=== block 1 ===
$ cat src/rtl/led_pwm_modulator.sv
// 256-cycle PWM driver for one LED pin, fed by an 8-bit fade ramp.
// Duty and mode are shadowed and reload only at period boundaries; breathe mode mirrors alternate sweeps.
module led_pwm_modulator #(
   parameter bit ACTIVE_HIGH = 1'b1
) (
   input  logic       clk,
   input  logic       rst,
   input  logic       enable,
   input  logic [7:0] level,
   input  logic [1:0] mode,
   output logic       pwm_out,
   output logic       period_start,
   output logic [7:0] duty,
   output logic       sweep_dir
);

   localparam logic INACTIVE = ~ACTIVE_HIGH;

   logic [7:0] r_cnt;
   logic [7:0] r_duty;
   logic [1:0] r_mode_q;
   logic [7:0] r_level_prev;
   logic       r_sweep_dir;
   logic       r_period_start;
   logic       r_pwm_out;

   logic       w_wrap;
   logic       w_dir_next;
   logic [7:0] w_target;
   logic       w_load;
   logic       w_raw;

   // A falling level means the upstream ramp wrapped; that flips the breathe direction.
   assign w_wrap     = (level < r_level_prev);
   assign w_dir_next = w_wrap ? ~r_sweep_dir : r_sweep_dir;
   assign w_target   = ((mode == 2'b01) && w_dir_next) ? (8'd255 - level) : level;
   assign w_load     = enable && (r_cnt == 8'd255);

   always_comb begin
      w_raw = 1'b0;
      case (r_mode_q)
         2'b00, 2'b01: w_raw = (r_cnt < r_duty);
         2'b10:        w_raw = 1'b0;
         default:      w_raw = 1'b1;
      endcase
   end

   always_ff @(posedge clk) begin
      if (rst) begin
         r_cnt          <= 8'd0;
         r_duty         <= 8'd0;
         r_mode_q       <= 2'b00;
         r_level_prev   <= 8'd0;
         r_sweep_dir    <= 1'b0;
         r_period_start <= 1'b0;
         r_pwm_out      <= INACTIVE;
      end else begin
         r_level_prev   <= level;
         r_sweep_dir    <= w_dir_next;
         r_period_start <= w_load;
         if (enable) begin
            r_cnt     <= r_cnt + 8'd1;
            r_pwm_out <= w_raw ^ INACTIVE;
         end else begin
            r_pwm_out <= INACTIVE;
         end
         if (w_load) begin
            r_duty   <= w_target;
            r_mode_q <= mode;
         end
      end
   end

   assign pwm_out      = r_pwm_out;
   assign period_start = r_period_start;
   assign duty         = r_duty;
   assign sweep_dir    = r_sweep_dir;

endmodule

$ cat config.mk
export PLATFORM = sky130hd
export DESIGN_NAME = led_pwm_modulator
export DESIGN_NICKNAME = d
export VERILOG_FILES = /design/src/rtl/led_pwm_modulator.sv
export SDC_FILE = /design/constraint.sdc
export NUM_CORES = 1
export LEC_CHECK = 0
export CAP_MARGIN = 20
export CORE_ASPECT_RATIO = 1.75
export CORE_UTILIZATION = 50
export CTS_CLUSTER_SIZE = 24
export DETAILED_ROUTE_END_ITERATION = 16
export PLACE_DENSITY = 0.8
export SYNTH_ARGS = -nofsm -noshare
export SYNTH_HDL_FRONTEND = slang
export SYNTH_SLANG_ARGS = --single-unit
$ cat constraint.sdc
create_clock -name clk -period 2.35 [get_ports clk]
set_input_delay 0.47 -clock clk [delete_from_list [all_inputs] [get_ports clk]]
set_output_delay 0.47 -clock clk [all_outputs]
set_load 0.005 [all_outputs]
==> ci_impl_report.md <==
### Yosys + OpenROAD results

| Metric | Value |
|---|---|
| Crit path from | level[1] |
| FF-to-FF path depth | 9 |
| Worst hold start | r_mode_q[0]$_SDFFE_PP0P_ |
| Largest stage delay, worst path | 440 ps |
| Number of stages on the worst setup path | 9 |
| Post-synth area hogs | dfxtp_1 40%, ha_1 13%, xnor2_1 6.6% |
| Synth area leader | dfxtp_1 |
| Status | completed |
| Hold Slack | 502 ps |
| Number of nets at floorplan | 186 |
| Vias in the first global route | 1,232 |
| Synthesized instance count | 158 |
| # IOs | 24 |
| Largest class | logic gates |
| CP Buf/Inv Count | 2 |
| Non-clock buffers | 35 |
| Startpoint types | input port |
| Synthesized area per cell | 9.20 um^2 |
| Top-count cell post-synth | dfxtp_1 |
| Commonest cells after routing, fill and taps aside | 29 x dfxtp_1, 22 x clkdlybuf4s50_1, 20 x nor2_1 |
| Sw Pwr | 278 uW |
| # rows | 25 |
| Post-synth seq share | 0.399 |
| Internal power | 807 uW |
| Pre-CTS worst setup slack | -474 ps |
| ANT cells | 0 |
| DRC viols | 0 |
| Layout cell share with drive strength beyond 1 | 0.144 |
| Crit-path cells | clkdlybuf4s50_1, ha_2, a211oi_2, o21ai_1, a21oi_2, mux2i_4, buf_12, xnor2_1, a211oi_1 |
[cells by family (layout without fill, tap and decap cells)]
kind of cell,Yosys count,in the layout,share of synthesized area
AND-OR/OR-AND,25,25,0.108
XOR/XNOR,14,14,0.0843
adder cells (fa/ha/maj),15,15,0.129
buffers and inverters,20,57,0.0628
flip-flops,29,29,0.399
multiplexers,4,4,0.0361
AND/OR/NAND/NOR,51,51,0.180
[routing by layer]
layer,vias up,GRT usage,share of wire
met5,-,0,0
met4,0,0.156,0.038
met1,565,0.209,0.37
li1,604,-,-
met3,10,0.0737,0.040
met2,26,0.402,0.55
Fig. 1: block 1, routed clock nets over the placement
Bar = 10 um.
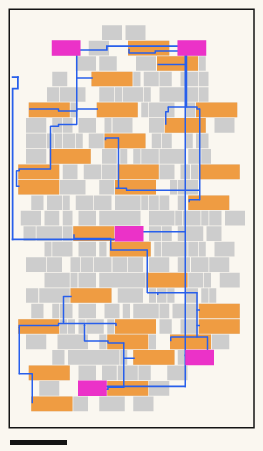
Key: orange = flip-flops [count 29]; magenta = clock drivers [count 5]; blue = clock wires [length 412 um]
There are 6 routed clock nets.
Clock Power: 397 uW
clk_skew: 8.80 ps
Clk pwr share: 0.366
Late-Pin Clk Latency: 290 ps


=== block 2 ===
Fig. 2: block 2, where the registers sit
Bar = 10 um.
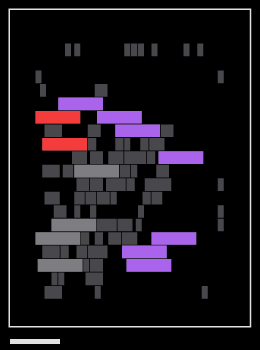
Fig. 3: block 2, drive-strength map
Bar = 10 um.
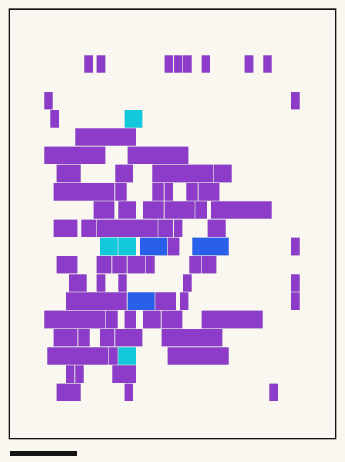
**src/rtl/rain_pkg.sv**
```systemverilog
// Shared types and constants for the rain-sensor debouncer.
// Holds the debouncer state encoding and the event-counter width/limit.
package rain_pkg;

  typedef enum logic [1:0] {
    DRY      = 2'd0,
    WET_PEND = 2'd1,
    WET      = 2'd2,
    DRY_PEND = 2'd3
  } rain_state_t;

  localparam int          RAIN_EVT_W   = 16;
  localparam logic [15:0] RAIN_EVT_MAX = 16'hFFFF;

endpackage

```
**src/rtl/rain_sync.sv**
```systemverilog
// N-flop single-bit synchroniser for an asynchronous input.
// Ports: clk, rst (async, active-high), d (async in), q (synchronised out).
module rain_sync #(
  parameter int N = 2
) (
  input  logic clk,
  input  logic rst,
  input  logic d,
  output logic q
);

  logic [N-1:0] r_ff;

  always_ff @(posedge clk or posedge rst) begin
    if (rst) r_ff <= '0;
    else     r_ff <= {r_ff[N-2:0], d};
  end

  assign q = r_ff[N-1];

endmodule

```
**src/rtl/rain_debouncer.sv**
```systemverilog
// Rain-sensor debouncer: synchronise, qualify wet/dry windows, emit pulses.
// Ports: clk, rst (async, active-high), raw_rain (async in), rain_sensor,
// rain_onset, rain_clear (registered), rain_events (16-bit onset count).
// Macro RAIN_EVENT_COUNT_EN enables the saturating onset counter;
// without it rain_events is tied to zero.
module rain_debouncer
  import rain_pkg::*;
#(
  parameter int SYNC_STAGES = 2,
  parameter int WET_CYCLES  = 16,
  parameter int DRY_CYCLES  = 64
) (
  input  logic        clk,
  input  logic        rst,
  input  logic        raw_rain,
  output logic        rain_sensor,
  output logic        rain_onset,
  output logic        rain_clear,
  output logic [15:0] rain_events
);

  localparam int MAXC = (WET_CYCLES > DRY_CYCLES) ? WET_CYCLES : DRY_CYCLES;
  localparam int CW   = $clog2(MAXC) + 1;

  logic          w_s;
  rain_state_t   r_state;
  rain_state_t   w_next;
  logic [CW-1:0] r_cnt;
  logic [CW-1:0] w_cnt_next;
  logic          r_sensor;
  logic          r_onset;
  logic          r_clear;

  rain_sync #(.N(SYNC_STAGES)) u_sync (
    .clk (clk),
    .rst (rst),
    .d   (raw_rain),
    .q   (w_s)
  );

  always_ff @(posedge clk or posedge rst) begin
    if (rst) begin
      r_state <= DRY;
      r_cnt   <= '0;
    end else begin
      r_state <= w_next;
      r_cnt   <= w_cnt_next;
    end
  end

  // The counter is cleared on every state change so it never wraps.
  always_comb begin
    w_next     = r_state;
    w_cnt_next = '0;
    unique case (r_state)
      DRY: begin
        if (w_s) w_next = WET_PEND;
      end
      WET_PEND: begin
        if (!w_s)
          w_next = DRY;
        else if (r_cnt == CW'(WET_CYCLES - 1))
          w_next = WET;
        else
          w_cnt_next = r_cnt + 1'b1;
      end
      WET: begin
        if (!w_s) w_next = DRY_PEND;
      end
      DRY_PEND: begin
        if (w_s)
          w_next = WET;
        else if (r_cnt == CW'(DRY_CYCLES - 1))
          w_next = DRY;
        else
          w_cnt_next = r_cnt + 1'b1;
      end
      default: w_next = DRY;
    endcase
  end

  // Outputs are registered from the next state so they change on the
  // same edge as the qualifying transition.
  always_ff @(posedge clk or posedge rst) begin
    if (rst) begin
      r_sensor <= 1'b0;
      r_onset  <= 1'b0;
      r_clear  <= 1'b0;
    end else begin
      r_sensor <= (w_next == WET) || (w_next == DRY_PEND);
      r_onset  <= (r_state == WET_PEND) && (w_next == WET);
      r_clear  <= (r_state == DRY_PEND) && (w_next == DRY);
    end
  end

  assign rain_sensor = r_sensor;
  assign rain_onset  = r_onset;
  assign rain_clear  = r_clear;

`ifdef RAIN_EVENT_COUNT_EN
  logic [RAIN_EVT_W-1:0] r_events;

  always_ff @(posedge clk or posedge rst) begin
    if (rst)
      r_events <= '0;
    else if (r_onset && (r_events != RAIN_EVT_MAX))
      r_events <= r_events + 1'b1;
  end

  assign rain_events = r_events;
`else
  assign rain_events = 16'h0000;
`endif

endmodule

```
**config.mk**
```make
export PLATFORM = sky130hd
export DESIGN_NAME = rain_debouncer
export DESIGN_NICKNAME = d
export VERILOG_FILES = /design/src/rtl/rain_pkg.sv /design/src/rtl/rain_sync.sv /design/src/rtl/rain_debouncer.sv
export SDC_FILE = /design/constraint.sdc
export NUM_CORES = 1
export LEC_CHECK = 0
export CORE_ASPECT_RATIO = 1.4
export CORE_MARGIN = 5
export CORE_UTILIZATION = 35
export DETAILED_ROUTE_END_ITERATION = 10
export RECOVER_POWER = 100
export SLEW_MARGIN = 20
export SYNTH_ARGS = -nofsm -noshare
export SYNTH_HDL_FRONTEND = slang
export SYNTH_SLANG_ARGS = --single-unit
```
**constraint.sdc**
```tcl
create_clock -name clk -period 1.55 [get_ports clk]
set_input_delay 0.31 -clock clk [delete_from_list [all_inputs] [get_ports clk]]
set_output_delay 0.31 -clock clk [all_outputs]
set_load 0.005 [all_outputs]
```
==> ci_impl_report.md <==
### Yosys + OpenROAD results

| Metric | Value |
|---|---|
| Total power | 629 uW |
| Finished Layout Cells | 102 |
| Worst-Margin Slew | 501 ps |
| Clock sink count | 13 |
| Final min period | 1470 ps |
| Gate power share | 0.092 |
| CP max FO | 4 |
| Core utilization at floorplan | 0.367 |
| Simple-Gate Area Share | 0.164 |
| CTS max path bufs | 2 |
| WP data arrival | 1680 ps |
| Slew headroom | 0.666 |
| Top layer in use | met4 |
| Gr busiest metal | met2 |
| Met3 Track Usage GR | 0.0140 |
| Pleak | 0.000347 uW |
| Worst hold endpoint | u_sync.r_ff[1]$_DFF_PP0_ |
| Commonest cells after routing, fill and taps aside | 16 x conb_1, 13 x dfrtp_1, 4 x nand3_1, 4 x xor2_1 |
| Mapped cell area | 724 um^2 |
| Crit path from | r_cnt[0]$_DFF_PP0_ |
| Worst Hold Class | register to register |
| Status | completed |
| Final GP Congestion | 0.729 |
| Post-synth area hogs | dfrtp_1 45%, buf_4 17%, xor2_1 4.8% |
| Clk pwr share | 0.341 |
| DRC viols | 0 |
| XOR Share, Synth | 0.0484 |
## Picture notes: Fig. 2
Key: red = u_sync.r_ff [placed flops 2]; purple = r_cnt [placed flops 7]
Another 4 sequential cells are not coloured.
Seq power: 357 uW
register area: 325 um^2
Seq/total area: 0.418
fin util: 0.394

## Picture notes: Fig. 3
Key: cyan = _3 and _4 cells [cells 4, share 4.9%, most used clkbuf_4]; blue = _2 cells [cells 3, share 3.7%]; purple = _0 and _1 cells [cells 74, share 91%, most used conb_1]

## area by class of cell
class | count | area, um^2 | area share
flip-flops and latches | 13 | 325 | 0.418
well taps | 21 | 26.3 | 0.0338
multi-input cells | 54 | 328 | 0.421
clock buffers | 4 | 26.3 | 0.0338
repair buffers | 8 | 65.1 | 0.0836
inverters | 2 | 7.51 | 0.00965
## sequential cells by signal (all words and copies together), names as in the netlist
signal,count
r_cnt,7
r_state,1
rain_clear,1
rain_onset,1
rain_sensor,1
u_sync.r_ff,2
## critical path, cell delays in order (launching register included)
cell and delay, ps:
dfrtp_1 390, ha_1 250, nand2_1 100, or4_1 500, a21oi_1 150

=== block 3 ===
Fig. 4: block 3, the clock network
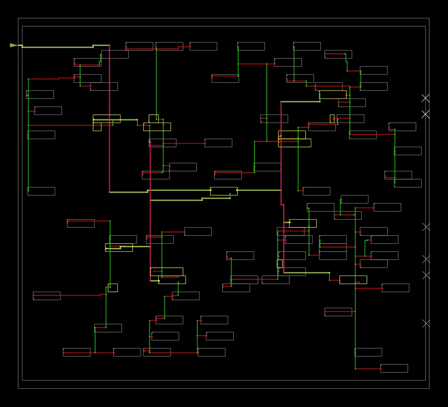
Fig. 5: block 3, where the registers sit
Bar = 50 um.
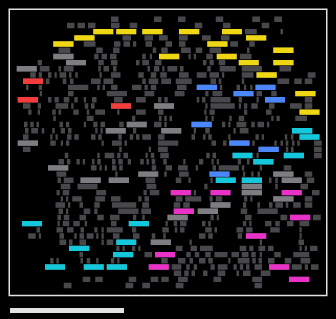
Fig. 6: block 3, routed clock nets over the placement
Bar = 50 um.
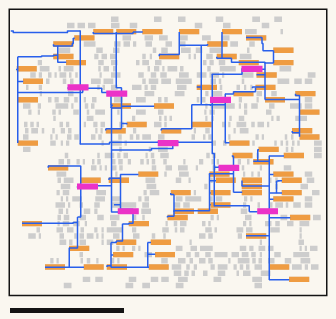
==> config.mk <==
export PLATFORM = sky130hd
export DESIGN_NAME = block_average_2_flat
export DESIGN_NICKNAME = d
export VERILOG_FILES = /design/src/rtl/block_average_2_pkg.sv /design/src/rtl/block_average_2_if.sv /design/src/rtl/block_addr_gen.sv /design/src/rtl/block_average_2.sv /design/src/flat_wrapper.sv
export SDC_FILE = /design/constraint.sdc
export NUM_CORES = 1
export LEC_CHECK = 0
export CAP_MARGIN = 10
export CELL_PAD_IN_SITES_DETAIL_PLACEMENT = 1
export CELL_PAD_IN_SITES_GLOBAL_PLACEMENT = 1
export CORE_ASPECT_RATIO = 0.9
export CORE_UTILIZATION = 30
export DETAILED_ROUTE_END_ITERATION = 8
export HOLD_SLACK_MARGIN = 0.15
export PLACE_DENSITY_LB_ADDON = 0.1
export SYNTH_ARGS = -nofsm -noshare
export SYNTH_HDL_FRONTEND = slang
export SYNTH_HIERARCHICAL = 1
export SYNTH_SLANG_ARGS = --single-unit
==> constraint.sdc <==
create_clock -name clk -period 8.2 [get_ports clk]
set_input_delay 2.46 -clock clk [delete_from_list [all_inputs] [get_ports clk]]
set_output_delay 2.46 -clock clk [all_outputs]
set_load 0.01 [all_outputs]
==> src/rtl/block_average_2_pkg.sv <==
// Shared constants, state encoding and rounding helper for the 2x2 block-average downscaler.
package block_average_2_pkg;

  localparam int IMG_WIDTH_IN   = 320;
  localparam int IMG_HEIGHT_IN  = 240;
  localparam int SHIFT_FACTOR   = 1;
  localparam int IMG_WIDTH_OUT  = IMG_WIDTH_IN >> SHIFT_FACTOR;
  localparam int IMG_HEIGHT_OUT = IMG_HEIGHT_IN >> SHIFT_FACTOR;

  localparam int R_ADDR_W = 17;
  localparam int W_ADDR_W = 15;
  localparam int PIX_W    = 8;
  localparam int ACC_W    = 10;
  localparam int CNT_W    = 8;
  localparam int K_W      = 2;

  typedef enum logic [2:0] {
    ST_IDLE  = 3'd0,
    ST_FETCH = 3'd1,
    ST_DRAIN = 3'd2,
    ST_WRITE = 3'd3,
    ST_FIN   = 3'd4
  } state_e;

  // Round-half-up mean of four pixels; 4*255+2 still fits in ACC_W bits.
  function automatic logic [PIX_W-1:0] round_avg4(input logic [ACC_W-1:0] sum);
    logic [ACC_W-1:0] t;
    t = sum + ACC_W'(2);
    return t[ACC_W-1:2];
  endfunction

endpackage

==> src/rtl/block_average_2_if.sv <==
// Frame-control, source-read and destination-write signals of the downscaler.
interface block_average_2_if;
  import block_average_2_pkg::*;

  logic                start;
  logic [R_ADDR_W-1:0] r_addr;
  logic [PIX_W-1:0]    r_data;
  logic [W_ADDR_W-1:0] w_addr;
  logic [PIX_W-1:0]    w_data;
  logic                w_en;
  logic                busy;
  logic                done;

  modport slave  (input  start, r_data,
                  output r_addr, w_addr, w_data, w_en, busy, done);
  modport master (output start, r_data,
                  input  r_addr, w_addr, w_data, w_en, busy, done);
endinterface

==> src/rtl/block_addr_gen.sv <==
// Maps destination pixel (ox, oy) and block tap k (TL, TR, BL, BR) to a row-major source address.
module block_addr_gen
  import block_average_2_pkg::*;
#(
  parameter int IMG_WIDTH_IN = block_average_2_pkg::IMG_WIDTH_IN
) (
  input  logic [CNT_W-1:0]    ox,
  input  logic [CNT_W-1:0]    oy,
  input  logic [K_W-1:0]      k,
  output logic [R_ADDR_W-1:0] addr
);

  logic [R_ADDR_W-1:0] row_s;
  logic [R_ADDR_W-1:0] col_s;

  // Source row is 2*oy+k[1], source column is 2*ox+k[0].
  always_comb begin
    row_s = R_ADDR_W'({oy, k[1]});
    col_s = R_ADDR_W'({ox, k[0]});
    addr  = row_s * R_ADDR_W'(IMG_WIDTH_IN) + col_s;
  end

endmodule

==> src/rtl/block_average_2.sv <==
// 2x2 block-average downscaler: fetches four source pixels per destination pixel,
// then writes their rounded mean; six cycles per destination pixel.
module block_average_2
  import block_average_2_pkg::*;
#(
  parameter int IMG_WIDTH_IN  = block_average_2_pkg::IMG_WIDTH_IN,
  parameter int IMG_HEIGHT_IN = block_average_2_pkg::IMG_HEIGHT_IN,
  parameter int SHIFT_FACTOR  = block_average_2_pkg::SHIFT_FACTOR
) (
  input  logic               clk,
  input  logic               rst,
  block_average_2_if.slave   bus
);

  localparam int OUT_W = IMG_WIDTH_IN >> SHIFT_FACTOR;
  localparam int OUT_H = IMG_HEIGHT_IN >> SHIFT_FACTOR;

  state_e              state_q, state_d;
  logic [CNT_W-1:0]    ox_q, ox_d, oy_q, oy_d;
  logic [K_W-1:0]      k_q, k_d;
  logic [ACC_W-1:0]    acc_q, acc_d;
  logic [R_ADDR_W-1:0] r_addr_q, r_addr_d;
  logic [W_ADDR_W-1:0] w_addr_q, w_addr_d;
  logic [PIX_W-1:0]    w_data_q, w_data_d;
  logic                w_en_q, w_en_d, busy_q, busy_d, done_q, done_d;

  logic [CNT_W-1:0]    ox_nx_s, oy_nx_s, gen_ox_s, gen_oy_s;
  logic [K_W-1:0]      gen_k_s;
  logic [R_ADDR_W-1:0] gen_addr_s;
  logic [ACC_W-1:0]    sum_s;
  logic                last_px_s;

  // R_ADDR is registered, so the generator is fed the coordinates of the next cycle's fetch.
  always_comb begin
    if (ox_q == CNT_W'(OUT_W - 1)) begin
      ox_nx_s = '0;
      oy_nx_s = oy_q + CNT_W'(1);
    end else begin
      ox_nx_s = ox_q + CNT_W'(1);
      oy_nx_s = oy_q;
    end
    case (state_q)
      ST_IDLE:  begin gen_ox_s = '0;      gen_oy_s = '0;      gen_k_s = '0;            end
      ST_FETCH: begin gen_ox_s = ox_q;    gen_oy_s = oy_q;    gen_k_s = k_q + K_W'(1); end
      ST_WRITE: begin gen_ox_s = ox_nx_s; gen_oy_s = oy_nx_s; gen_k_s = '0;            end
      default:  begin gen_ox_s = ox_q;    gen_oy_s = oy_q;    gen_k_s = k_q;           end
    endcase
  end

  block_addr_gen #(.IMG_WIDTH_IN(IMG_WIDTH_IN)) u_addr_gen (
    .ox   (gen_ox_s),
    .oy   (gen_oy_s),
    .k    (gen_k_s),
    .addr (gen_addr_s)
  );

  // Next-state, counter, accumulator and output computation.
  always_comb begin
    state_d   = state_q;
    ox_d      = ox_q;
    oy_d      = oy_q;
    k_d       = k_q;
    acc_d     = acc_q;
    r_addr_d  = r_addr_q;
    w_addr_d  = w_addr_q;
    w_data_d  = w_data_q;
    w_en_d    = 1'b0;
    busy_d    = busy_q;
    done_d    = 1'b0;
    sum_s     = acc_q + ACC_W'(bus.r_data);
    last_px_s = (ox_q == CNT_W'(OUT_W - 1)) && (oy_q == CNT_W'(OUT_H - 1));
    case (state_q)
      ST_IDLE: begin
        if (bus.start) begin
          state_d  = ST_FETCH;
          ox_d     = '0;
          oy_d     = '0;
          k_d      = '0;
          acc_d    = '0;
          busy_d   = 1'b1;
          r_addr_d = gen_addr_s;
        end else begin
          state_d  = ST_IDLE;
        end
      end
      ST_FETCH: begin
        // Data for tap k arrives during tap k+1, so tap 0's cycle has nothing to add.
        if (k_q != K_W'(0)) begin
          acc_d = sum_s;
        end else begin
          acc_d = acc_q;
        end
        if (k_q == K_W'(3)) begin
          state_d = ST_DRAIN;
          k_d     = '0;
        end else begin
          k_d      = k_q + K_W'(1);
          r_addr_d = gen_addr_s;
        end
      end
      ST_DRAIN: begin
        acc_d    = sum_s;
        state_d  = ST_WRITE;
        w_en_d   = 1'b1;
        w_addr_d = W_ADDR_W'(oy_q) * W_ADDR_W'(OUT_W) + W_ADDR_W'(ox_q);
        w_data_d = round_avg4(sum_s);
      end
      ST_WRITE: begin
        acc_d = '0;
        if (last_px_s) begin
          state_d = ST_FIN;
          busy_d  = 1'b0;
          done_d  = 1'b1;
        end else begin
          state_d  = ST_FETCH;
          ox_d     = ox_nx_s;
          oy_d     = oy_nx_s;
          k_d      = '0;
          r_addr_d = gen_addr_s;
        end
      end
      ST_FIN: begin
        state_d = ST_IDLE;
      end
      default: begin
        state_d = ST_IDLE;
        busy_d  = 1'b0;
      end
    endcase
  end

  // State and output registers.
  always_ff @(posedge clk or posedge rst) begin
    if (rst) begin
      state_q  <= ST_IDLE;
      ox_q     <= '0;
      oy_q     <= '0;
      k_q      <= '0;
      acc_q    <= '0;
      r_addr_q <= '0;
      w_addr_q <= '0;
      w_data_q <= '0;
      w_en_q   <= 1'b0;
      busy_q   <= 1'b0;
      done_q   <= 1'b0;
    end else begin
      state_q  <= state_d;
      ox_q     <= ox_d;
      oy_q     <= oy_d;
      k_q      <= k_d;
      acc_q    <= acc_d;
      r_addr_q <= r_addr_d;
      w_addr_q <= w_addr_d;
      w_data_q <= w_data_d;
      w_en_q   <= w_en_d;
      busy_q   <= busy_d;
      done_q   <= done_d;
    end
  end

  assign bus.r_addr = r_addr_q;
  assign bus.w_addr = w_addr_q;
  assign bus.w_data = w_data_q;
  assign bus.w_en   = w_en_q;
  assign bus.busy   = busy_q;
  assign bus.done   = done_q;

endmodule

==> src/flat_wrapper.sv <==
// flat-port wrapper written by rule: the top's interface ports become plain ports
module block_average_2_flat import block_average_2_pkg::*;
#(
  parameter int IMG_WIDTH_IN  = block_average_2_pkg::IMG_WIDTH_IN,
  parameter int IMG_HEIGHT_IN = block_average_2_pkg::IMG_HEIGHT_IN,
  parameter int SHIFT_FACTOR  = block_average_2_pkg::SHIFT_FACTOR
)
  (clk, rst, bus_start, bus_r_data, bus_r_addr, bus_w_addr, bus_w_data, bus_w_en, bus_busy, bus_done);
  block_average_2_if bus_i ();
  input  logic clk;
  input  logic rst;
  input wire logic [$bits(bus_i.start)-1:0] bus_start;
  input wire logic [$bits(bus_i.r_data)-1:0] bus_r_data;
  output wire logic [$bits(bus_i.r_addr)-1:0] bus_r_addr;
  output wire logic [$bits(bus_i.w_addr)-1:0] bus_w_addr;
  output wire logic [$bits(bus_i.w_data)-1:0] bus_w_data;
  output wire logic [$bits(bus_i.w_en)-1:0] bus_w_en;
  output wire logic [$bits(bus_i.busy)-1:0] bus_busy;
  output wire logic [$bits(bus_i.done)-1:0] bus_done;
  assign bus_i.start = bus_start;
  assign bus_i.r_data = bus_r_data;
  assign bus_r_addr = bus_i.r_addr;
  assign bus_w_addr = bus_i.w_addr;
  assign bus_w_data = bus_i.w_data;
  assign bus_w_en = bus_i.w_en;
  assign bus_busy = bus_i.busy;
  assign bus_done = bus_i.done;
  block_average_2 #(.IMG_WIDTH_IN(IMG_WIDTH_IN), .IMG_HEIGHT_IN(IMG_HEIGHT_IN), .SHIFT_FACTOR(SHIFT_FACTOR)) u_core (.clk(clk), .rst(rst), .bus(bus_i));
endmodule
==> ci_impl_report.md <==
### Yosys + OpenROAD results

| Metric | Value |
|---|---|
| DRC viols | 8 |
| CP required | 8430 ps |
| Seq power | 398 uW |
| Hold Slack | 475 ps |
| Number of nets at floorplan | 602 |
| Max reg flops | 17 |
| Sw Pwr | 218 uW |
| DR iter-0 viols | 185 |
| Yosys top cell area share | 0.367 |
| Status | finished with violations |
| Failing checks | design-rule violations |
| Port Buffers | 53 |
| Die width | 139 um |
| EDFF count, synth | 0 |
| Max-Cap Viols | 0 |
| Ys flop type | dfrtp_1 |
| Commonest cells after routing, fill and taps aside | 74 x nand2_1, 74 x dfrtp_1, 53 x clkdlybuf4s50_1 |
About Fig. 4:
CTS Buf Count: 9
Late-Pin Clk Latency: 340 ps

About Fig. 5:
Key: blue = u_core/ox_q [placed flops 8]; yellow = u_core/bus.r_addr [placed flops 17]; magenta = u_core/acc_q [placed flops 10]; red = u_core/state_q [placed flops 3]; cyan = u_core/bus.w_addr [placed flops 15]

About Fig. 6:
Key: orange = flip-flops [count 74]; blue = clock wires [length 1,260 um]; magenta = clock drivers [count 9]
Position of the flops: widely spread. There are 10 routed clock nets.
Clock Power: 431 uW
clk_skew: 8.05 ps
Clk pwr share: 0.468

[cell families (layout without fill, tap and decap cells)]
logic type | Yosys count | after routing | share of synthesized area
DFF | 74 | 74 | 0.367
AOI/OAI and AO/OA | 135 | 135 | 0.163
muxes | 17 | 17 | 0.0453
xor gates and xnor gates | 44 | 44 | 0.0792
and+or+nand+nor | 174 | 174 | 0.170
buffers and inverters | 47 | 98 | 0.0443
adders and majority gates | 50 | 50 | 0.131

=== block 4 ===
Fig. 7: block 4, routed clock nets over the placement
Bar = 20 um.
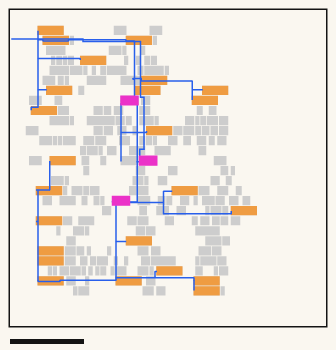
Fig. 8: block 4, drive-strength map
Bar = 20 um.
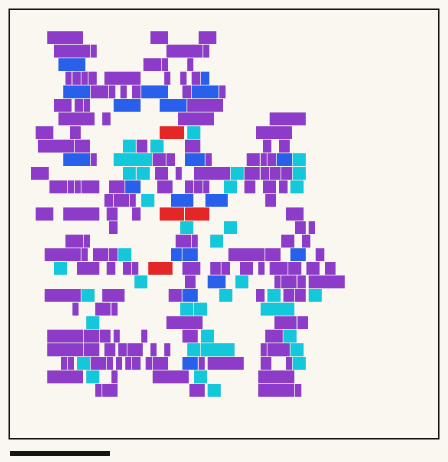
## config.mk

```make
export PLATFORM = sky130hd
export DESIGN_NAME = uart_tx_stream
export DESIGN_NICKNAME = d
export VERILOG_FILES = /design/src/rtl/uart_tx_stream.sv
export SDC_FILE = /design/constraint.sdc
export NUM_CORES = 1
export LEC_CHECK = 0
export CAP_MARGIN = 10
export CORE_MARGIN = 4
export CORE_UTILIZATION = 25
export CTS_BUF_LIST = sky130_fd_sc_hd__clkbuf_8
export CTS_CLUSTER_DIAMETER = 100
export DETAILED_ROUTE_END_ITERATION = 6
export GPL_TIMING_DRIVEN = 1
export PLACE_DENSITY = 0.41
export SYNTH_ARGS = -nofsm -noshare
export SYNTH_HDL_FRONTEND = slang
export SYNTH_SLANG_ARGS = --single-unit
```

## constraint.sdc

```tcl
create_clock -name i_clk -period 2.5 [get_ports i_clk]
set_clock_uncertainty 0.1 [all_clocks]
set_input_delay 0.75 -clock i_clk [delete_from_list [all_inputs] [get_ports i_clk]]
set_output_delay 0.75 -clock i_clk [all_outputs]
set_load 0.02 [all_outputs]
```

## src/rtl/uart_tx_stream.sv

```systemverilog
// uart_tx_stream: serialises bytes from the peripheral-side FIFO read port onto
// a UART TX line. Frame = start, DATA_BITS (LSB first), optional parity, STOP_BITS.
// o_ready is asserted in IDLE and in the last cycle of the last stop bit, so a
// byte waiting at the FIFO is sent back-to-back with no idle gap.
module uart_tx_stream #(
    parameter int CLKS_PER_BIT = 217,
    parameter int DATA_BITS    = 8,
    parameter int PARITY       = 0,   // 0 none, 1 odd, 2 even
    parameter int STOP_BITS    = 1
) (
    input  logic                 i_clk,
    input  logic                 i_rst_n,
    input  logic [DATA_BITS-1:0] i_data,
    input  logic                 i_valid,
    output logic                 o_ready,
    output logic                 o_uart_tx,
    output logic                 o_busy,
    output logic                 o_frame_done
);

    localparam int BAUD_W = $clog2(CLKS_PER_BIT);
    localparam int BIT_W  = $clog2(DATA_BITS + 1);

    localparam logic [BAUD_W-1:0] BAUD_LAST = BAUD_W'(CLKS_PER_BIT - 1);
    localparam logic [BIT_W-1:0]  DATA_LAST = BIT_W'(DATA_BITS - 1);
    localparam logic [BIT_W-1:0]  STOP_LAST = BIT_W'(STOP_BITS - 1);

    localparam logic [2:0] S_IDLE   = 3'd0;
    localparam logic [2:0] S_START  = 3'd1;
    localparam logic [2:0] S_DATA   = 3'd2;
    localparam logic [2:0] S_PARITY = 3'd3;
    localparam logic [2:0] S_STOP   = 3'd4;

    logic [2:0]           state_q,  state_d;
    logic [BAUD_W-1:0]    baud_q,   baud_d;
    logic [BIT_W-1:0]     bit_q,    bit_d;
    logic [DATA_BITS-1:0] shift_q,  shift_d;
    logic                 parity_q, parity_d;
    logic                 tx_q,     tx_d;

    logic bit_end;
    logic last_stop;
    logic accept;

    // Handshake and status decode from state and counters only (never i_valid).
    always_comb begin
        bit_end      = (baud_q == BAUD_LAST);
        last_stop    = (state_q == S_STOP) && bit_end && (bit_q == STOP_LAST);
        o_ready      = (state_q == S_IDLE) || last_stop;
        accept       = i_valid && o_ready;
        o_frame_done = last_stop;
        o_busy       = (state_q != S_IDLE);
        o_uart_tx    = tx_q;
    end

    // Next-state logic: advance one bit each time the baud counter hits its
    // terminal value; an accept overrides everything and starts a new frame.
    always_comb begin
        state_d  = state_q;
        baud_d   = baud_q;
        bit_d    = bit_q;
        shift_d  = shift_q;
        parity_d = parity_q;
        tx_d     = tx_q;

        if (state_q != S_IDLE) begin
            baud_d = bit_end ? '0 : baud_q + 1'b1;
        end

        case (state_q)
            S_IDLE: begin
                tx_d = 1'b1;
            end
            S_START: begin
                if (bit_end) begin
                    state_d = S_DATA;
                    bit_d   = '0;
                    tx_d    = shift_q[0];
                    shift_d = shift_q >> 1;
                end
            end
            S_DATA: begin
                if (bit_end) begin
                    if (bit_q == DATA_LAST) begin
                        bit_d = '0;
                        if (PARITY != 0) begin
                            state_d = S_PARITY;
                            tx_d    = parity_q;
                        end else begin
                            state_d = S_STOP;
                            tx_d    = 1'b1;
                        end
                    end else begin
                        bit_d   = bit_q + 1'b1;
                        tx_d    = shift_q[0];
                        shift_d = shift_q >> 1;
                    end
                end
            end
            S_PARITY: begin
                if (bit_end) begin
                    state_d = S_STOP;
                    bit_d   = '0;
                    tx_d    = 1'b1;
                end
            end
            S_STOP: begin
                if (bit_end) begin
                    if (bit_q == STOP_LAST) begin
                        state_d = S_IDLE;
                        bit_d   = '0;
                    end else begin
                        bit_d = bit_q + 1'b1;
                    end
                end
            end
            default: begin
                state_d = S_IDLE;
                baud_d  = '0;
                bit_d   = '0;
                tx_d    = 1'b1;
            end
        endcase

        if (accept) begin
            state_d  = S_START;
            baud_d   = '0;
            bit_d    = '0;
            shift_d  = i_data;
            parity_d = (PARITY == 1) ? ~(^i_data) : (^i_data);
            tx_d     = 1'b0;
        end
    end

    // State registers with synchronous active-low reset; line idles high.
    always_ff @(posedge i_clk) begin
        if (!i_rst_n) begin
            state_q  <= S_IDLE;
            baud_q   <= '0;
            bit_q    <= '0;
            shift_q  <= '0;
            parity_q <= 1'b0;
            tx_q     <= 1'b1;
        end else begin
            state_q  <= state_d;
            baud_q   <= baud_d;
            bit_q    <= bit_d;
            shift_q  <= shift_d;
            parity_q <= parity_d;
            tx_q     <= tx_d;
        end
    end

endmodule

```

==> ci_impl_report.md <==
### Yosys + OpenROAD results

| Metric | Value |
|---|---|
| Comb area | 948 um^2 |
| WP data arrival | 1550 ps |
| Startpoint types | register |
| Clock sink count | 24 |
| Top-count cell post-synth | dfxtp_1 |
| Crit path from | bit_q[0]$_SDFFE_PP0P_ |
| Top layer in use | met4 |
| CP required | 1650 ps |
| # hold bufs at CTS | 0 |
| EDFF count, synth | 0 |
| Yosys top cell area share | 0.318 |
| Final GP Congestion | 0.800 |
| Post-synth seq share | 0.318 |
| Setup TNS | 0 ps |
| PD cells | 423 mW/mm^2 |
| XOR Share, Synth | 0.0464 |
| Gate power share | 0.186 |
| Unrepaired setup endpoints after global routing | no |
| Initial antenna violation count | 0 |
| Status | completed |
| Hpwl dp | 3060 um |
| ANT nets after route | 0 |
| Complex Gates by Area | 0.241 |
| Combinational power | 158 uW |
| Clock tree from TritonCTS | yes |
| First drt pass iteration count | 4 |
| Flip-flops | 24 |
| Sequential power share | 0.488 |
| Syn. warnings | 0 |
| # clk buffers | 4 |
| Core box area | 0.00589 mm^2 |
About Fig. 7:
Key: orange = flip-flops [count 24]; blue = clock wires [length 397 um]; magenta = clock drivers [count 3]
There are 4 routed clock nets.

About Fig. 8:
Key: cyan = _3 and _4 cells [cells 37, share 17%, most used buf_4]; blue = _2 cells [cells 19, share 8.6%, most used a221oi_2]; purple = _0 and _1 cells [cells 161, share 73%, most used dfxtp_1]; red = _6 and larger [cells 4, share 1.8%, most used clkbuf_8]
Non-clock buffers: 47
area grow syn2layout: 32.9%

## metrics by stage
step,std cells,hold WS (ps),area (um^2)
final,296,369,2010
after global routing,296,392,2010
after CTS,296,373,2010
after detailed placement,292,359,1940
after global placement,292,350,1940
after floorplan,180,342,1510
## registers in the layout (all words and copies together), names as in the netlist
signal and flops:
bit_q 4, o_uart_tx 1, state_q 3, baud_q 8, shift_q 8
## critical path, cell delays in order, from the launching register on
cell and delay, ps:
dfxtp_1 320, inv_1 70, ha_1 180, nor3b_4 230, nand3_2 140, a21oi_2 170
buf_4 160

=== block 5 ===
Fig. 9: block 5, where the registers sit
Bar = 20 um.
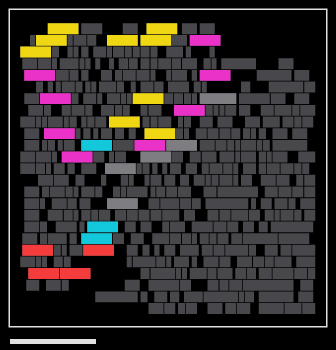
Fig. 10: block 5, routed clock nets over the placement
Bar = 20 um.
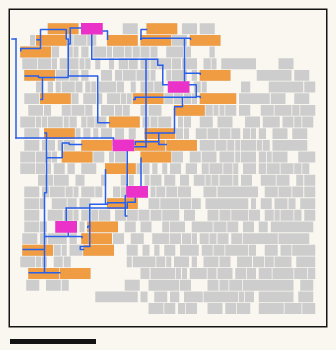
===== config.mk =====
export PLATFORM = sky130hd
export DESIGN_NAME = ternary_mm_sequencer_flat
export DESIGN_NICKNAME = d
export VERILOG_FILES = /design/src/rtl/ternary_mm_sequencer_if.sv /design/src/rtl/ternary_mm_sequencer.sv /design/src/flat_wrapper.sv
export SDC_FILE = /design/constraint.sdc
export NUM_CORES = 1
export LEC_CHECK = 0
export CAP_MARGIN = 10
export CORE_MARGIN = 2
export CORE_UTILIZATION = 51
export CTS_CLUSTER_SIZE = 25
export DETAILED_ROUTE_END_ITERATION = 10
export HOLD_SLACK_MARGIN = 0.08
export PLACE_DENSITY = 0.81
export REMOVE_ABC_BUFFERS = 1
export SYNTH_ARGS = -nofsm -noshare
export SYNTH_HDL_FRONTEND = slang
export SYNTH_SLANG_ARGS = --single-unit

===== constraint.sdc =====
create_clock -name clk -period 2.5 [get_ports clk]
set_input_delay 0.5 -clock clk [delete_from_list [all_inputs] [get_ports clk]]
set_output_delay 0.5 -clock clk [all_outputs]
set_load 0.01 [all_outputs]

===== src/rtl/ternary_mm_sequencer_if.sv =====
// Host/array/sequencer bundle for the ternary matrix-multiply array.
// master: host + array side; slave: the sequencer.
interface ternary_mm_sequencer_if #(
  parameter int KW = 8
);
  logic          start;
  logic [KW-1:0] k_len;
  logic [3:0]    shift;
  logic          relu;
  logic          in_valid;
  logic          in_ready;
  logic          array_en;
  logic          clear_acc;
  logic          copy_out;
  logic          restart_q;
  logic [3:0]    out_index;
  logic [16:0]   acc_in;
  logic [7:0]    out_data;
  logic          out_valid;
  logic          out_ready;
  logic          busy;
  logic          done;

  modport master (
    output start, k_len, shift, relu,
    output in_valid, out_ready, acc_in,
    input  in_ready, array_en, clear_acc,
    input  copy_out, restart_q, out_index,
    input  out_data, out_valid, busy, done
  );

  modport slave (
    input  start, k_len, shift, relu,
    input  in_valid, out_ready, acc_in,
    output in_ready, array_en, clear_acc,
    output copy_out, restart_q, out_index,
    output out_data, out_valid, busy, done
  );
endinterface


===== src/rtl/ternary_mm_sequencer.sv =====
// Job sequencer for the ternary MM array: clear, accumulate K*SLICES beats,
// snapshot, then stream NOUT results through shift/ReLU/int8 saturation.
// Ports: clk, reset (sync, active-high), bus (slave side of the bundle).
module ternary_mm_sequencer #(
  parameter int SLICES = 2,
  parameter int NOUT   = 16,
  parameter int KW     = 8
) (
  input  logic                  clk,
  input  logic                  reset,
  ternary_mm_sequencer_if.slave bus
);
  // Beat counter must hold k_len*SLICES.
  localparam int CW =
    (SLICES > 2) ? KW + $clog2(SLICES) : KW + 1;
  localparam logic [3:0] LAST = 4'(NOUT - 1);

  typedef enum logic [2:0] {
    S_IDLE,
    S_CLEAR,
    S_ACCUM,
    S_COPY,
    S_READ,
    S_DONE
  } state_t;

  state_t state;
  state_t next;

  logic [KW-1:0] k_lat;
  logic [3:0]    shift_lat;
  logic          relu_lat;
  logic [CW-1:0] beat_cnt;
  logic [CW-1:0] beat_tgt;
  logic [3:0]    idx;
  logic          last_beat;

  logic in_ready;
  logic array_en;
  logic clear_acc;
  logic copy_out;
  logic restart_q;
  logic out_valid;
  logic done;

  logic signed [16:0] shifted;
  logic signed [16:0] clamped;
  logic [7:0]         sat;

  assign beat_tgt  = CW'(k_lat) * CW'(SLICES);
  assign last_beat = (beat_cnt + CW'(1)) == beat_tgt;

  always_ff @(posedge clk) begin
    if (reset) begin
      state <= S_IDLE;
    end else begin
      state <= next;
    end
  end

  always_comb begin
    next      = state;
    in_ready  = 1'b0;
    array_en  = 1'b0;
    clear_acc = 1'b0;
    copy_out  = 1'b0;
    restart_q = 1'b0;
    out_valid = 1'b0;
    done      = 1'b0;
    unique case (state)
      S_IDLE: begin
        if (bus.start) next = S_CLEAR;
      end
      S_CLEAR: begin
        clear_acc = 1'b1;
        next = (k_lat == '0) ? S_COPY : S_ACCUM;
      end
      S_ACCUM: begin
        in_ready = 1'b1;
        array_en = bus.in_valid;
        if (bus.in_valid && last_beat) next = S_COPY;
      end
      S_COPY: begin
        copy_out  = 1'b1;
        restart_q = 1'b1;
        next      = S_READ;
      end
      S_READ: begin
        out_valid = 1'b1;
        if (bus.out_ready && idx == LAST) next = S_DONE;
      end
      S_DONE: begin
        done = 1'b1;
        next = S_IDLE;
      end
      default: next = S_IDLE;
    endcase
  end

  always_ff @(posedge clk) begin
    if (reset) begin
      k_lat     <= '0;
      shift_lat <= '0;
      relu_lat  <= 1'b0;
      beat_cnt  <= '0;
      idx       <= '0;
    end else begin
      if (state == S_IDLE && bus.start) begin
        k_lat     <= bus.k_len;
        shift_lat <= bus.shift;
        relu_lat  <= bus.relu;
        beat_cnt  <= '0;
      end else if (array_en) begin
        beat_cnt <= beat_cnt + CW'(1);
      end
      if (state == S_COPY) begin
        idx <= '0;
      end else if (out_valid && bus.out_ready) begin
        idx <= idx + 4'd1;
      end
    end
  end

  always_comb begin
    shifted = $signed(bus.acc_in) >>> shift_lat;
    clamped = shifted;
    if (relu_lat && shifted[16]) clamped = '0;
    sat = clamped[7:0];
    if (clamped > 17'sd127) begin
      sat = 8'h7f;
    end else if (clamped < -17'sd128) begin
      sat = 8'h80;
    end
  end

  assign bus.in_ready  = in_ready;
  assign bus.array_en  = array_en;
  assign bus.clear_acc = clear_acc;
  assign bus.copy_out  = copy_out;
  assign bus.restart_q = restart_q;
  assign bus.out_index = idx;
  assign bus.out_valid = out_valid;
  assign bus.out_data  = out_valid ? sat : 8'h00;
  assign bus.busy      = (state != S_IDLE);
  assign bus.done      = done;
endmodule

===== src/flat_wrapper.sv =====
// flat-port wrapper written by rule: the top's interface ports become plain ports
module ternary_mm_sequencer_flat 
#(
  parameter int SLICES = 2,
  parameter int NOUT   = 16,
  parameter int KW     = 8
)
  (clk, reset, bus_start, bus_k_len, bus_shift, bus_relu, bus_in_valid, bus_out_ready, bus_acc_in, bus_in_ready, bus_array_en, bus_clear_acc, bus_copy_out, bus_restart_q, bus_out_index, bus_out_data, bus_out_valid, bus_busy, bus_done);
  ternary_mm_sequencer_if #(.KW(KW)) bus_i ();
  input  logic clk;
  input  logic reset;
  input wire logic [$bits(bus_i.start)-1:0] bus_start;
  input wire logic [$bits(bus_i.k_len)-1:0] bus_k_len;
  input wire logic [$bits(bus_i.shift)-1:0] bus_shift;
  input wire logic [$bits(bus_i.relu)-1:0] bus_relu;
  input wire logic [$bits(bus_i.in_valid)-1:0] bus_in_valid;
  input wire logic [$bits(bus_i.out_ready)-1:0] bus_out_ready;
  input wire logic [$bits(bus_i.acc_in)-1:0] bus_acc_in;
  output wire logic [$bits(bus_i.in_ready)-1:0] bus_in_ready;
  output wire logic [$bits(bus_i.array_en)-1:0] bus_array_en;
  output wire logic [$bits(bus_i.clear_acc)-1:0] bus_clear_acc;
  output wire logic [$bits(bus_i.copy_out)-1:0] bus_copy_out;
  output wire logic [$bits(bus_i.restart_q)-1:0] bus_restart_q;
  output wire logic [$bits(bus_i.out_index)-1:0] bus_out_index;
  output wire logic [$bits(bus_i.out_data)-1:0] bus_out_data;
  output wire logic [$bits(bus_i.out_valid)-1:0] bus_out_valid;
  output wire logic [$bits(bus_i.busy)-1:0] bus_busy;
  output wire logic [$bits(bus_i.done)-1:0] bus_done;
  assign bus_i.start = bus_start;
  assign bus_i.k_len = bus_k_len;
  assign bus_i.shift = bus_shift;
  assign bus_i.relu = bus_relu;
  assign bus_i.in_valid = bus_in_valid;
  assign bus_i.out_ready = bus_out_ready;
  assign bus_i.acc_in = bus_acc_in;
  assign bus_in_ready = bus_i.in_ready;
  assign bus_array_en = bus_i.array_en;
  assign bus_clear_acc = bus_i.clear_acc;
  assign bus_copy_out = bus_i.copy_out;
  assign bus_restart_q = bus_i.restart_q;
  assign bus_out_index = bus_i.out_index;
  assign bus_out_data = bus_i.out_data;
  assign bus_out_valid = bus_i.out_valid;
  assign bus_busy = bus_i.busy;
  assign bus_done = bus_i.done;
  ternary_mm_sequencer #(.SLICES(SLICES), .NOUT(NOUT), .KW(KW)) u_core (.clk(clk), .reset(reset), .bus(bus_i));
endmodule

==> ci_impl_report.md <==
### Yosys + OpenROAD results

| Metric | Value |
|---|---|
| Non-clock buffers | 112 |
| Die area | 0.00544 mm^2 |
| # rows | 25 |
| Register area | 584 um^2 |
| Fin worst setup slack | -525 ps |
| Main logic family after synthesis | simple AND/OR/NAND/NOR gates |
| Area grow syn2layout | 45.8% |
| Met1 wire length | 3170 um |
| Final min period | 3030 ps |
| Met3 routed WL | 757 um |
| GRT Residual Overflow | 0 |
| Clock tree from TritonCTS | yes |
| Core utilization at floorplan | 0.529 |
| Finished Layout Cells | 464 |
| Yosys cell count | 313 |
| Via density | 6.22 |
| Gate power share | 0.627 |
| Ys flops | 29 |
| CP endpoint kind | primary output |
| Largest net degree at the start of global routing | 15 |
| Status | finished with violations |
| Failing checks | negative setup slack |
| Grt met2 use | 0.471 |
| Top-count cell post-synth | nand2_1 |
| # Taps | 54 |
| Routed wl met2 | 3600 um |
| # IOs | 55 |
| Setup CP Type | register to primary output |
| # setup viols final | 7 |
| Clk_skew | 6.34 ps |
| Worst-Margin Slew | 497 ps |
Notes on Fig. 9 above:
Key: yellow = u_core.beat_cnt [placed flops 9]; cyan = u_core.state [placed flops 3]; magenta = u_core.k_lat [placed flops 8]; red = u_core.bus.out_index [placed flops 4, where bottom left]
fin util: 0.771
Seq/total area: 0.162
Seq power: 596 uW

Notes on Fig. 10 above:
Key: blue = clock wires [length 428 um]; orange = flip-flops [count 29]; magenta = clock drivers [count 5]
There are 6 routed clock nets.

[path summary, 6_finish.rpt]
check / startpoint / to / slack (ps) / cells after the start
worst max-delay path: u_core.shift_lat[1]$_SDFFE_PP0P_ / bus_out_data[0] / -530 / 10
worst min-delay path: u_core.k_lat[2]$_SDFFE_PP0P_ / u_core.k_lat[2]$_SDFFE_PP0P_ / 490 / 2
worst min register to register: u_core.k_lat[2]$_SDFFE_PP0P_ / u_core.k_lat[2]$_SDFFE_PP0P_ / 490 / 2
worst max register to register: u_core.beat_cnt[0]$_SDFFE_PP0P_ / u_core.state[0]$_SDFFE_PP0P_ / 420 / 7

=== block 6 ===
`src/rtl/fibo_controller.sv`:
```
// Sequencer for a 4-register ring datapath that computes F(n) mod 2^size.
// Optional build macro FIBO_CTRL_ZCHK_EN aborts COMPUTE on an ALU zero result.
module fibo_controller #(
  parameter int size = 4
) (
  input  logic            clk,
  input  logic            rst_n,
  input  logic            start,
  input  logic [size-1:0] n,
  input  logic            zero_flag,
  output logic            wrt_en,
  output logic [1:0]      wrt_addr,
  output logic [1:0]      rd_addr1,
  output logic [1:0]      rd_addr2,
  output logic            load_data,
  output logic [2:0]      alu_opcode,
  output logic [size-1:0] count,
  output logic            busy,
  output logic            done,
  output logic [1:0]      result_addr,
  output logic            err
);

  typedef enum logic [2:0] {
    IDLE    = 3'd0,
    INIT0   = 3'd1,
    INIT1   = 3'd2,
    COMPUTE = 3'd3,
    DONE    = 3'd4
  } state_t;

  localparam logic [2:0] ALU_ADD = 3'b110;

  state_t          state_q, state_d;
  logic [size-1:0] n_q, n_d;
  logic [size-1:0] i_q, i_d;
  logic            err_q, err_d;
  logic [1:0]      result_addr_q, result_addr_d;
  logic            wrt_en_q, wrt_en_d;
  logic [1:0]      wrt_addr_q, wrt_addr_d;
  logic [1:0]      rd_addr1_q, rd_addr1_d;
  logic [1:0]      rd_addr2_q, rd_addr2_d;
  logic            load_data_q, load_data_d;
  logic [2:0]      alu_opcode_q, alu_opcode_d;
  logic [size-1:0] count_q, count_d;
  logic            busy_q, busy_d;
  logic            done_q, done_d;
  logic            abort;

`ifdef FIBO_CTRL_ZCHK_EN
  assign abort = zero_flag;
`else
  logic unused_zero_flag;
  assign unused_zero_flag = zero_flag;
  assign abort            = 1'b0;
`endif

  always_comb begin
    state_d       = state_q;
    n_d           = n_q;
    i_d           = i_q;
    err_d         = err_q;
    result_addr_d = result_addr_q;

    case (state_q)
      IDLE: begin
        if (start) begin
          n_d           = n;
          err_d         = 1'b0;
          i_d           = size'(2);
          result_addr_d = n[1:0];
          state_d       = INIT0;
        end
      end
      INIT0:   state_d = INIT1;
      INIT1:   state_d = (n_q >= size'(2)) ? COMPUTE : DONE;
      COMPUTE: begin
        if (abort) begin
          err_d   = 1'b1;
          state_d = DONE;
        end else if (i_q == n_q) begin
          state_d = DONE;
        end else begin
          i_d = i_q + size'(1);
        end
      end
      DONE:    state_d = IDLE;
      default: state_d = IDLE;
    endcase

    // Outputs are decoded from the next state so they are registered alongside it.
    wrt_en_d     = 1'b0;
    wrt_addr_d   = 2'd0;
    rd_addr1_d   = 2'd0;
    rd_addr2_d   = 2'd0;
    load_data_d  = 1'b0;
    alu_opcode_d = 3'd0;
    count_d      = '0;
    busy_d       = 1'b0;
    done_d       = 1'b0;

    case (state_d)
      INIT0: begin
        wrt_en_d    = 1'b1;
        load_data_d = 1'b1;
        busy_d      = 1'b1;
      end
      INIT1: begin
        wrt_en_d    = 1'b1;
        load_data_d = 1'b1;
        wrt_addr_d  = 2'd1;
        count_d     = size'(1);
        busy_d      = 1'b1;
      end
      COMPUTE: begin
        wrt_en_d     = 1'b1;
        alu_opcode_d = ALU_ADD;
        wrt_addr_d   = i_d[1:0];
        rd_addr1_d   = i_d[1:0] - 2'd1;
        rd_addr2_d   = i_d[1:0] - 2'd2;
        busy_d       = 1'b1;
      end
      DONE: begin
        done_d     = 1'b1;
        rd_addr1_d = result_addr_d;
        rd_addr2_d = result_addr_d;
      end
      default: begin
      end
    endcase
  end

  always_ff @(posedge clk) begin
    if (!rst_n) begin
      state_q       <= IDLE;
      n_q           <= '0;
      i_q           <= '0;
      err_q         <= 1'b0;
      result_addr_q <= 2'd0;
      wrt_en_q      <= 1'b0;
      wrt_addr_q    <= 2'd0;
      rd_addr1_q    <= 2'd0;
      rd_addr2_q    <= 2'd0;
      load_data_q   <= 1'b0;
      alu_opcode_q  <= 3'd0;
      count_q       <= '0;
      busy_q        <= 1'b0;
      done_q        <= 1'b0;
    end else begin
      state_q       <= state_d;
      n_q           <= n_d;
      i_q           <= i_d;
      err_q         <= err_d;
      result_addr_q <= result_addr_d;
      wrt_en_q      <= wrt_en_d;
      wrt_addr_q    <= wrt_addr_d;
      rd_addr1_q    <= rd_addr1_d;
      rd_addr2_q    <= rd_addr2_d;
      load_data_q   <= load_data_d;
      alu_opcode_q  <= alu_opcode_d;
      count_q       <= count_d;
      busy_q        <= busy_d;
      done_q        <= done_d;
    end
  end

  assign wrt_en      = wrt_en_q;
  assign wrt_addr    = wrt_addr_q;
  assign rd_addr1    = rd_addr1_q;
  assign rd_addr2    = rd_addr2_q;
  assign load_data   = load_data_q;
  assign alu_opcode  = alu_opcode_q;
  assign count       = count_q;
  assign busy        = busy_q;
  assign done        = done_q;
  assign result_addr = result_addr_q;
  assign err         = err_q;

endmodule
```
`config.mk`:
```
export PLATFORM = sky130hd
export DESIGN_NAME = fibo_controller
export DESIGN_NICKNAME = d
export VERILOG_FILES = /design/src/rtl/fibo_controller.sv
export SDC_FILE = /design/constraint.sdc
export NUM_CORES = 1
export LEC_CHECK = 0
export ABC_AREA = 0
export ABC_CLOCK_PERIOD_IN_PS = 1900
export CORE_ASPECT_RATIO = 1.1
export CORE_UTILIZATION = 45
export CTS_CLUSTER_SIZE = 12
export DETAILED_ROUTE_END_ITERATION = 7
export PLACE_DENSITY = 0.87
export SYNTH_ARGS = -nofsm -noshare
export SYNTH_HDL_FRONTEND = slang
export SYNTH_SLANG_ARGS = --single-unit
```
`constraint.sdc`:
```
create_clock -name clk -period 1.9 [get_ports clk]
set_input_delay 0.285 -clock clk [delete_from_list [all_inputs] [get_ports clk]]
set_output_delay 0.285 -clock clk [all_outputs]
set_load 0.1 [all_outputs]
```
Fig. 11: block 6, drive-strength map
Bar = 10 um.
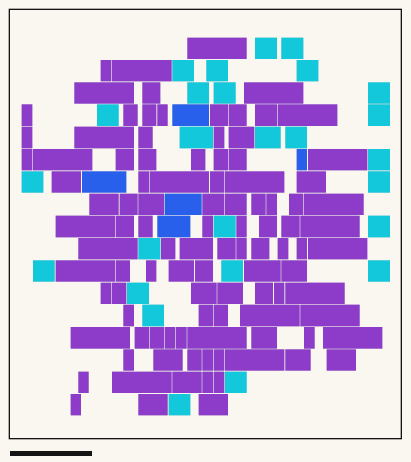
Key: blue = _2 cells [cells 5, share 3.7%]; cyan = _3 and _4 cells [cells 26, share 19%, most used buf_4]; purple = _0 and _1 cells [cells 103, share 77%, most used dfxtp_1]
area grow syn2layout: 20.0%
post-route cell area: 0.00124 mm^2

Fig. 12: block 6, routed clock nets over the placement
Bar = 10 um.
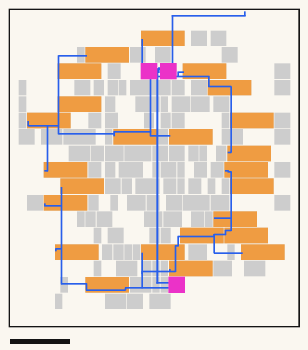
Key: blue = clock wires [length 250 um]; orange = flip-flops [count 24]; magenta = clock drivers [count 3]
There are 4 routed clock nets.
Late-Pin Clk Latency: 310 ps
Clock Power: 216 uW

==> ci_impl_report.md <==
### Yosys + OpenROAD results

| Metric | Value |
|---|---|
| Area fraction in mux cells | 0.0109 |
| Synthesized area per cell | 9.32 um^2 |
| Vias | 820 |
| Die area | 0.00250 mm^2 |
| Max-Cap Viols | 0 |
| GRT Overall Usage | 0.173 |
| Ys flop type | dfxtp_1 |
| Most numerous logic cell after layout | dfxtp_1 |
| Vias in the first global route | 741 |
| Gr busiest metal | met2 |
| Setup TNS | 0 ps |
| FA/HA/MAJ Cells, Area Fraction | 0.0121 |
| Largest class | registers |
| WP data arrival | 1970 ps |
| Number of stages on the worst setup path | 6 |
| CP endpoint kind | register |
| Root Buffer | clkbuf_4 |
| Final GP Congestion | 0.807 |
| IR drop worst, VDD | 0.000611 V |
| Status | completed |
| Top-count cell post-synth | dfxtp_1 |
| Fmax | 572 MHz |
| DR iter-0 viols | 16 |
| Post-synth seq share | 0.464 |
| First drt pass iteration count | 4 |
| Logic share of the area | 0.379 |
| Yosys cell count | 111 |
| Wire length per cell | 12.0 um |
| Tool warnings | 27 |
| # setup viols final | 0 |
| EDFF count, synth | 0 |
| Top layer in use | met4 |
| CTS Buf Count | 3 |
| Mi-comb count | 76 |
| Switching Fraction | 0.389 |
| Nets | 145 |
Fig. 13: block 6, a small window of the routed layout
Region (18, 0) to (48, 30) um. Cells in grey, sequential cells in the stronger grey; small squares are vias.
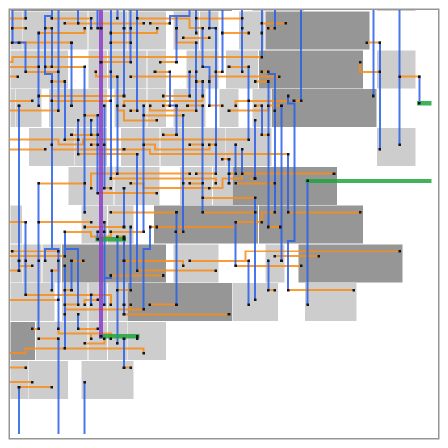
Key: green = metal 3; blue = metal 2; orange = metal 1; purple = metal 4
Netlist names of flops here include i_q (4), n_q (2). Most frequent: nand2_1 (10), dfxtp_1 (9), xor2_1 (6). 57 logic cells have their middle in the window. Sequential cells in the window: 9.

[sequential cells by signal, summed over array words and instances, names as in the netlist, 2 cells and up]
register,count
i_q,4
n_q,4
state_q,3
rd_addr1,2
rd_addr2,2
result_addr,2
wrt_addr,2
[stage by stage]
stage | utilization | setup WS (ps) | hold slack (ps) | power, uW | instances
after floorplan | - | 235 | 407 | 878 | 115
after global placement | 0.585 | -3.48 | 461 | 944 | 159
after detailed placement | 0.585 | -20.1 | 469 | 951 | 159
after CTS | 0.595 | 153 | 486 | 1170 | 162
after global routing | 0.595 | 70.7 | 510 | 1210 | 162
final | 0.595 | 152 | 480 | 1160 | 162

=== block 7 ===
Fig. 14: block 7, a small window of the routed layout
Region (41, 8) to (71, 38) um. Cells in grey, sequential cells in the stronger grey; small squares are vias.
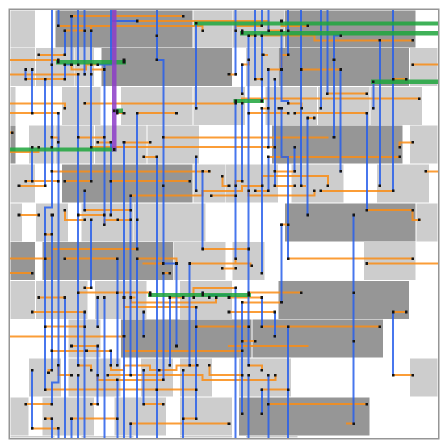
**config.mk**
```make
export PLATFORM = sky130hd
export DESIGN_NAME = alu_arbiter
export DESIGN_NICKNAME = d
export VERILOG_FILES = /design/src/rtl/alu_arbiter.sv
export SDC_FILE = /design/constraint.sdc
export NUM_CORES = 1
export LEC_CHECK = 0
export CAP_MARGIN = 20
export CORE_ASPECT_RATIO = 1.25
export CORE_UTILIZATION = 41
export CTS_BUF_LIST = sky130_fd_sc_hd__clkbuf_2 sky130_fd_sc_hd__clkbuf_4 sky130_fd_sc_hd__clkbuf_8
export CTS_CLUSTER_DIAMETER = 80
export DETAILED_ROUTE_END_ITERATION = 7
export PLACE_DENSITY = 0.79
export SYNTH_ARGS = -nofsm -noshare
export SYNTH_HDL_FRONTEND = slang
export SYNTH_SLANG_ARGS = --single-unit
```
**constraint.sdc**
```tcl
create_clock -name clk -period 1.9 [get_ports clk]
set_input_delay 0.285 -clock clk [delete_from_list [all_inputs] [get_ports clk]]
set_output_delay 0.285 -clock clk [all_outputs]
set_load 0.01 [all_outputs]
```
**src/rtl/alu_arbiter.sv**
```systemverilog
// rtl/alu_arbiter.sv - two-requester round-robin front end for a shared combinational ALU
module alu_arbiter #(
    parameter int WIDTH  = 16,
    parameter int SETTLE = 1
) (
    input  logic             clk,
    input  logic             rst_n,
    input  logic             req0,
    input  logic             req1,
    input  logic [WIDTH-1:0] a0,
    input  logic [WIDTH-1:0] b0,
    input  logic [WIDTH-1:0] a1,
    input  logic [WIDTH-1:0] b1,
    input  logic [1:0]       fun0,
    input  logic [1:0]       fun1,
    output logic             gnt0,
    output logic             gnt1,
    output logic             done0,
    output logic             done1,
    output logic [WIDTH-1:0] z_out,
    output logic             busy,
    output logic [WIDTH-1:0] alu_a,
    output logic [WIDTH-1:0] alu_b,
    output logic [1:0]       alu_fun,
    input  logic [WIDTH-1:0] alu_z
);

    typedef enum logic [1:0] {
        S_IDLE = 2'd0,
        S_EXEC = 2'd1,
        S_DONE = 2'd2
    } state_t;

    // Settle counter starts one below SETTLE so capture lands exactly SETTLE edges after accept.
    localparam logic [3:0] CNT_INIT = 4'(SETTLE - 1);

    state_t           state, state_n;
    logic [3:0]       cnt, cnt_n;
    logic             owner, owner_n;
    logic             last, last_n;
    logic             win;
    logic             gnt0_n, gnt1_n, done0_n, done1_n;
    logic [WIDTH-1:0] z_n, alu_a_n, alu_b_n;
    logic [1:0]       alu_fun_n;

    // Next-state, arbitration and registered-output computation.
    always_comb begin
        state_n   = state;
        cnt_n     = cnt;
        owner_n   = owner;
        last_n    = last;
        win       = 1'b0;
        gnt0_n    = 1'b0;
        gnt1_n    = 1'b0;
        done0_n   = 1'b0;
        done1_n   = 1'b0;
        z_n       = z_out;
        alu_a_n   = alu_a;
        alu_b_n   = alu_b;
        alu_fun_n = alu_fun;
        case (state)
            S_IDLE: begin
                if (req0 || req1) begin
                    // On a tie the requester not granted last wins; a lone request always wins.
                    win       = (req0 && req1) ? ~last : req1;
                    owner_n   = win;
                    last_n    = win;
                    alu_a_n   = win ? a1 : a0;
                    alu_b_n   = win ? b1 : b0;
                    alu_fun_n = win ? fun1 : fun0;
                    gnt0_n    = ~win;
                    gnt1_n    = win;
                    cnt_n     = CNT_INIT;
                    state_n   = S_EXEC;
                end
            end
            S_EXEC: begin
                if (cnt != 4'd0) begin
                    cnt_n = cnt - 4'd1;
                end else begin
                    z_n     = alu_z;
                    done0_n = ~owner;
                    done1_n = owner;
                    state_n = S_DONE;
                end
            end
            S_DONE: begin
                state_n = S_IDLE;
            end
            default: begin
                state_n = S_IDLE;
            end
        endcase
    end

    // State and output registers; reset discards any in-flight operation.
    always_ff @(posedge clk or negedge rst_n) begin
        if (!rst_n) begin
            state   <= S_IDLE;
            cnt     <= 4'd0;
            owner   <= 1'b0;
            last    <= 1'b1;
            gnt0    <= 1'b0;
            gnt1    <= 1'b0;
            done0   <= 1'b0;
            done1   <= 1'b0;
            z_out   <= '0;
            alu_a   <= '0;
            alu_b   <= '0;
            alu_fun <= 2'b00;
        end else begin
            state   <= state_n;
            cnt     <= cnt_n;
            owner   <= owner_n;
            last    <= last_n;
            gnt0    <= gnt0_n;
            gnt1    <= gnt1_n;
            done0   <= done0_n;
            done1   <= done1_n;
            z_out   <= z_n;
            alu_a   <= alu_a_n;
            alu_b   <= alu_b_n;
            alu_fun <= alu_fun_n;
        end
    end

    assign busy = (state != S_IDLE);

endmodule

```
==> ci_impl_report.md <==
### Yosys + OpenROAD results

| Metric | Value |
|---|---|
| Status | completed |
| Htree depth | 3 |
| First drt pass iteration count | 4 |
| Complex Gates by Area | 0.205 |
| Tool warnings | 27 |
| Via density | 5.20 |
| Yosys cell count | 224 |
| Met3 Track Usage GR | 0.0754 |
| Gr busiest metal | met2 |
| Flip-flops | 62 |
| First-pass GRT wire length | 12,000 um |
| Yosys top cell area share | 0.556 |
| WL final | 7440 um |
| Met3 routed WL | 592 um |
| Crit path max-delay cell type | dfrtp_1 |
| Vias | 2,412 |
| Unrepaired setup endpoints after global routing | no |
Notes on Fig. 14 above:
Key: green = metal 3; blue = metal 2; purple = metal 4; orange = metal 1
52 logic cells have their middle in the window. Netlist names of flops here include alu_a (7). Sequential cells in the window: 12. Most frequent: clkdlybuf4s50_1 (15), dfrtp_1 (11), a221o_1 (9).

[layout by cell type, fill, tap and decap left out, drive strengths merged, types with 2 or more instances in the layout]
cell type	n
clkdlybuf4s50	140
dfrtp	61
nand2	26
a211oi	25
a2bb2oi	25
mux2	16
buf	13
clkbuf	12
and3	9
a221o	9
nor2	6
inv	5
o21ai	4
mux2i	3
ha	2
bufinv	2
clkinv	2
nand2b	2
[power by group through the flow]
stage                     registers, uW  clock network (uW)  logic [uW]
after floorplan                    2540                   0        1490
after global placement             2320                   0        3410
after detailed placement           2310                   0        3510
after CTS                          2320                1300        3500
after global routing               2390                1370        3720
final                              2320                1290        3470

=== block 8 ===
Fig. 15: block 8, drive-strength map
Bar = 20 um.
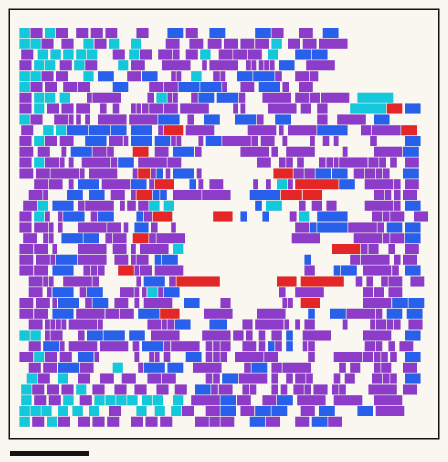
Fig. 16: block 8, where the registers sit
Bar = 20 um.
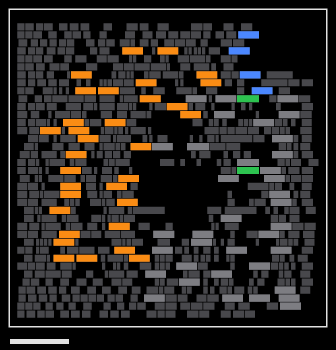
### src/rtl/mem_arbiter.sv
// mem_arbiter: round-robin sharing of a single-port memory between fetch and data ports
module mem_arbiter #(
  parameter int ADDR_WIDTH = 32
) (
  input  logic                  clk,
  input  logic                  rst,
  input  logic                  i_req_i,
  input  logic [ADDR_WIDTH-1:0] i_addr_i,
  output logic [31:0]           i_rdata_o,
  output logic                  i_done_o,
  input  logic                  d_req_i,
  input  logic [ADDR_WIDTH-1:0] d_addr_i,
  input  logic [3:0]            d_wmask_i,
  input  logic [31:0]           d_wdata_i,
  output logic [31:0]           d_rdata_o,
  output logic                  d_done_o,
  output logic [ADDR_WIDTH-1:0] mem_addr_o,
  output logic                  mem_rstrb_o,
  output logic [3:0]            mem_wmask_o,
  output logic [31:0]           mem_wdata_o,
  input  logic [31:0]           mem_rdata_i
);
  typedef enum logic [1:0] {IDLE, ISSUE, RESP} state_t;
  typedef enum logic [1:0] {G_NONE, G_I, G_D} grant_t;
  state_t state, state_n;
  grant_t grant, grant_n;
  logic   last_d;
  logic   go, pick_d, is_load;
  assign go      = i_req_i | d_req_i;
  // On a tie the port that was not served last wins
  assign pick_d  = d_req_i & ~(i_req_i & last_d);
  assign is_load = ~pick_d | (d_wmask_i == 4'b0000);
  always_comb begin
    state_n = state == IDLE ? (go ? ISSUE : IDLE) : state == ISSUE ? RESP : IDLE;
    grant_n = state == IDLE ? (go ? (pick_d ? G_D : G_I) : G_NONE) : state == RESP ? G_NONE : grant;
  end
  assign i_done_o  = state == RESP && grant == G_I;
  assign d_done_o  = state == RESP && grant == G_D;
  assign i_rdata_o = mem_rdata_i;
  assign d_rdata_o = mem_rdata_i;
  always_ff @(posedge clk) begin
    if (rst) begin
      state       <= IDLE;
      grant       <= G_NONE;
      last_d      <= 1'b1;
      mem_addr_o  <= '0;
      mem_rstrb_o <= 1'b0;
      mem_wmask_o <= 4'b0000;
      mem_wdata_o <= '0;
    end else begin
      state <= state_n;
      grant <= grant_n;
      if (state == IDLE && go) begin
        mem_addr_o  <= pick_d ? d_addr_i : i_addr_i;
        mem_rstrb_o <= is_load;
        mem_wmask_o <= pick_d ? d_wmask_i : 4'b0000;
        mem_wdata_o <= pick_d ? d_wdata_i : mem_wdata_o;
        last_d      <= pick_d;
      end else begin
        mem_rstrb_o <= 1'b0;
        mem_wmask_o <= 4'b0000;
      end
    end
  end
endmodule

### config.mk
export PLATFORM = sky130hd
export DESIGN_NAME = mem_arbiter
export DESIGN_NICKNAME = d
export VERILOG_FILES = /design/src/rtl/mem_arbiter.sv
export SDC_FILE = /design/constraint.sdc
export NUM_CORES = 1
export LEC_CHECK = 0
export CAP_MARGIN = 20
export CORE_MARGIN = 2
export CORE_UTILIZATION = 35
export CTS_CLUSTER_DIAMETER = 200
export DETAILED_ROUTE_END_ITERATION = 10
export GPL_TIMING_DRIVEN = 0
export PLACE_DENSITY = 0.81
export SLEW_MARGIN = 10
export SYNTH_ARGS = -nofsm -noshare
export SYNTH_HDL_FRONTEND = slang
export SYNTH_SLANG_ARGS = --single-unit
### constraint.sdc
create_clock -name clk -period 1.7 [get_ports clk]
set_input_delay 0.34 -clock clk [delete_from_list [all_inputs] [get_ports clk]]
set_output_delay 0.34 -clock clk [all_outputs]
set_load 0.1 [all_outputs]
==> ci_impl_report.md <==
### Yosys + OpenROAD results

| Metric | Value |
|---|---|
| Final GP Congestion | 0.799 |
| FF-to-FF path depth | 5 |
| Gate power share | 0.454 |
| Yosys top cell area share | 0.393 |
| Clock slew at reported path FFs | 80 ps |
| Final period utilization | 0.997 |
| # setup viols final | 0 |
| Total power | 6670 uW |
| Number of stages on the worst setup path | 3 |
| Setup TNS | 0 ps |
| Simple-Gate Area Share | 0.138 |
| CP Buf/Inv Count | 2 |
| Fillers | 914 |
| Core utilization at floorplan | 0.364 |
| CP max FO | 5 |
| ANT cells | 0 |
| CP required | 1360 ps |
| Met1 Usage GRT | 0.225 |
| Placed cell count | 804 |
| Startpoint types | register |
| Top layer in use | met4 |
| Late-Pin Clk Latency | 350 ps |
| Status | completed |
| Yosys Chip Area | 0.00377 mm^2 |
| Tool warnings | 29 |
| Vias in the first global route | 4,207 |
| DR iter-0 viols | 153 |
| Number of nets at floorplan | 567 |
| Synthesized instance count | 431 |
| Root Buffer | clkbuf_8 |
Notes on Fig. 15 above:
Key: blue = _2 cells [cells 121, share 18%, most used clkdlybuf4s15_2]; purple = _0 and _1 cells [cells 469, share 68%, most used clkdlybuf4s50_1]; cyan = _3 and _4 cells [cells 74, share 11%, most used buf_4]; red = _6 and larger [cells 21, share 3.1%, most used clkbuf_8]

Notes on Fig. 16 above:
Key: blue = mem_wmask_o [placed flops 4, where top right]; orange = mem_addr_o [placed flops 32]; green = grant [placed flops 2]
Another 36 sequential cells are not coloured.
fin util: 0.641
Seq/total area: 0.224

## state kept, by name (all words and copies together) (netlist names)
name,count
state,2
mem_addr_o,32
mem_wmask_o,4
last_d,1
mem_wdata_o,32
grant,2
mem_rstrb_o,1
## power by group through the flow
stage / Combinational, uW / Sequential, uW / Clock (uW)
2_1_floorplan: 1290 / 3010 / 0
3_3_place_gp: 3090 / 2000 / 0
3_5_place_dp: 3120 / 2010 / 0
4_1_cts: 3030 / 1970 / 1690
5_1_grt: 3140 / 1990 / 1770
6_report: 3030 / 1970 / 1670

=== block 9 ===
### src/rtl/diferential_cfg_loader.sv
// Serial cell-configuration loader for the muxpga grid: shadows a full image, commits it atomically, then settles and releases the grid.
// Optional per-beat parity checking is enabled with `define CFG_PARITY_EN.
module diferential_cfg_loader #(
  parameter int ROWS          = 5,
  parameter int COLS          = 5,
  parameter int CFG_W         = 4,
  parameter int SETTLE_CYCLES = 2
) (
  input  logic                        clk,
  input  logic                        reset,
  input  logic                        start,
  input  logic [CFG_W-1:0]            cfg_nibble,
  input  logic                        cfg_valid,
  input  logic                        cfg_par,
  output logic                        cfg_ready,
  output logic [ROWS*COLS*CFG_W-1:0]  cell_cfg,
  output logic                        grid_run,
  output logic                        busy,
  output logic                        done,
  output logic                        err
);

  localparam int CELLS = ROWS * COLS;
  localparam int IDX_W = (CELLS > 1) ? $clog2(CELLS) : 1;
  localparam int CNT_W = (SETTLE_CYCLES > 1) ? $clog2(SETTLE_CYCLES) : 1;

  typedef enum logic [2:0] {
    S_IDLE,
    S_LOAD,
    S_SETTLE,
    S_RUN,
    S_ERROR
  } state_t;

  state_t                   state_q, state_d;
  logic [IDX_W-1:0]         idx_q, idx_d;
  logic [CNT_W-1:0]         cnt_q, cnt_d;
  logic [CELLS*CFG_W-1:0]   shadow_q, shadow_d;
  logic [CELLS*CFG_W-1:0]   cell_cfg_q, cell_cfg_d;
  logic                     from_run_q, from_run_d;
  logic                     cfg_ready_q, cfg_ready_d;
  logic                     grid_run_q, grid_run_d;
  logic                     busy_q, busy_d;
  logic                     done_q, done_d;
  logic                     err_q, err_d;
  logic                     parity_bad;

`ifdef CFG_PARITY_EN
  assign parity_bad = (cfg_par != ^cfg_nibble);
`else
  logic unused_par;
  assign unused_par = cfg_par;
  assign parity_bad = 1'b0;
`endif

  always_comb begin
    state_d    = state_q;
    idx_d      = idx_q;
    cnt_d      = cnt_q;
    shadow_d   = shadow_q;
    cell_cfg_d = cell_cfg_q;
    from_run_d = from_run_q;
    err_d      = err_q;

    case (state_q)
      S_IDLE: begin
        if (start) begin
          state_d    = S_LOAD;
          idx_d      = '0;
          from_run_d = 1'b0;
        end
      end
      S_LOAD: begin
        if (cfg_valid && cfg_ready_q) begin
          if (parity_bad) begin
            state_d    = S_ERROR;
            idx_d      = '0;
            from_run_d = 1'b0;
            err_d      = 1'b1;
          end else begin
            shadow_d[idx_q*CFG_W +: CFG_W] = cfg_nibble;
            // The final beat bypasses the shadow so the whole image lands in one edge.
            if (idx_q == IDX_W'(CELLS-1)) begin
              cell_cfg_d = shadow_d;
              idx_d      = '0;
              cnt_d      = CNT_W'(SETTLE_CYCLES-1);
              state_d    = S_SETTLE;
            end else begin
              idx_d = idx_q + IDX_W'(1);
            end
          end
        end
      end
      S_SETTLE: begin
        if (cnt_q == '0) begin
          state_d    = S_RUN;
          from_run_d = 1'b0;
        end else begin
          cnt_d = cnt_q - CNT_W'(1);
        end
      end
      S_RUN: begin
        if (start) begin
          state_d    = S_LOAD;
          idx_d      = '0;
          from_run_d = 1'b1;
        end
      end
      S_ERROR: begin
        if (start) begin
          state_d    = S_LOAD;
          idx_d      = '0;
          from_run_d = 1'b0;
          err_d      = 1'b0;
        end
      end
      default: begin
        state_d = S_IDLE;
      end
    endcase

    // Outputs are derived from the next state so they register alongside it.
    cfg_ready_d = (state_d == S_LOAD);
    busy_d      = (state_d == S_LOAD) || (state_d == S_SETTLE);
    grid_run_d  = (state_d == S_RUN) || ((state_d == S_LOAD) && from_run_d);
    done_d      = (state_q == S_SETTLE) && (state_d == S_RUN);
  end

  always_ff @(posedge clk or posedge reset) begin
    if (reset) begin
      state_q     <= S_IDLE;
      idx_q       <= '0;
      cnt_q       <= '0;
      shadow_q    <= '0;
      cell_cfg_q  <= '0;
      from_run_q  <= 1'b0;
      cfg_ready_q <= 1'b0;
      grid_run_q  <= 1'b0;
      busy_q      <= 1'b0;
      done_q      <= 1'b0;
      err_q       <= 1'b0;
    end else begin
      state_q     <= state_d;
      idx_q       <= idx_d;
      cnt_q       <= cnt_d;
      shadow_q    <= shadow_d;
      cell_cfg_q  <= cell_cfg_d;
      from_run_q  <= from_run_d;
      cfg_ready_q <= cfg_ready_d;
      grid_run_q  <= grid_run_d;
      busy_q      <= busy_d;
      done_q      <= done_d;
      err_q       <= err_d;
    end
  end

  assign cfg_ready = cfg_ready_q;
  assign cell_cfg  = cell_cfg_q;
  assign grid_run  = grid_run_q;
  assign busy      = busy_q;
  assign done      = done_q;
  assign err       = err_q;

endmodule

### config.mk
export PLATFORM = sky130hd
export DESIGN_NAME = diferential_cfg_loader
export DESIGN_NICKNAME = d
export VERILOG_FILES = /design/src/rtl/diferential_cfg_loader.sv
export SDC_FILE = /design/constraint.sdc
export NUM_CORES = 1
export LEC_CHECK = 0
export CORE_UTILIZATION = 53
export CTS_CLUSTER_SIZE = 8
export DETAILED_ROUTE_END_ITERATION = 6
export PLACE_DENSITY = 0.77
export SLEW_MARGIN = 15
export SYNTH_ARGS = -nofsm -noshare
export SYNTH_HDL_FRONTEND = slang
export SYNTH_SLANG_ARGS = --single-unit
### constraint.sdc
create_clock -name clk -period 12.81 [get_ports clk]
set_input_delay 2.562 -clock clk [delete_from_list [all_inputs] [get_ports clk]]
set_output_delay 2.562 -clock clk [all_outputs]
set_load 0.03 [all_outputs]
Fig. 17: block 9, the clock network
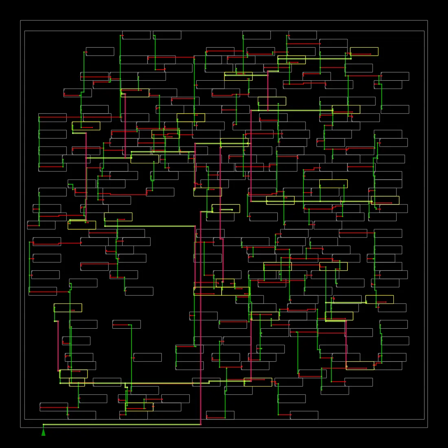
CTS Buf Count: 30
flip-flops: 214
Late-Pin Clk Latency: 530 ps

==> ci_impl_report.md <==
### Yosys + OpenROAD results

| Metric | Value |
|---|---|
| Non-Clock Inverter Count | 12 |
| Switching Fraction | 0.346 |
| Combinational power | 659 uW |
| Core box area | 0.0168 mm^2 |
| Pre-CTS worst setup slack | 7800 ps |
| CTS resizes | 0 |
| Ys flop type | dfrtp_1 |
| Syn. warnings | 0 |
| Max-Cap Viols | 0 |
| Commonest cells after routing, fill and taps aside | 220 x nand2_1, 214 x dfrtp_1, 111 x clkdlybuf4s50_1 |
| Core utilization at floorplan | 0.549 |
| Grt met2 use | 0.384 |
| ClkCell Share | 0.0696 |
| First drt pass iteration count | 5 |
| Sw Pwr | 784 uW |
| Met1 Usage GRT | 0.341 |
| CP Buf/Inv Count | 1 |
| PD cells | 202 mW/mm^2 |
| Clock slew at reported path FFs | 50 ps |
| Startpoint types | input port |
| Tool warnings | 30 |
| GRT Residual Overflow | 0 |
| Post-route cell area | 0.0112 mm^2 |
| Post-synth top cells | 220 x nand2_1, 214 x dfrtp_1, 96 x mux2_2 |
| Synthesized area per cell | 10.9 um^2 |
| CP max FO | 90 |
| Unrepaired setup endpoints after global routing | no |
| Yosys Chip Area | 0.00924 mm^2 |
| # setup viols final | 0 |
| Comb area | 0.00360 mm^2 |
| Hpwl dp | 13,300 um |
| WP data arrival | 4920 ps |
| Via density | 5.80 |
| Yosys top cell area share | 0.580 |
| Non-clock buffers | 116 |
| Area fraction in mux cells | 0.126 |
| Fillers | 1,315 |
| Status | completed |
| Vias in the first global route | 6,637 |
| Area grow syn2layout | 21.4% |
| Met3 Track Usage GR | 0.0348 |
| Root Buffer | clkbuf_16 |
| Number of nets at floorplan | 863 |
Fig. 18: block 9, where the registers sit
Bar = 50 um.
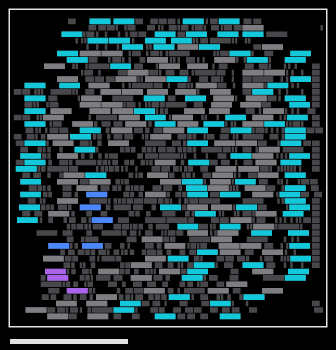
Key: cyan = cell_cfg [placed flops 100, where widely spread]; blue = idx_q [placed flops 5]; purple = state_q [placed flops 3]
Another 106 sequential cells are not coloured.
fin util: 0.667
Seq power: 932 uW

-- worst paths after layout --
check	from	endpoint	slack [ps]
worst max-delay path	cfg_valid	cell_cfg[62]$_DFFE_PP0P_	8300
worst min-delay path	shadow_q[18]$_DFFE_PP0P_	cell_cfg[18]$_DFFE_PP0P_	450
worst max register to register	idx_q[0]$_DFFE_PP0P_	shadow_q[22]$_DFFE_PP0P_	9340
worst min register to register	shadow_q[18]$_DFFE_PP0P_	cell_cfg[18]$_DFFE_PP0P_	450
max in group asynchronous	reset	shadow_q[28]$_DFFE_PP0P_	8610
min in group asynchronous	reset	cell_cfg[16]$_DFFE_PP0P_	2650

=== block 10 ===
Fig. 19: block 10, routed clock nets over the placement
Bar = 20 um.
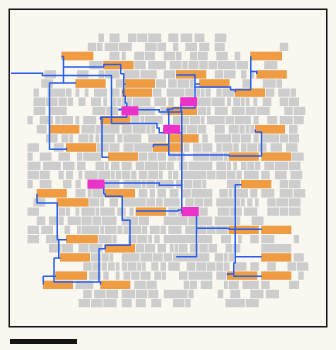
Fig. 20: block 10, where the registers sit
Bar = 20 um.
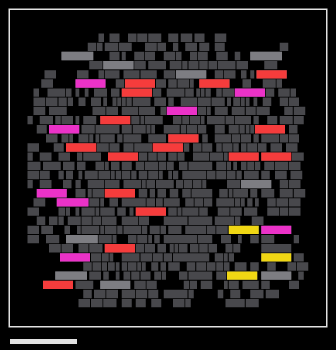
--- config.mk ---
export PLATFORM = sky130hd
export DESIGN_NAME = universal_shift_register_flat
export DESIGN_NICKNAME = d
export VERILOG_FILES = /design/src/rtl/universal_shift_register_pkg.sv /design/src/rtl/universal_shift_register_if.sv /design/src/rtl/universal_shift_register_frame_counter.sv /design/src/rtl/universal_shift_register.sv /design/src/flat_wrapper.sv
export SDC_FILE = /design/constraint.sdc
export NUM_CORES = 1
export LEC_CHECK = 0
export CAP_MARGIN = 25
export CORE_MARGIN = 5
export CORE_UTILIZATION = 43
export DETAILED_ROUTE_END_ITERATION = 8
export PLACE_DENSITY = 0.82
export RECOVER_POWER = 25
export SLEW_MARGIN = 0
export SYNTH_ARGS = -nofsm -noshare
export SYNTH_HDL_FRONTEND = slang
export SYNTH_SLANG_ARGS = --single-unit
export TNS_END_PERCENT = 100
--- constraint.sdc ---
create_clock -name clk -period 1.3 [get_ports clk]
set_clock_uncertainty 0.1 [all_clocks]
set_input_delay 0.13 -clock clk [delete_from_list [all_inputs] [get_ports clk]]
set_output_delay 0.13 -clock clk [all_outputs]
set_load 0.005 [all_outputs]
--- src/rtl/universal_shift_register_pkg.sv ---
// -----------------------------------------------------------------------------
// shift_reg_pkg
// Shared types and helpers for the universal shift register block.
//   shift_mode_e : per-cycle operation select carried on the mode bus.
//   cnt_width()  : width of the frame step counter for a given DEPTH. The
//                  counter never holds DEPTH itself, but it is sized for
//                  0..DEPTH so that its width matches the shift_cnt port.
// -----------------------------------------------------------------------------
package shift_reg_pkg;

  typedef enum logic [2:0] {
    HOLD  = 3'b000,
    SHL   = 3'b001,
    SHR   = 3'b010,
    LOAD  = 3'b011,
    ROTL  = 3'b100,
    ROTR  = 3'b101,
    CLEAR = 3'b110,
    RSVD  = 3'b111
  } shift_mode_e;

  function automatic int cnt_width(input int depth);
    return $clog2(depth + 1);
  endfunction

endpackage

--- src/rtl/universal_shift_register_if.sv ---
// -----------------------------------------------------------------------------
// universal_shift_register_if
// Groups the control, data and status signals of the universal shift register.
//   en, mode    : operation enable and operation select
//   din         : serial lane input (WIDTH bits)
//   pin         : parallel load data, stage k at [k*WIDTH +: WIDTH]
//   pout        : all stages, same packing as pin
//   dout_l      : stage DEPTH-1 (left end)
//   dout_r      : stage 0 (right end)
//   shift_cnt   : shift steps taken in the current frame
//   frame_done  : one-cycle pulse after the DEPTH-th step of a frame
// master drives control/data (the user), slave is the shift register.
// -----------------------------------------------------------------------------
interface universal_shift_register_if
  import shift_reg_pkg::*;
#(
  parameter int WIDTH = 8,
  parameter int DEPTH = 4
);

  localparam int CW = cnt_width(DEPTH);

  logic                   en;
  shift_mode_e            mode;
  logic [WIDTH-1:0]       din;
  logic [DEPTH*WIDTH-1:0] pin;
  logic [DEPTH*WIDTH-1:0] pout;
  logic [WIDTH-1:0]       dout_l;
  logic [WIDTH-1:0]       dout_r;
  logic [CW-1:0]          shift_cnt;
  logic                   frame_done;

  modport master (
    output en, mode, din, pin,
    input  pout, dout_l, dout_r, shift_cnt, frame_done
  );

  modport slave (
    input  en, mode, din, pin,
    output pout, dout_l, dout_r, shift_cnt, frame_done
  );

endinterface

--- src/rtl/universal_shift_register_frame_counter.sv ---
// -----------------------------------------------------------------------------
// shift_frame_counter
// Counts shift steps within a frame of DEPTH steps and pulses done for one
// cycle after the step that completes the frame.
//   clk, rst_n : clock, asynchronous active-low reset
//   step       : a shift step is taken on this edge
//   restart    : LOAD/CLEAR on this edge; zero the count, no pulse
//   count      : steps taken in the current frame (0..DEPTH-1)
//   done       : registered one-cycle frame completion pulse
// -----------------------------------------------------------------------------
module shift_frame_counter
  import shift_reg_pkg::*;
#(
  parameter int DEPTH = 4,
  parameter int CW    = cnt_width(DEPTH)
) (
  input  logic          clk,
  input  logic          rst_n,
  input  logic          step,
  input  logic          restart,
  output logic [CW-1:0] count,
  output logic          done
);

  localparam logic [CW-1:0] LAST = CW'(DEPTH - 1);

  // NOTE: state registers use non-blocking assignments so every flop samples
  // pre-edge values; blocking here would create order-dependent simulation.
  always_ff @(posedge clk or negedge rst_n) begin
    if (!rst_n) begin
      count <= '0;
      done  <= 1'b0;
    end else begin
      done <= 1'b0;
      if (restart) begin
        count <= '0;
      end else if (step) begin
        // The DEPTH-th step wraps straight to zero so back-to-back frames
        // pulse every DEPTH cycles with no bubble.
        if (count == LAST) begin
          count <= '0;
          done  <= 1'b1;
        end else begin
          count <= count + 1'b1;
        end
      end
    end
  end

endmodule

--- src/rtl/universal_shift_register.sv ---
// -----------------------------------------------------------------------------
// universal_shift_register
// DEPTH stages of WIDTH bits with hold, left/right shift, left/right rotate,
// parallel load and clear selected per cycle, plus a frame step counter.
//   clk, rst_n : clock, asynchronous active-low reset
//   bus        : universal_shift_register_if slave (en, mode, din, pin in;
//                pout, dout_l, dout_r, shift_cnt, frame_done out)
// All outputs come straight from registers; there is no combinational path
// from din, pin or mode to any output.
// -----------------------------------------------------------------------------
module universal_shift_register
  import shift_reg_pkg::*;
#(
  parameter int WIDTH = 8,
  parameter int DEPTH = 4
) (
  input  logic                        clk,
  input  logic                        rst_n,
  universal_shift_register_if.slave   bus
);

  logic [WIDTH-1:0]       stage      [DEPTH];
  logic [WIDTH-1:0]       stage_next [DEPTH];
  logic [DEPTH*WIDTH-1:0] pout_flat;
  logic                   step;
  logic                   restart;

  // Next-state mux for the stage array.
  // NOTE: every path starts from stage_next = stage so no branch leaves a
  // signal unassigned; that is what keeps this block free of latches.
  always_comb begin
    stage_next = stage;
    if (bus.en) begin
      case (bus.mode)
        SHL: begin
          for (int k = 1; k < DEPTH; k++) stage_next[k] = stage[k-1];
          stage_next[0] = bus.din;
        end
        SHR: begin
          for (int k = 0; k < DEPTH - 1; k++) stage_next[k] = stage[k+1];
          stage_next[DEPTH-1] = bus.din;
        end
        ROTL: begin
          for (int k = 1; k < DEPTH; k++) stage_next[k] = stage[k-1];
          stage_next[0] = stage[DEPTH-1];
        end
        ROTR: begin
          for (int k = 0; k < DEPTH - 1; k++) stage_next[k] = stage[k+1];
          stage_next[DEPTH-1] = stage[0];
        end
        LOAD: begin
          for (int k = 0; k < DEPTH; k++) stage_next[k] = bus.pin[k*WIDTH +: WIDTH];
        end
        CLEAR: begin
          for (int k = 0; k < DEPTH; k++) stage_next[k] = '0;
        end
        default: ; // HOLD and reserved encoding: no change
      endcase
    end
  end

  // NOTE: the stage array is reset even though it is storage, because
  // outputs must read zero during reset and a frame in progress is discarded.
  always_ff @(posedge clk or negedge rst_n) begin
    if (!rst_n) begin
      for (int k = 0; k < DEPTH; k++) stage[k] <= '0;
    end else begin
      stage <= stage_next;
    end
  end

  always_comb begin
    pout_flat = '0;
    for (int k = 0; k < DEPTH; k++) pout_flat[k*WIDTH +: WIDTH] = stage[k];
  end

  assign bus.pout   = pout_flat;
  assign bus.dout_l = stage[DEPTH-1];
  assign bus.dout_r = stage[0];

  assign step    = bus.en && (bus.mode inside {SHL, SHR, ROTL, ROTR});
  assign restart = bus.en && (bus.mode inside {LOAD, CLEAR});

  shift_frame_counter #(
    .DEPTH (DEPTH)
  ) u_frame_counter (
    .clk     (clk),
    .rst_n   (rst_n),
    .step    (step),
    .restart (restart),
    .count   (bus.shift_cnt),
    .done    (bus.frame_done)
  );

endmodule

--- src/flat_wrapper.sv ---
// flat-port wrapper written by rule: the top's interface ports become plain ports
module universal_shift_register_flat import shift_reg_pkg::*;
#(
  parameter int WIDTH = 8,
  parameter int DEPTH = 4
)
  (clk, rst_n, bus_en, bus_mode, bus_din, bus_pin, bus_pout, bus_dout_l, bus_dout_r, bus_shift_cnt, bus_frame_done);
  universal_shift_register_if #(.WIDTH(WIDTH), .DEPTH(DEPTH)) bus_i ();
  input  logic clk;
  input  logic rst_n;
  input wire logic [$bits(bus_i.en)-1:0] bus_en;
  input wire logic [$bits(bus_i.mode)-1:0] bus_mode;
  input wire logic [$bits(bus_i.din)-1:0] bus_din;
  input wire logic [$bits(bus_i.pin)-1:0] bus_pin;
  output wire logic [$bits(bus_i.pout)-1:0] bus_pout;
  output wire logic [$bits(bus_i.dout_l)-1:0] bus_dout_l;
  output wire logic [$bits(bus_i.dout_r)-1:0] bus_dout_r;
  output wire logic [$bits(bus_i.shift_cnt)-1:0] bus_shift_cnt;
  output wire logic [$bits(bus_i.frame_done)-1:0] bus_frame_done;
  assign bus_i.en = bus_en;
  assign bus_i.mode = bus_mode;
  assign bus_i.din = bus_din;
  assign bus_i.pin = bus_pin;
  assign bus_pout = bus_i.pout;
  assign bus_dout_l = bus_i.dout_l;
  assign bus_dout_r = bus_i.dout_r;
  assign bus_shift_cnt = bus_i.shift_cnt;
  assign bus_frame_done = bus_i.frame_done;
  universal_shift_register #(.WIDTH(WIDTH), .DEPTH(DEPTH)) u_core (.clk(clk), .rst_n(rst_n), .bus(bus_i));
endmodule
==> ci_impl_report.md <==
### Yosys + OpenROAD results

| Metric | Value |
|---|---|
| # setup viols final | 14 |
| Die area | 0.00882 mm^2 |
| # IOs | 98 |
| CP Buf/Inv Count | 2 |
| Failing checks | negative setup slack |
| Setup Fix Bufs, Post-CTS | 42 |
| Tool warnings | 29 |
| Status | finished with violations |
| Fin worst setup slack | -109 ps |
| Non-clk buf share | 0.365 |
| ClkCell Share | 0.0254 |
| Number of nets at floorplan | 384 |
| Synth area leader | dfrtp_1 |
| Vias in the first global route | 3,487 |
| Complex Gates by Area | 0.329 |
| Non-Clock Inverter Count | 21 |
Notes on Fig. 19 above:
Key: blue = clock wires [length 571 um]; magenta = clock drivers [count 5]; orange = flip-flops [count 36]
There are 6 routed clock nets. Position of the flops: widely spread.

Notes on Fig. 20 above:
Key: yellow = u_core.u_frame_counter.count [placed flops 3]; red = u_core.bus.pout [placed flops 16]; magenta = u_core.bus.dout_r [placed flops 8]
Another 9 sequential cells are not coloured.
Seq/total area: 0.182
Seq power: 1540 uW
fin util: 0.729
register area: 907 um^2

report_power, final:
part / total [uW] / internal (uW) / leakage [uW] / switching, uW
clock network: 1130 / 678 / 0.0000645 / 449
logic: 2980 / 1690 / 0.00177 / 1290
registers: 1540 / 1350 / 0.000427 / 191
registers in the layout (all words and copies together) (netlist names):
| register | flops |
|---|---|
| u_core.bus.dout_r | 8 |
| u_core.u_frame_counter.done | 1 |
| u_core.u_frame_counter.count | 3 |
| u_core.bus.dout_l | 8 |
| u_core.bus.pout | 16 |

=== block 11 ===
Fig. 21: block 11, the clock network
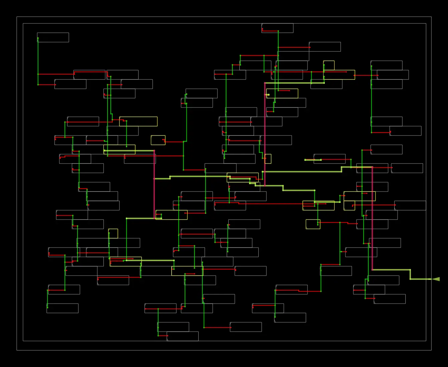
Fig. 22: block 11, where the registers sit
Bar = 20 um.
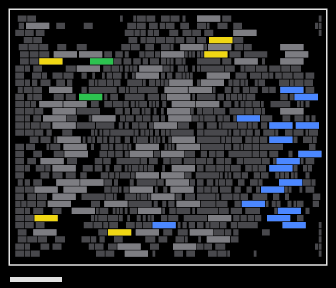
==> src/rtl/carregador_programa.sv <==
// Copies a run of HD tracks into one instruction-memory program slot.
// Optional CARREGADOR_VERIFICA_LIMITE_EN rejects counts larger than TAM_SLOT.
module carregador_programa #(
    parameter int TAM_SLOT = 500
) (
    input  logic        clock,
    input  logic        reset,
    input  logic        iniciar,
    input  logic [4:0]  indiceProgramaIn,
    input  logic [4:0]  setorIn,
    input  logic [15:0] trilhaInicio,
    input  logic [15:0] quantidade,
    input  logic [31:0] hdDadoLido,
    output logic [4:0]  indicePrograma,
    output logic [4:0]  setor,
    output logic [31:0] trilha,
    output logic [15:0] enderecoEscritaMemInstr,
    output logic        hdLeitura,
    output logic        memInstrEscrita,
    output logic [31:0] memInstrDado,
    output logic        ocupado,
    output logic        concluido,
    output logic        erro
);

    typedef enum logic [1:0] {
        OCIOSO,
        LER,
        ESCREVER,
        FIM
    } estado_t;

    estado_t     r_estado;
    estado_t     w_prox;
    logic [4:0]  r_indice;
    logic [4:0]  r_setor;
    logic [15:0] r_trilha_ini;
    logic [15:0] r_qtd;
    logic [15:0] r_cont;
    logic [15:0] r_trilha;
    logic [15:0] r_endereco;
    logic [15:0] w_soma;
    logic [15:0] w_cont_mais;
    logic [15:0] w_trilha;
    logic        w_excede;
    logic        w_aceita;

    assign w_soma      = r_trilha_ini + r_cont;
    assign w_cont_mais = r_cont + 16'd1;

`ifdef CARREGADOR_VERIFICA_LIMITE_EN
    logic r_erro;
    assign w_excede = ({16'd0, quantidade} > 32'(TAM_SLOT));
    assign erro     = r_erro;

    always_ff @(posedge clock or negedge reset) begin
        if (!reset) begin
            r_erro <= 1'b0;
        end else begin
            r_erro <= (r_estado == OCIOSO) && iniciar && w_excede;
        end
    end
`else
    assign w_excede = 1'b0;
    assign erro     = 1'b0;
`endif

    assign w_aceita       = (r_estado == OCIOSO) && iniciar && !w_excede;
    assign indicePrograma = r_indice;
    assign setor          = r_setor;
    assign ocupado        = (r_estado != OCIOSO);
    assign trilha         = {16'd0, w_trilha};

    always_ff @(posedge clock or negedge reset) begin
        if (!reset) begin
            r_estado     <= OCIOSO;
            r_indice     <= 5'd0;
            r_setor      <= 5'd0;
            r_trilha_ini <= 16'd0;
            r_qtd        <= 16'd0;
            r_cont       <= 16'd0;
            r_trilha     <= 16'd0;
            r_endereco   <= 16'd0;
        end else begin
            r_estado <= w_prox;
            if (w_aceita) begin
                r_indice     <= indiceProgramaIn;
                r_setor      <= setorIn;
                r_trilha_ini <= trilhaInicio;
                r_qtd        <= quantidade;
                r_cont       <= 16'd0;
            end
            if (r_estado == LER) begin
                r_trilha <= w_soma;
            end
            if (r_estado == ESCREVER) begin
                r_endereco <= r_cont;
                r_cont     <= w_cont_mais;
            end
        end
    end

    // Track and offset hold their last driven value outside LER/ESCREVER.
    always_comb begin
        w_prox                  = r_estado;
        w_trilha                = r_trilha;
        enderecoEscritaMemInstr = r_endereco;
        hdLeitura               = 1'b0;
        memInstrEscrita         = 1'b0;
        memInstrDado            = 32'd0;
        concluido               = 1'b0;
        unique case (r_estado)
            OCIOSO: begin
                if (w_aceita) begin
                    w_prox = (quantidade == 16'd0) ? FIM : LER;
                end
            end
            LER: begin
                hdLeitura = 1'b1;
                w_trilha  = w_soma;
                w_prox    = ESCREVER;
            end
            ESCREVER: begin
                memInstrEscrita         = 1'b1;
                memInstrDado            = hdDadoLido;
                enderecoEscritaMemInstr = r_cont;
                w_prox = (w_cont_mais == r_qtd) ? FIM : LER;
            end
            FIM: begin
                concluido = 1'b1;
                w_prox    = OCIOSO;
            end
            default: w_prox = OCIOSO;
        endcase
    end

endmodule

==> config.mk <==
export PLATFORM = sky130hd
export DESIGN_NAME = carregador_programa
export DESIGN_NICKNAME = d
export VERILOG_FILES = /design/src/rtl/carregador_programa.sv
export SDC_FILE = /design/constraint.sdc
export NUM_CORES = 1
export LEC_CHECK = 0
export CAP_MARGIN = 20
export CORE_ASPECT_RATIO = 0.8
export CORE_MARGIN = 1.5
export CORE_UTILIZATION = 47
export CTS_CLUSTER_DIAMETER = 120
export DETAILED_ROUTE_END_ITERATION = 6
export PLACE_DENSITY = 0.9
export SLEW_MARGIN = 20
export SYNTH_ARGS = -nofsm -noshare
export SYNTH_HDL_FRONTEND = slang
export SYNTH_SLANG_ARGS = --single-unit
==> constraint.sdc <==
create_clock -name clock -period 2.7 [get_ports clock]
set_input_delay 0.54 -clock clock [delete_from_list [all_inputs] [get_ports clock]]
set_output_delay 0.54 -clock clock [all_outputs]
set_load 0.01 [all_outputs]
==> ci_impl_report.md <==
### Yosys + OpenROAD results

| Metric | Value |
|---|---|
| Status | finished with violations |
| Final Hold Viols | 0 |
| Yosys Chip Area | 0.00521 mm^2 |
| Clk pwr share | 0.176 |
| IR drop worst, VDD | 0.000478 V |
| Final min period | 3140 ps |
| Flop2flop setup slack | 390 ps |
| Yosys top cell area share | 0.442 |
| Startpoint types | register |
| Fin worst setup slack | -437 ps |
| Crit-path most repeated cell | o31a_1 |
| Main logic family after synthesis | simple AND/OR/NAND/NOR gates |
| Failing checks | negative setup slack |
| Nets | 833 |
| Fin util | 0.723 |
| DRC viols | 0 |
| XOR Share, Synth | 0.0605 |
| CTS max path bufs | 2 |
| Via density | 5.45 |
| CP Buf/Inv Count | 1 |
| Simple-Gate Area Share | 0.195 |
| Final period utilization | 1.16 |
| CP delay by family, top | AND-OR/OR-AND gates |
| Post-synth top cells | 92 x dfrtp_1, 81 x nand2_1, 42 x mux2_2, 42 x o21ai_0, 35 x and2_1 |
| Setup TNS | -2970 ps |
| Critical R2R Capture | r_estado[1]$_DFFE_PN0P_ |
| Tool warnings | 28 |
| # setup viols final | 13 |
| Finished Layout Cells | 888 |
Notes on Fig. 21 above:
CTS Buf Count: 9
clock sink count: 92
# clk buffers: 9
flip-flops: 92
Late-Pin Clk Latency: 350 ps

Notes on Fig. 22 above:
Key: green = r_estado [placed flops 2]; blue = r_trilha [placed flops 16]; yellow = setor [placed flops 5]
Another 69 sequential cells are not coloured.

final cells by class:
class / instances / area [um^2] / share of cell area
multi-input combinational: 400 / 2950 / 0.376
inverter: 12 / 45.0 / 0.00574
clock buffer: 9 / 225 / 0.0287
timing repair buffer: 224 / 2060 / 0.263
clock inverter: 7 / 82.6 / 0.0105
sequential: 92 / 2300 / 0.294
tap: 144 / 180 / 0.0230
power groups by stage:
stage	combinational (uW)	sequential [uW]	clock, uW
after floorplan	1920	2150	0
after global placement	3440	2160	0
after detailed placement	3570	2200	0
after CTS	3620	2180	1330
after global routing	4260	2260	1400
final	3960	2210	1320

=== block 12 ===
$ cat config.mk
export PLATFORM = sky130hd
export DESIGN_NAME = pe_act_read_arbiter
export DESIGN_NICKNAME = d
export VERILOG_FILES = /design/src/rtl/pe_act_read_arbiter.sv
export SDC_FILE = /design/constraint.sdc
export NUM_CORES = 1
export LEC_CHECK = 0
export CORE_MARGIN = 3
export CORE_UTILIZATION = 24
export CTS_CLUSTER_SIZE = 8
export DETAILED_ROUTE_END_ITERATION = 8
export DONT_BUFFER_PORTS = 1
export GPL_ROUTABILITY_DRIVEN = 0
export SYNTH_ARGS = -nofsm -noshare
export SYNTH_HDL_FRONTEND = slang
export SYNTH_SLANG_ARGS = --single-unit
$ cat constraint.sdc
create_clock -name clk -period 3.8 [get_ports clk]
set_clock_uncertainty 0.1 [all_clocks]
set_input_delay 0.38 -clock clk [delete_from_list [all_inputs] [get_ports clk]]
set_output_delay 0.38 -clock clk [all_outputs]
set_load 0.005 [all_outputs]
$ cat src/rtl/pe_act_read_arbiter.sv
// Read-port arbiter for the PE activation register file: COMP has priority,
// BROADCAST is protected by a starvation counter, and read data is routed back to its issuer.
module pe_act_read_arbiter #(
  parameter int ACT_NO_WIDTH   = 4,
  parameter int ACT_DATA_WIDTH = 16,
  parameter int STARVE_LIMIT   = 4
) (
  input  logic                      clk,
  input  logic                      rst_n,
  input  logic                      comp_req,
  input  logic [ACT_NO_WIDTH-1:0]   comp_addr,
  output logic                      comp_gnt,
  input  logic                      broadcast_req,
  input  logic [ACT_NO_WIDTH-1:0]   broadcast_addr,
  output logic                      broadcast_gnt,
  output logic                      in_act_read_en,
  output logic [ACT_NO_WIDTH-1:0]   in_act_read_addr,
  input  logic [ACT_DATA_WIDTH-1:0] in_act_read_data,
  output logic                      comp_rdata_valid,
  output logic [ACT_DATA_WIDTH-1:0] comp_rdata,
  output logic                      broadcast_rdata_valid,
  output logic [ACT_DATA_WIDTH-1:0] broadcast_rdata,
  output logic                      busy
);

  typedef enum logic {
    OWNER_COMP = 1'b0,
    OWNER_BC   = 1'b1
  } owner_e;

  // Four bits cover the whole legal STARVE_LIMIT range of 1..15.
  localparam int                CNT_W = 4;
  localparam logic [CNT_W-1:0] LIMIT = CNT_W'(STARVE_LIMIT);

  logic [CNT_W-1:0]          starve_cnt_q, starve_cnt_d;
  logic                      force_bc;
  logic                      tag_valid_q;
  owner_e                    tag_owner_q;
  logic                      comp_rdata_valid_q, broadcast_rdata_valid_q;
  logic [ACT_DATA_WIDTH-1:0] comp_rdata_q, broadcast_rdata_q;

  // NOTE: every signal gets a default at the top of the block so no path can infer a latch.
  always_comb begin
    force_bc      = broadcast_req && (starve_cnt_q == LIMIT);
    comp_gnt      = 1'b0;
    broadcast_gnt = 1'b0;
    // Grants are held low while reset is asserted.
    if (rst_n) begin
      if (force_bc)           broadcast_gnt = 1'b1;
      else if (comp_req)      comp_gnt      = 1'b1;
      else if (broadcast_req) broadcast_gnt = 1'b1;
    end

    in_act_read_en   = comp_gnt | broadcast_gnt;
    in_act_read_addr = '0;
    if (comp_gnt)           in_act_read_addr = comp_addr;
    else if (broadcast_gnt) in_act_read_addr = broadcast_addr;

    starve_cnt_d = starve_cnt_q;
    if (!broadcast_req || broadcast_gnt) starve_cnt_d = '0;
    else if (starve_cnt_q < LIMIT)       starve_cnt_d = starve_cnt_q + 1'b1;
  end

  // NOTE: state uses non-blocking assignments so all registers update together at the edge.
  always_ff @(posedge clk or negedge rst_n) begin
    if (!rst_n) begin
      starve_cnt_q            <= '0;
      tag_valid_q             <= 1'b0;
      tag_owner_q             <= OWNER_COMP;
      comp_rdata_valid_q      <= 1'b0;
      broadcast_rdata_valid_q <= 1'b0;
      comp_rdata_q            <= '0;
      broadcast_rdata_q       <= '0;
    end else begin
      starve_cnt_q            <= starve_cnt_d;
      tag_valid_q             <= in_act_read_en;
      tag_owner_q             <= broadcast_gnt ? OWNER_BC : OWNER_COMP;
      comp_rdata_valid_q      <= tag_valid_q && (tag_owner_q == OWNER_COMP);
      broadcast_rdata_valid_q <= tag_valid_q && (tag_owner_q == OWNER_BC);
      // Register file data is valid the cycle after the grant, while the tag sits in stage 1.
      if (tag_valid_q && (tag_owner_q == OWNER_COMP)) comp_rdata_q      <= in_act_read_data;
      if (tag_valid_q && (tag_owner_q == OWNER_BC))   broadcast_rdata_q <= in_act_read_data;
    end
  end

  assign comp_rdata_valid      = comp_rdata_valid_q;
  assign comp_rdata            = comp_rdata_q;
  assign broadcast_rdata_valid = broadcast_rdata_valid_q;
  assign broadcast_rdata       = broadcast_rdata_q;
  assign busy                  = tag_valid_q | comp_rdata_valid_q | broadcast_rdata_valid_q;

endmodule

Fig. 23: block 12, the clock network
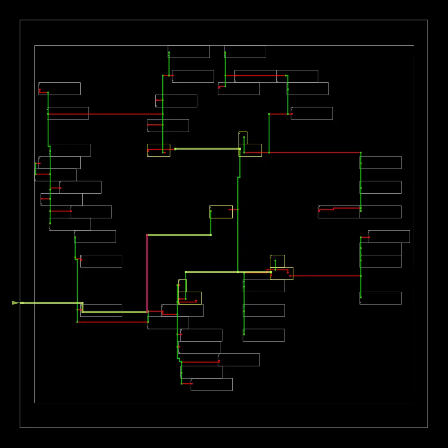
# clk buffers: 5
Late-Pin Clk Latency: 280 ps
Clock Power: 270 uW
clock sink count: 40

Fig. 24: block 12, where the registers sit
Bar = 20 um.
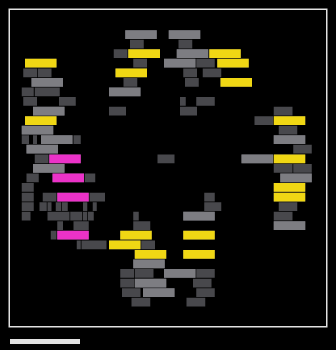
Key: magenta = starve_cnt_q [placed flops 4, where left middle]; yellow = broadcast_rdata [placed flops 16, where widely spread]
Another 20 sequential cells are not coloured.
register area: 0.00100 mm^2
Seq/total area: 0.532

Fig. 25: block 12, routed clock nets over the placement
Bar = 20 um.
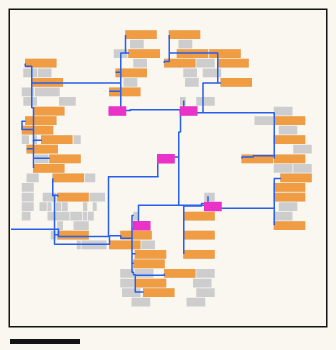
Key: orange = flip-flops [count 40]; magenta = clock drivers [count 5]; blue = clock wires [length 488 um]
There are 6 routed clock nets. Position of the flops: widely spread.
Clk pwr share: 0.279

==> ci_impl_report.md <==
### Yosys + OpenROAD results

| Metric | Value |
|---|---|
| Area grow syn2layout | 11.3% |
| Crit-path cells | inv_1, ha_1, nand3b_4, a21boi_2, a32o_1 |
| Port Buffers | 0 |
| CTS max path bufs | 2 |
| Setup TNS | 0 ps |
| Total power | 969 uW |
| Clock slew at reported path FFs | 80 ps |
| Worst hold endpoint | comp_rdata[4]$_DFFE_PN0P_ |
| Met1 wire length | 1190 um |
| Worst r2r src | tag_valid_q$_DFF_PN0_ |
| Status | completed |
| Setup CP Type | register to primary output |
| Most numerous logic cell after layout | dfrtp_1 |
| CP max FO | 9 |
| Crit path to | in_act_read_addr[2] |
| Top-count cell post-synth | dfrtp_1 |
| Sw Pwr | 251 uW |
| Htree depth | 2 |
| CP required | 3320 ps |
| Post-synth area hogs | dfrtp_1 59%, mux2_4 16%, mux2_2 9.3% |
| First drt pass iteration count | 3 |
| Final min period | 2110 ps |
| Final slew viol count | 0 |
-- routing by layer --
metal  global-route usage  vias to the layer above
met3               0.0392                        2
li1                     -                      372
met2                0.165                       46
met4               0.0268                        0
met1               0.0861                      443
met5                    0                        -
-- cell type report --
class,instances,area [um^2]
clock inverter,3,18.8
inverter,5,18.8
multi-input combinational,54,629
sequential,40,1000
fill,699,4720
tap,93,116
timing repair buffer,2,30.0
clock buffer,5,68.8
-- metrics by stage --
step	setup slack, ps	hold slack, ps
CTS	1670	120
floorplan	2120	-15.6
finish	1690	137
detailed placement	1990	-14.6
global placement	2070	-14.4
global route	1540	114

=== block 13 ===
Fig. 26: block 13, routed clock nets over the placement
Bar = 20 um.
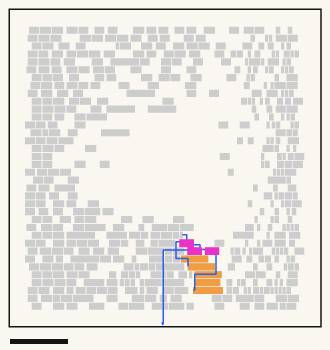
Fig. 27: block 13, drive-strength map
Bar = 20 um.
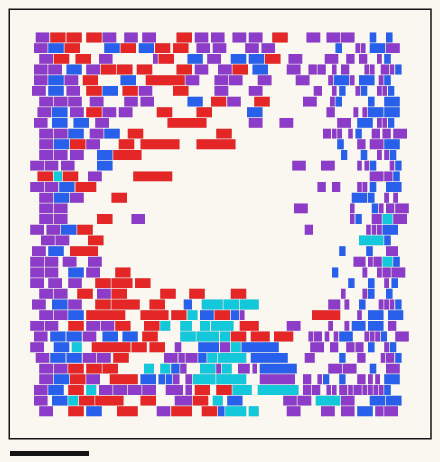
Fig. 28: block 13, metal 2
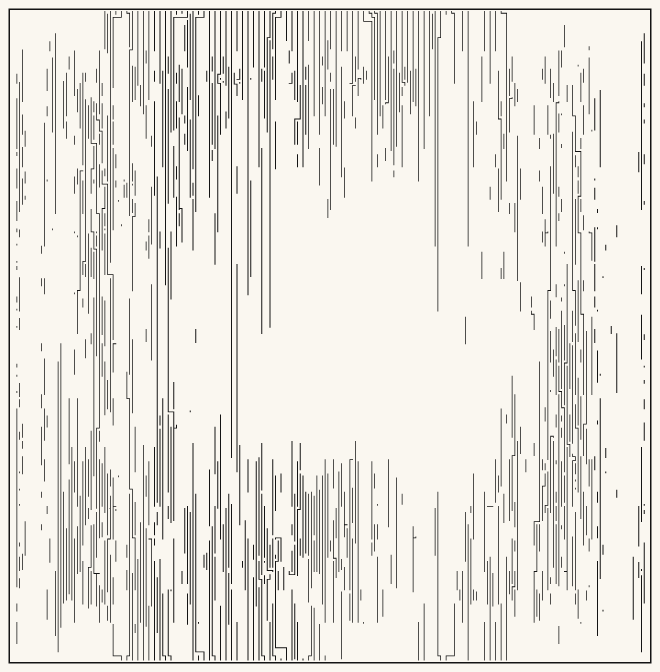
### src/rtl/onchip_mem_arbiter_if.sv
// One requester port of the on-chip memory arbiter: request, write data and
// the accept/response strobes returned to that requester.
interface onchip_mem_arbiter_if #(
    parameter int AW = 17
) ();
    logic [AW-1:0] address;
    logic          read;
    logic          write;
    logic [3:0]    byteenable;
    logic [31:0]   writedata;
    logic          waitrequest;
    logic [31:0]   readdata;
    logic          readdatavalid;
    logic          error;

    modport master (
        output address, read, write, byteenable, writedata,
        input  waitrequest, readdata, readdatavalid, error
    );

    modport slave (
        input  address, read, write, byteenable, writedata,
        output waitrequest, readdata, readdatavalid, error
    );
endinterface

### src/rtl/onchip_mem_arbiter.sv
// Two-requester round-robin arbiter in front of a single-port RAM with one-cycle
// read latency; out-of-range accesses are accepted, never issued, and flagged.
module onchip_mem_arbiter #(
    parameter int unsigned DEPTH = 98304,
    parameter int unsigned AW    = 17
) (
    input  logic                  clk,
    input  logic                  reset_n,
    onchip_mem_arbiter_if.slave   m0,
    onchip_mem_arbiter_if.slave   m1,
    input  logic                  hold,
    output logic [AW-1:0]         mem_address,
    output logic [3:0]            mem_byteenable,
    output logic [31:0]           mem_writedata,
    output logic                  mem_chipselect,
    output logic                  mem_write,
    input  logic [31:0]           mem_readdata
);

    logic          req0, req1, win1, grant, win_wr, in_range;
    logic [AW-1:0] win_addr;
    logic [31:0]   rd_data;
    logic          rd_done;

    logic last_grant_q, last_grant_d;
    logic rsp_valid_q,  rsp_valid_d;
    logic rsp_owner_q,  rsp_owner_d;
    logic rsp_read_q,   rsp_read_d;
    logic rsp_oob_q,    rsp_oob_d;

    // Port 1 wins when alone or when port 0 held the bus last time.
    always_comb begin
        req0     = m0.read | m0.write;
        req1     = m1.read | m1.write;
        win1     = req1 && (!req0 || !last_grant_q);
        grant    = reset_n && !hold && (req0 || req1);
        win_addr = win1 ? m1.address : m0.address;
        win_wr   = win1 ? m1.write   : m0.write;
        in_range = 32'(win_addr) < DEPTH;

        m0.waitrequest = !(grant && !win1);
        m1.waitrequest = !(grant && win1);

        mem_chipselect = grant && in_range;
        mem_write      = grant && in_range && win_wr;
        mem_address    = grant ? win_addr : '0;
        mem_byteenable = '0;
        mem_writedata  = '0;
        if (grant) begin
            mem_byteenable = win1 ? m1.byteenable : m0.byteenable;
            mem_writedata  = win1 ? m1.writedata  : m0.writedata;
        end
    end

    always_comb begin
        last_grant_d = grant ? win1 : last_grant_q;
        rsp_valid_d  = grant;
        rsp_owner_d  = win1;
        rsp_read_d   = !win_wr;
        rsp_oob_d    = !in_range;
    end

    always_ff @(posedge clk or negedge reset_n) begin
        if (!reset_n) begin
            last_grant_q <= 1'b1;
            rsp_valid_q  <= 1'b0;
            rsp_owner_q  <= 1'b0;
            rsp_read_q   <= 1'b0;
            rsp_oob_q    <= 1'b0;
        end else begin
            last_grant_q <= last_grant_d;
            rsp_valid_q  <= rsp_valid_d;
            rsp_owner_q  <= rsp_owner_d;
            rsp_read_q   <= rsp_read_d;
            rsp_oob_q    <= rsp_oob_d;
        end
    end

    // The registered tag steers this cycle's RAM output to the port granted last cycle.
    always_comb begin
        rd_done = rsp_valid_q && rsp_read_q;
        rd_data = rsp_oob_q ? '0 : mem_readdata;

        m0.readdatavalid = rd_done && !rsp_owner_q;
        m1.readdatavalid = rd_done && rsp_owner_q;
        m0.readdata      = (rd_done && !rsp_owner_q) ? rd_data : '0;
        m1.readdata      = (rd_done && rsp_owner_q)  ? rd_data : '0;
        m0.error         = rsp_valid_q && rsp_oob_q && !rsp_owner_q;
        m1.error         = rsp_valid_q && rsp_oob_q && rsp_owner_q;
    end

endmodule

### src/flat_wrapper.sv
// flat-port wrapper written by rule: the top's interface ports become plain ports
module onchip_mem_arbiter_flat 
#(
    parameter int unsigned DEPTH = 98304,
    parameter int unsigned AW    = 17
)
  (clk, reset_n, hold, mem_address, mem_byteenable, mem_writedata, mem_chipselect, mem_write, mem_readdata, m0_address, m0_read, m0_write, m0_byteenable, m0_writedata, m0_waitrequest, m0_readdata, m0_readdatavalid, m0_error, m1_address, m1_read, m1_write, m1_byteenable, m1_writedata, m1_waitrequest, m1_readdata, m1_readdatavalid, m1_error);
  onchip_mem_arbiter_if #(.AW(AW)) m0_i ();
  onchip_mem_arbiter_if #(.AW(AW)) m1_i ();
  input  logic clk;
  input  logic reset_n;
  input  logic hold;
  output logic [AW-1:0] mem_address;
  output logic [3:0] mem_byteenable;
  output logic [31:0] mem_writedata;
  output logic mem_chipselect;
  output logic mem_write;
  input  logic [31:0] mem_readdata;
  input wire logic [$bits(m0_i.address)-1:0] m0_address;
  input wire logic [$bits(m0_i.read)-1:0] m0_read;
  input wire logic [$bits(m0_i.write)-1:0] m0_write;
  input wire logic [$bits(m0_i.byteenable)-1:0] m0_byteenable;
  input wire logic [$bits(m0_i.writedata)-1:0] m0_writedata;
  output wire logic [$bits(m0_i.waitrequest)-1:0] m0_waitrequest;
  output wire logic [$bits(m0_i.readdata)-1:0] m0_readdata;
  output wire logic [$bits(m0_i.readdatavalid)-1:0] m0_readdatavalid;
  output wire logic [$bits(m0_i.error)-1:0] m0_error;
  input wire logic [$bits(m1_i.address)-1:0] m1_address;
  input wire logic [$bits(m1_i.read)-1:0] m1_read;
  input wire logic [$bits(m1_i.write)-1:0] m1_write;
  input wire logic [$bits(m1_i.byteenable)-1:0] m1_byteenable;
  input wire logic [$bits(m1_i.writedata)-1:0] m1_writedata;
  output wire logic [$bits(m1_i.waitrequest)-1:0] m1_waitrequest;
  output wire logic [$bits(m1_i.readdata)-1:0] m1_readdata;
  output wire logic [$bits(m1_i.readdatavalid)-1:0] m1_readdatavalid;
  output wire logic [$bits(m1_i.error)-1:0] m1_error;
  assign m0_i.address = m0_address;
  assign m0_i.read = m0_read;
  assign m0_i.write = m0_write;
  assign m0_i.byteenable = m0_byteenable;
  assign m0_i.writedata = m0_writedata;
  assign m0_waitrequest = m0_i.waitrequest;
  assign m0_readdata = m0_i.readdata;
  assign m0_readdatavalid = m0_i.readdatavalid;
  assign m0_error = m0_i.error;
  assign m1_i.address = m1_address;
  assign m1_i.read = m1_read;
  assign m1_i.write = m1_write;
  assign m1_i.byteenable = m1_byteenable;
  assign m1_i.writedata = m1_writedata;
  assign m1_waitrequest = m1_i.waitrequest;
  assign m1_readdata = m1_i.readdata;
  assign m1_readdatavalid = m1_i.readdatavalid;
  assign m1_error = m1_i.error;
  onchip_mem_arbiter #(.DEPTH(DEPTH), .AW(AW)) u_core (.clk(clk), .reset_n(reset_n), .m0(m0_i), .m1(m1_i), .hold(hold), .mem_address(mem_address), .mem_byteenable(mem_byteenable), .mem_writedata(mem_writedata), .mem_chipselect(mem_chipselect), .mem_write(mem_write), .mem_readdata(mem_readdata));
endmodule
### config.mk
export PLATFORM = sky130hd
export DESIGN_NAME = onchip_mem_arbiter_flat
export DESIGN_NICKNAME = d
export VERILOG_FILES = /design/src/rtl/onchip_mem_arbiter_if.sv /design/src/rtl/onchip_mem_arbiter.sv /design/src/flat_wrapper.sv
export SDC_FILE = /design/constraint.sdc
export NUM_CORES = 1
export LEC_CHECK = 0
export ABC_AREA = 0
export CORE_AREA = 5 5 102 104
export DETAILED_ROUTE_END_ITERATION = 6
export DIE_AREA = 0 0 107 109
export GPL_TIMING_DRIVEN = 0
export HOLD_SLACK_MARGIN = 0.06
export MAX_ROUTING_LAYER = met4
export PLACE_DENSITY = 0.75
export REMOVE_ABC_BUFFERS = 1
export SYNTH_ARGS = -nofsm -noshare
export SYNTH_HDL_FRONTEND = slang
export SYNTH_SLANG_ARGS = --single-unit
### constraint.sdc
create_clock -name clk -period 2.2 [get_ports clk]
set_clock_uncertainty 0.1 [all_clocks]
set_input_delay 0.55 -clock clk [delete_from_list [all_inputs] [get_ports clk]]
set_output_delay 0.55 -clock clk [all_outputs]
set_load 0.03 [all_outputs]
==> ci_impl_report.md <==
### Yosys + OpenROAD results

| Metric | Value |
|---|---|
| Failing checks | negative setup slack |
| Port Buffers | 269 |
| CP Buf/Inv Count | 6 |
| Vias | 2,986 |
| Yosys top cell area share | 0.350 |
| Synthesized instance count | 215 |
| Final slew viol count | 0 |
| Placed Area | 0.00421 mm^2 |
| WP data arrival | 1930 ps |
| Final GP Congestion | 0.770 |
| # IOs | 270 |
| Routed wl met2 | 6400 um |
| Fin worst setup slack | -377 ps |
| Critical R2R Capture | u_core.last_grant_q$_DFFE_PN1P_ |
| Mapped cell area | 0.00143 mm^2 |
| ANT cells | 0 |
| Synthesized area per cell | 6.65 um^2 |
| GRT Overall Usage | 0.186 |
| Via density | 4.79 |
| Syn. warnings | 0 |
| Seq/total area | 0.0272 |
| First-pass GRT wire length | 16,700 um |
| Crit path to | mem_writedata[28] |
| Total power | 1590 uW |
| Status | finished with violations |
| Combinational power | 1280 uW |
| Gr busiest metal | met2 |
| CP max FO | 7 |
| Largest class | non-clock buffers |
| Die width | 107 um |
| Fin util | 0.515 |
| Clock slew at reported path FFs | 40 ps |
| Fmax | 388 MHz |
| Non-clock buffers | 313 |
| GRT Residual Overflow | 0 |
| Core utilization at floorplan | 0.151 |
| Clk pwr share | 0.103 |
| CP endpoint kind | primary output |
| Seq power | 145 uW |
| # setup viols final | 55 |
| # rows | 36 |
| Most numerous logic cell after layout | clkdlybuf4s50_1 |
| Area fraction in mux cells | 0 |
| CTS Buf Count | 3 |
| Main power group | combinational logic |
About Fig. 26:
Key: magenta = clock drivers [count 3]; orange = flip-flops [count 5]; blue = clock wires [length 88.1 um]
There are 4 routed clock nets.
Clock Power: 164 uW
Late-Pin Clk Latency: 210 ps

About Fig. 27:
Key: red = _6 and larger [cells 90, share 18%, most used buf_6]; purple = _0 and _1 cells [cells 267, share 52%, most used clkdlybuf4s50_1]; cyan = _3 and _4 cells [cells 33, share 6.5%, most used buf_4]; blue = _2 cells [cells 119, share 23%, most used a32o_2]

About Fig. 28:
The wires run mostly vertical. The layer holds 53% of the routed length. The longest straight run is 74.6 um. 583 nets have wire on it. The layer carries 6,400 um of wire.

[synthesized netlist by cell type]
cell type	number
nor2b_1	1
o2bb2ai_1	1
clkbuf_1	19
nor4_1	1
a22o_1	1
dfstp_2	1
and3_1	1
nor2_2	1
o21ai_0	3
nand3_1	3
or2_4	1
buf_6	5
nand2_1	4
a211oi_4	1
a21boi_0	1
buf_2	1
or2_2	1
nor2_1	68
nor3_1	2
inv_1	5
a32o_1	50
a32o_2	1
nand3b_1	1
a21oi_1	3
nand2b_1	33
a21o_1	1
dfrtp_1	4
o21a_1	1


==> gallery <==
Drive-strength map.
shot_01.png
Bar = 50 um.
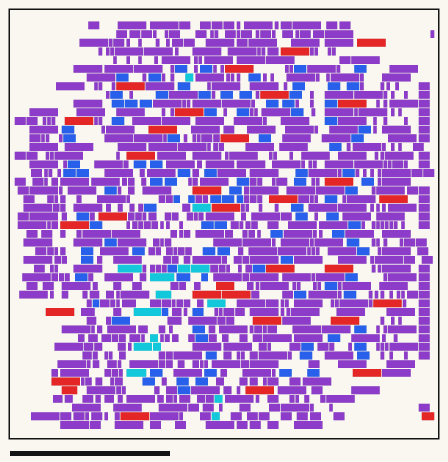
shot_02.png
Bar = 20 um.
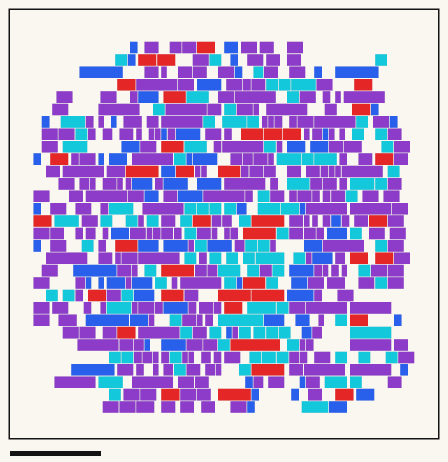
shot_03.png
Bar = 20 um.
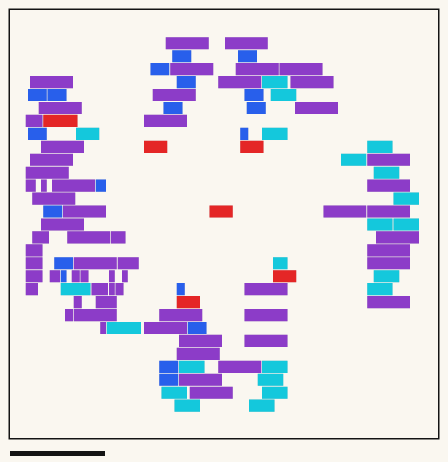
shot_04.png
Bar = 50 um.
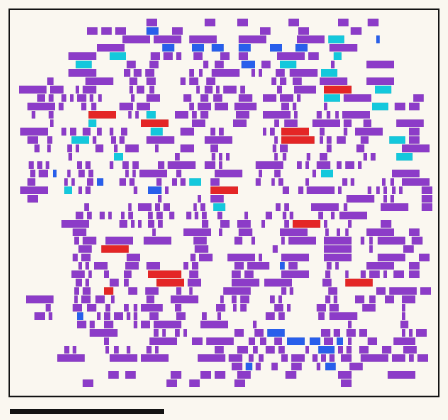
shot_05.png
Bar = 20 um.
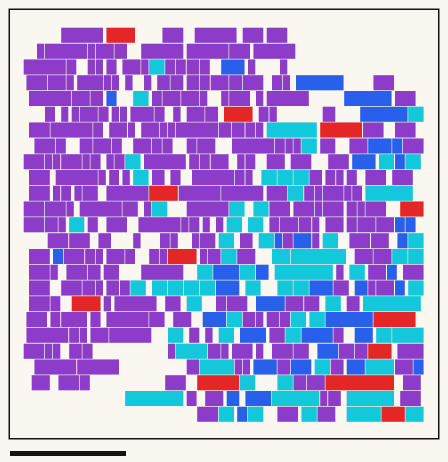
shot_06.png
Bar = 20 um.
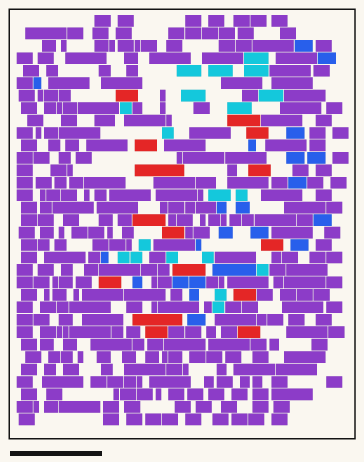
shot_05.png is block 5.
shot_03.png is block 12.
shot_01.png is block 9.
shot_04.png is block 3.
shot_02.png is block 10.
shot_06.png is block 7.
- smallest die: shot_05.png


## Gallery

The clock network.
(a)
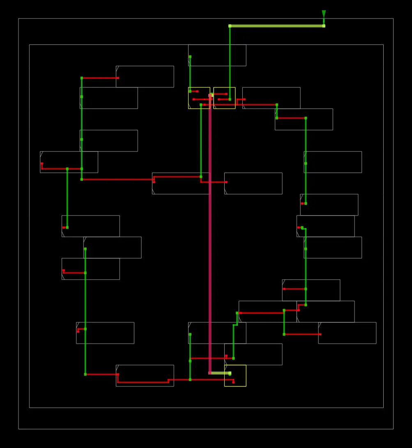
(b)
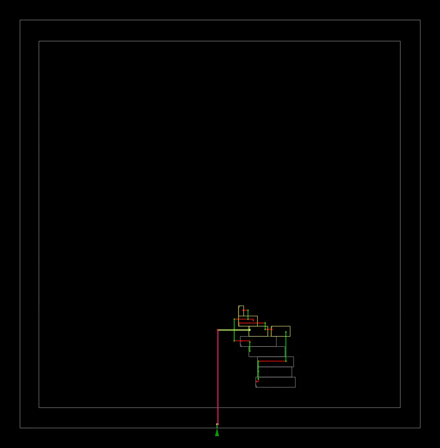
(c)
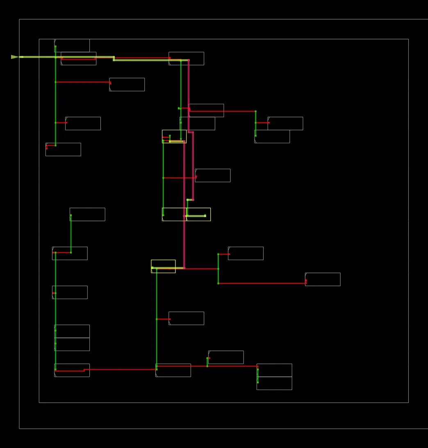
(d)
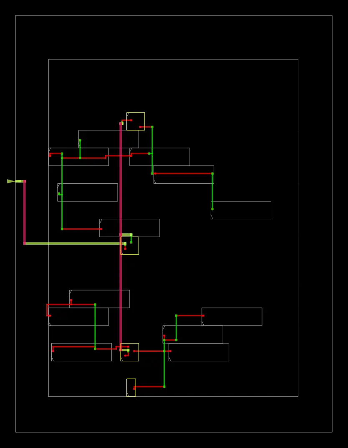
(e)
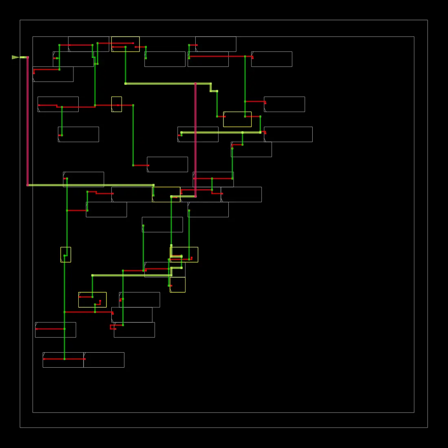
(f)
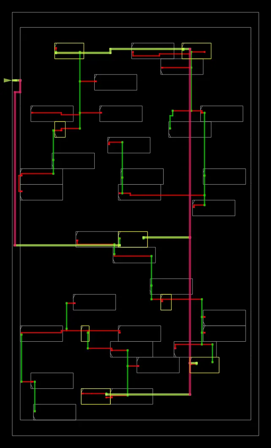
- (c) = block 4
- (b) = block 13
- (e) = block 5
- (f) = block 1
- (a) = block 6
- (d) = block 2
Of these, fewest sequential cells: (b)

Power figures rest on the tool's default switching activity, not on a simulated workload.
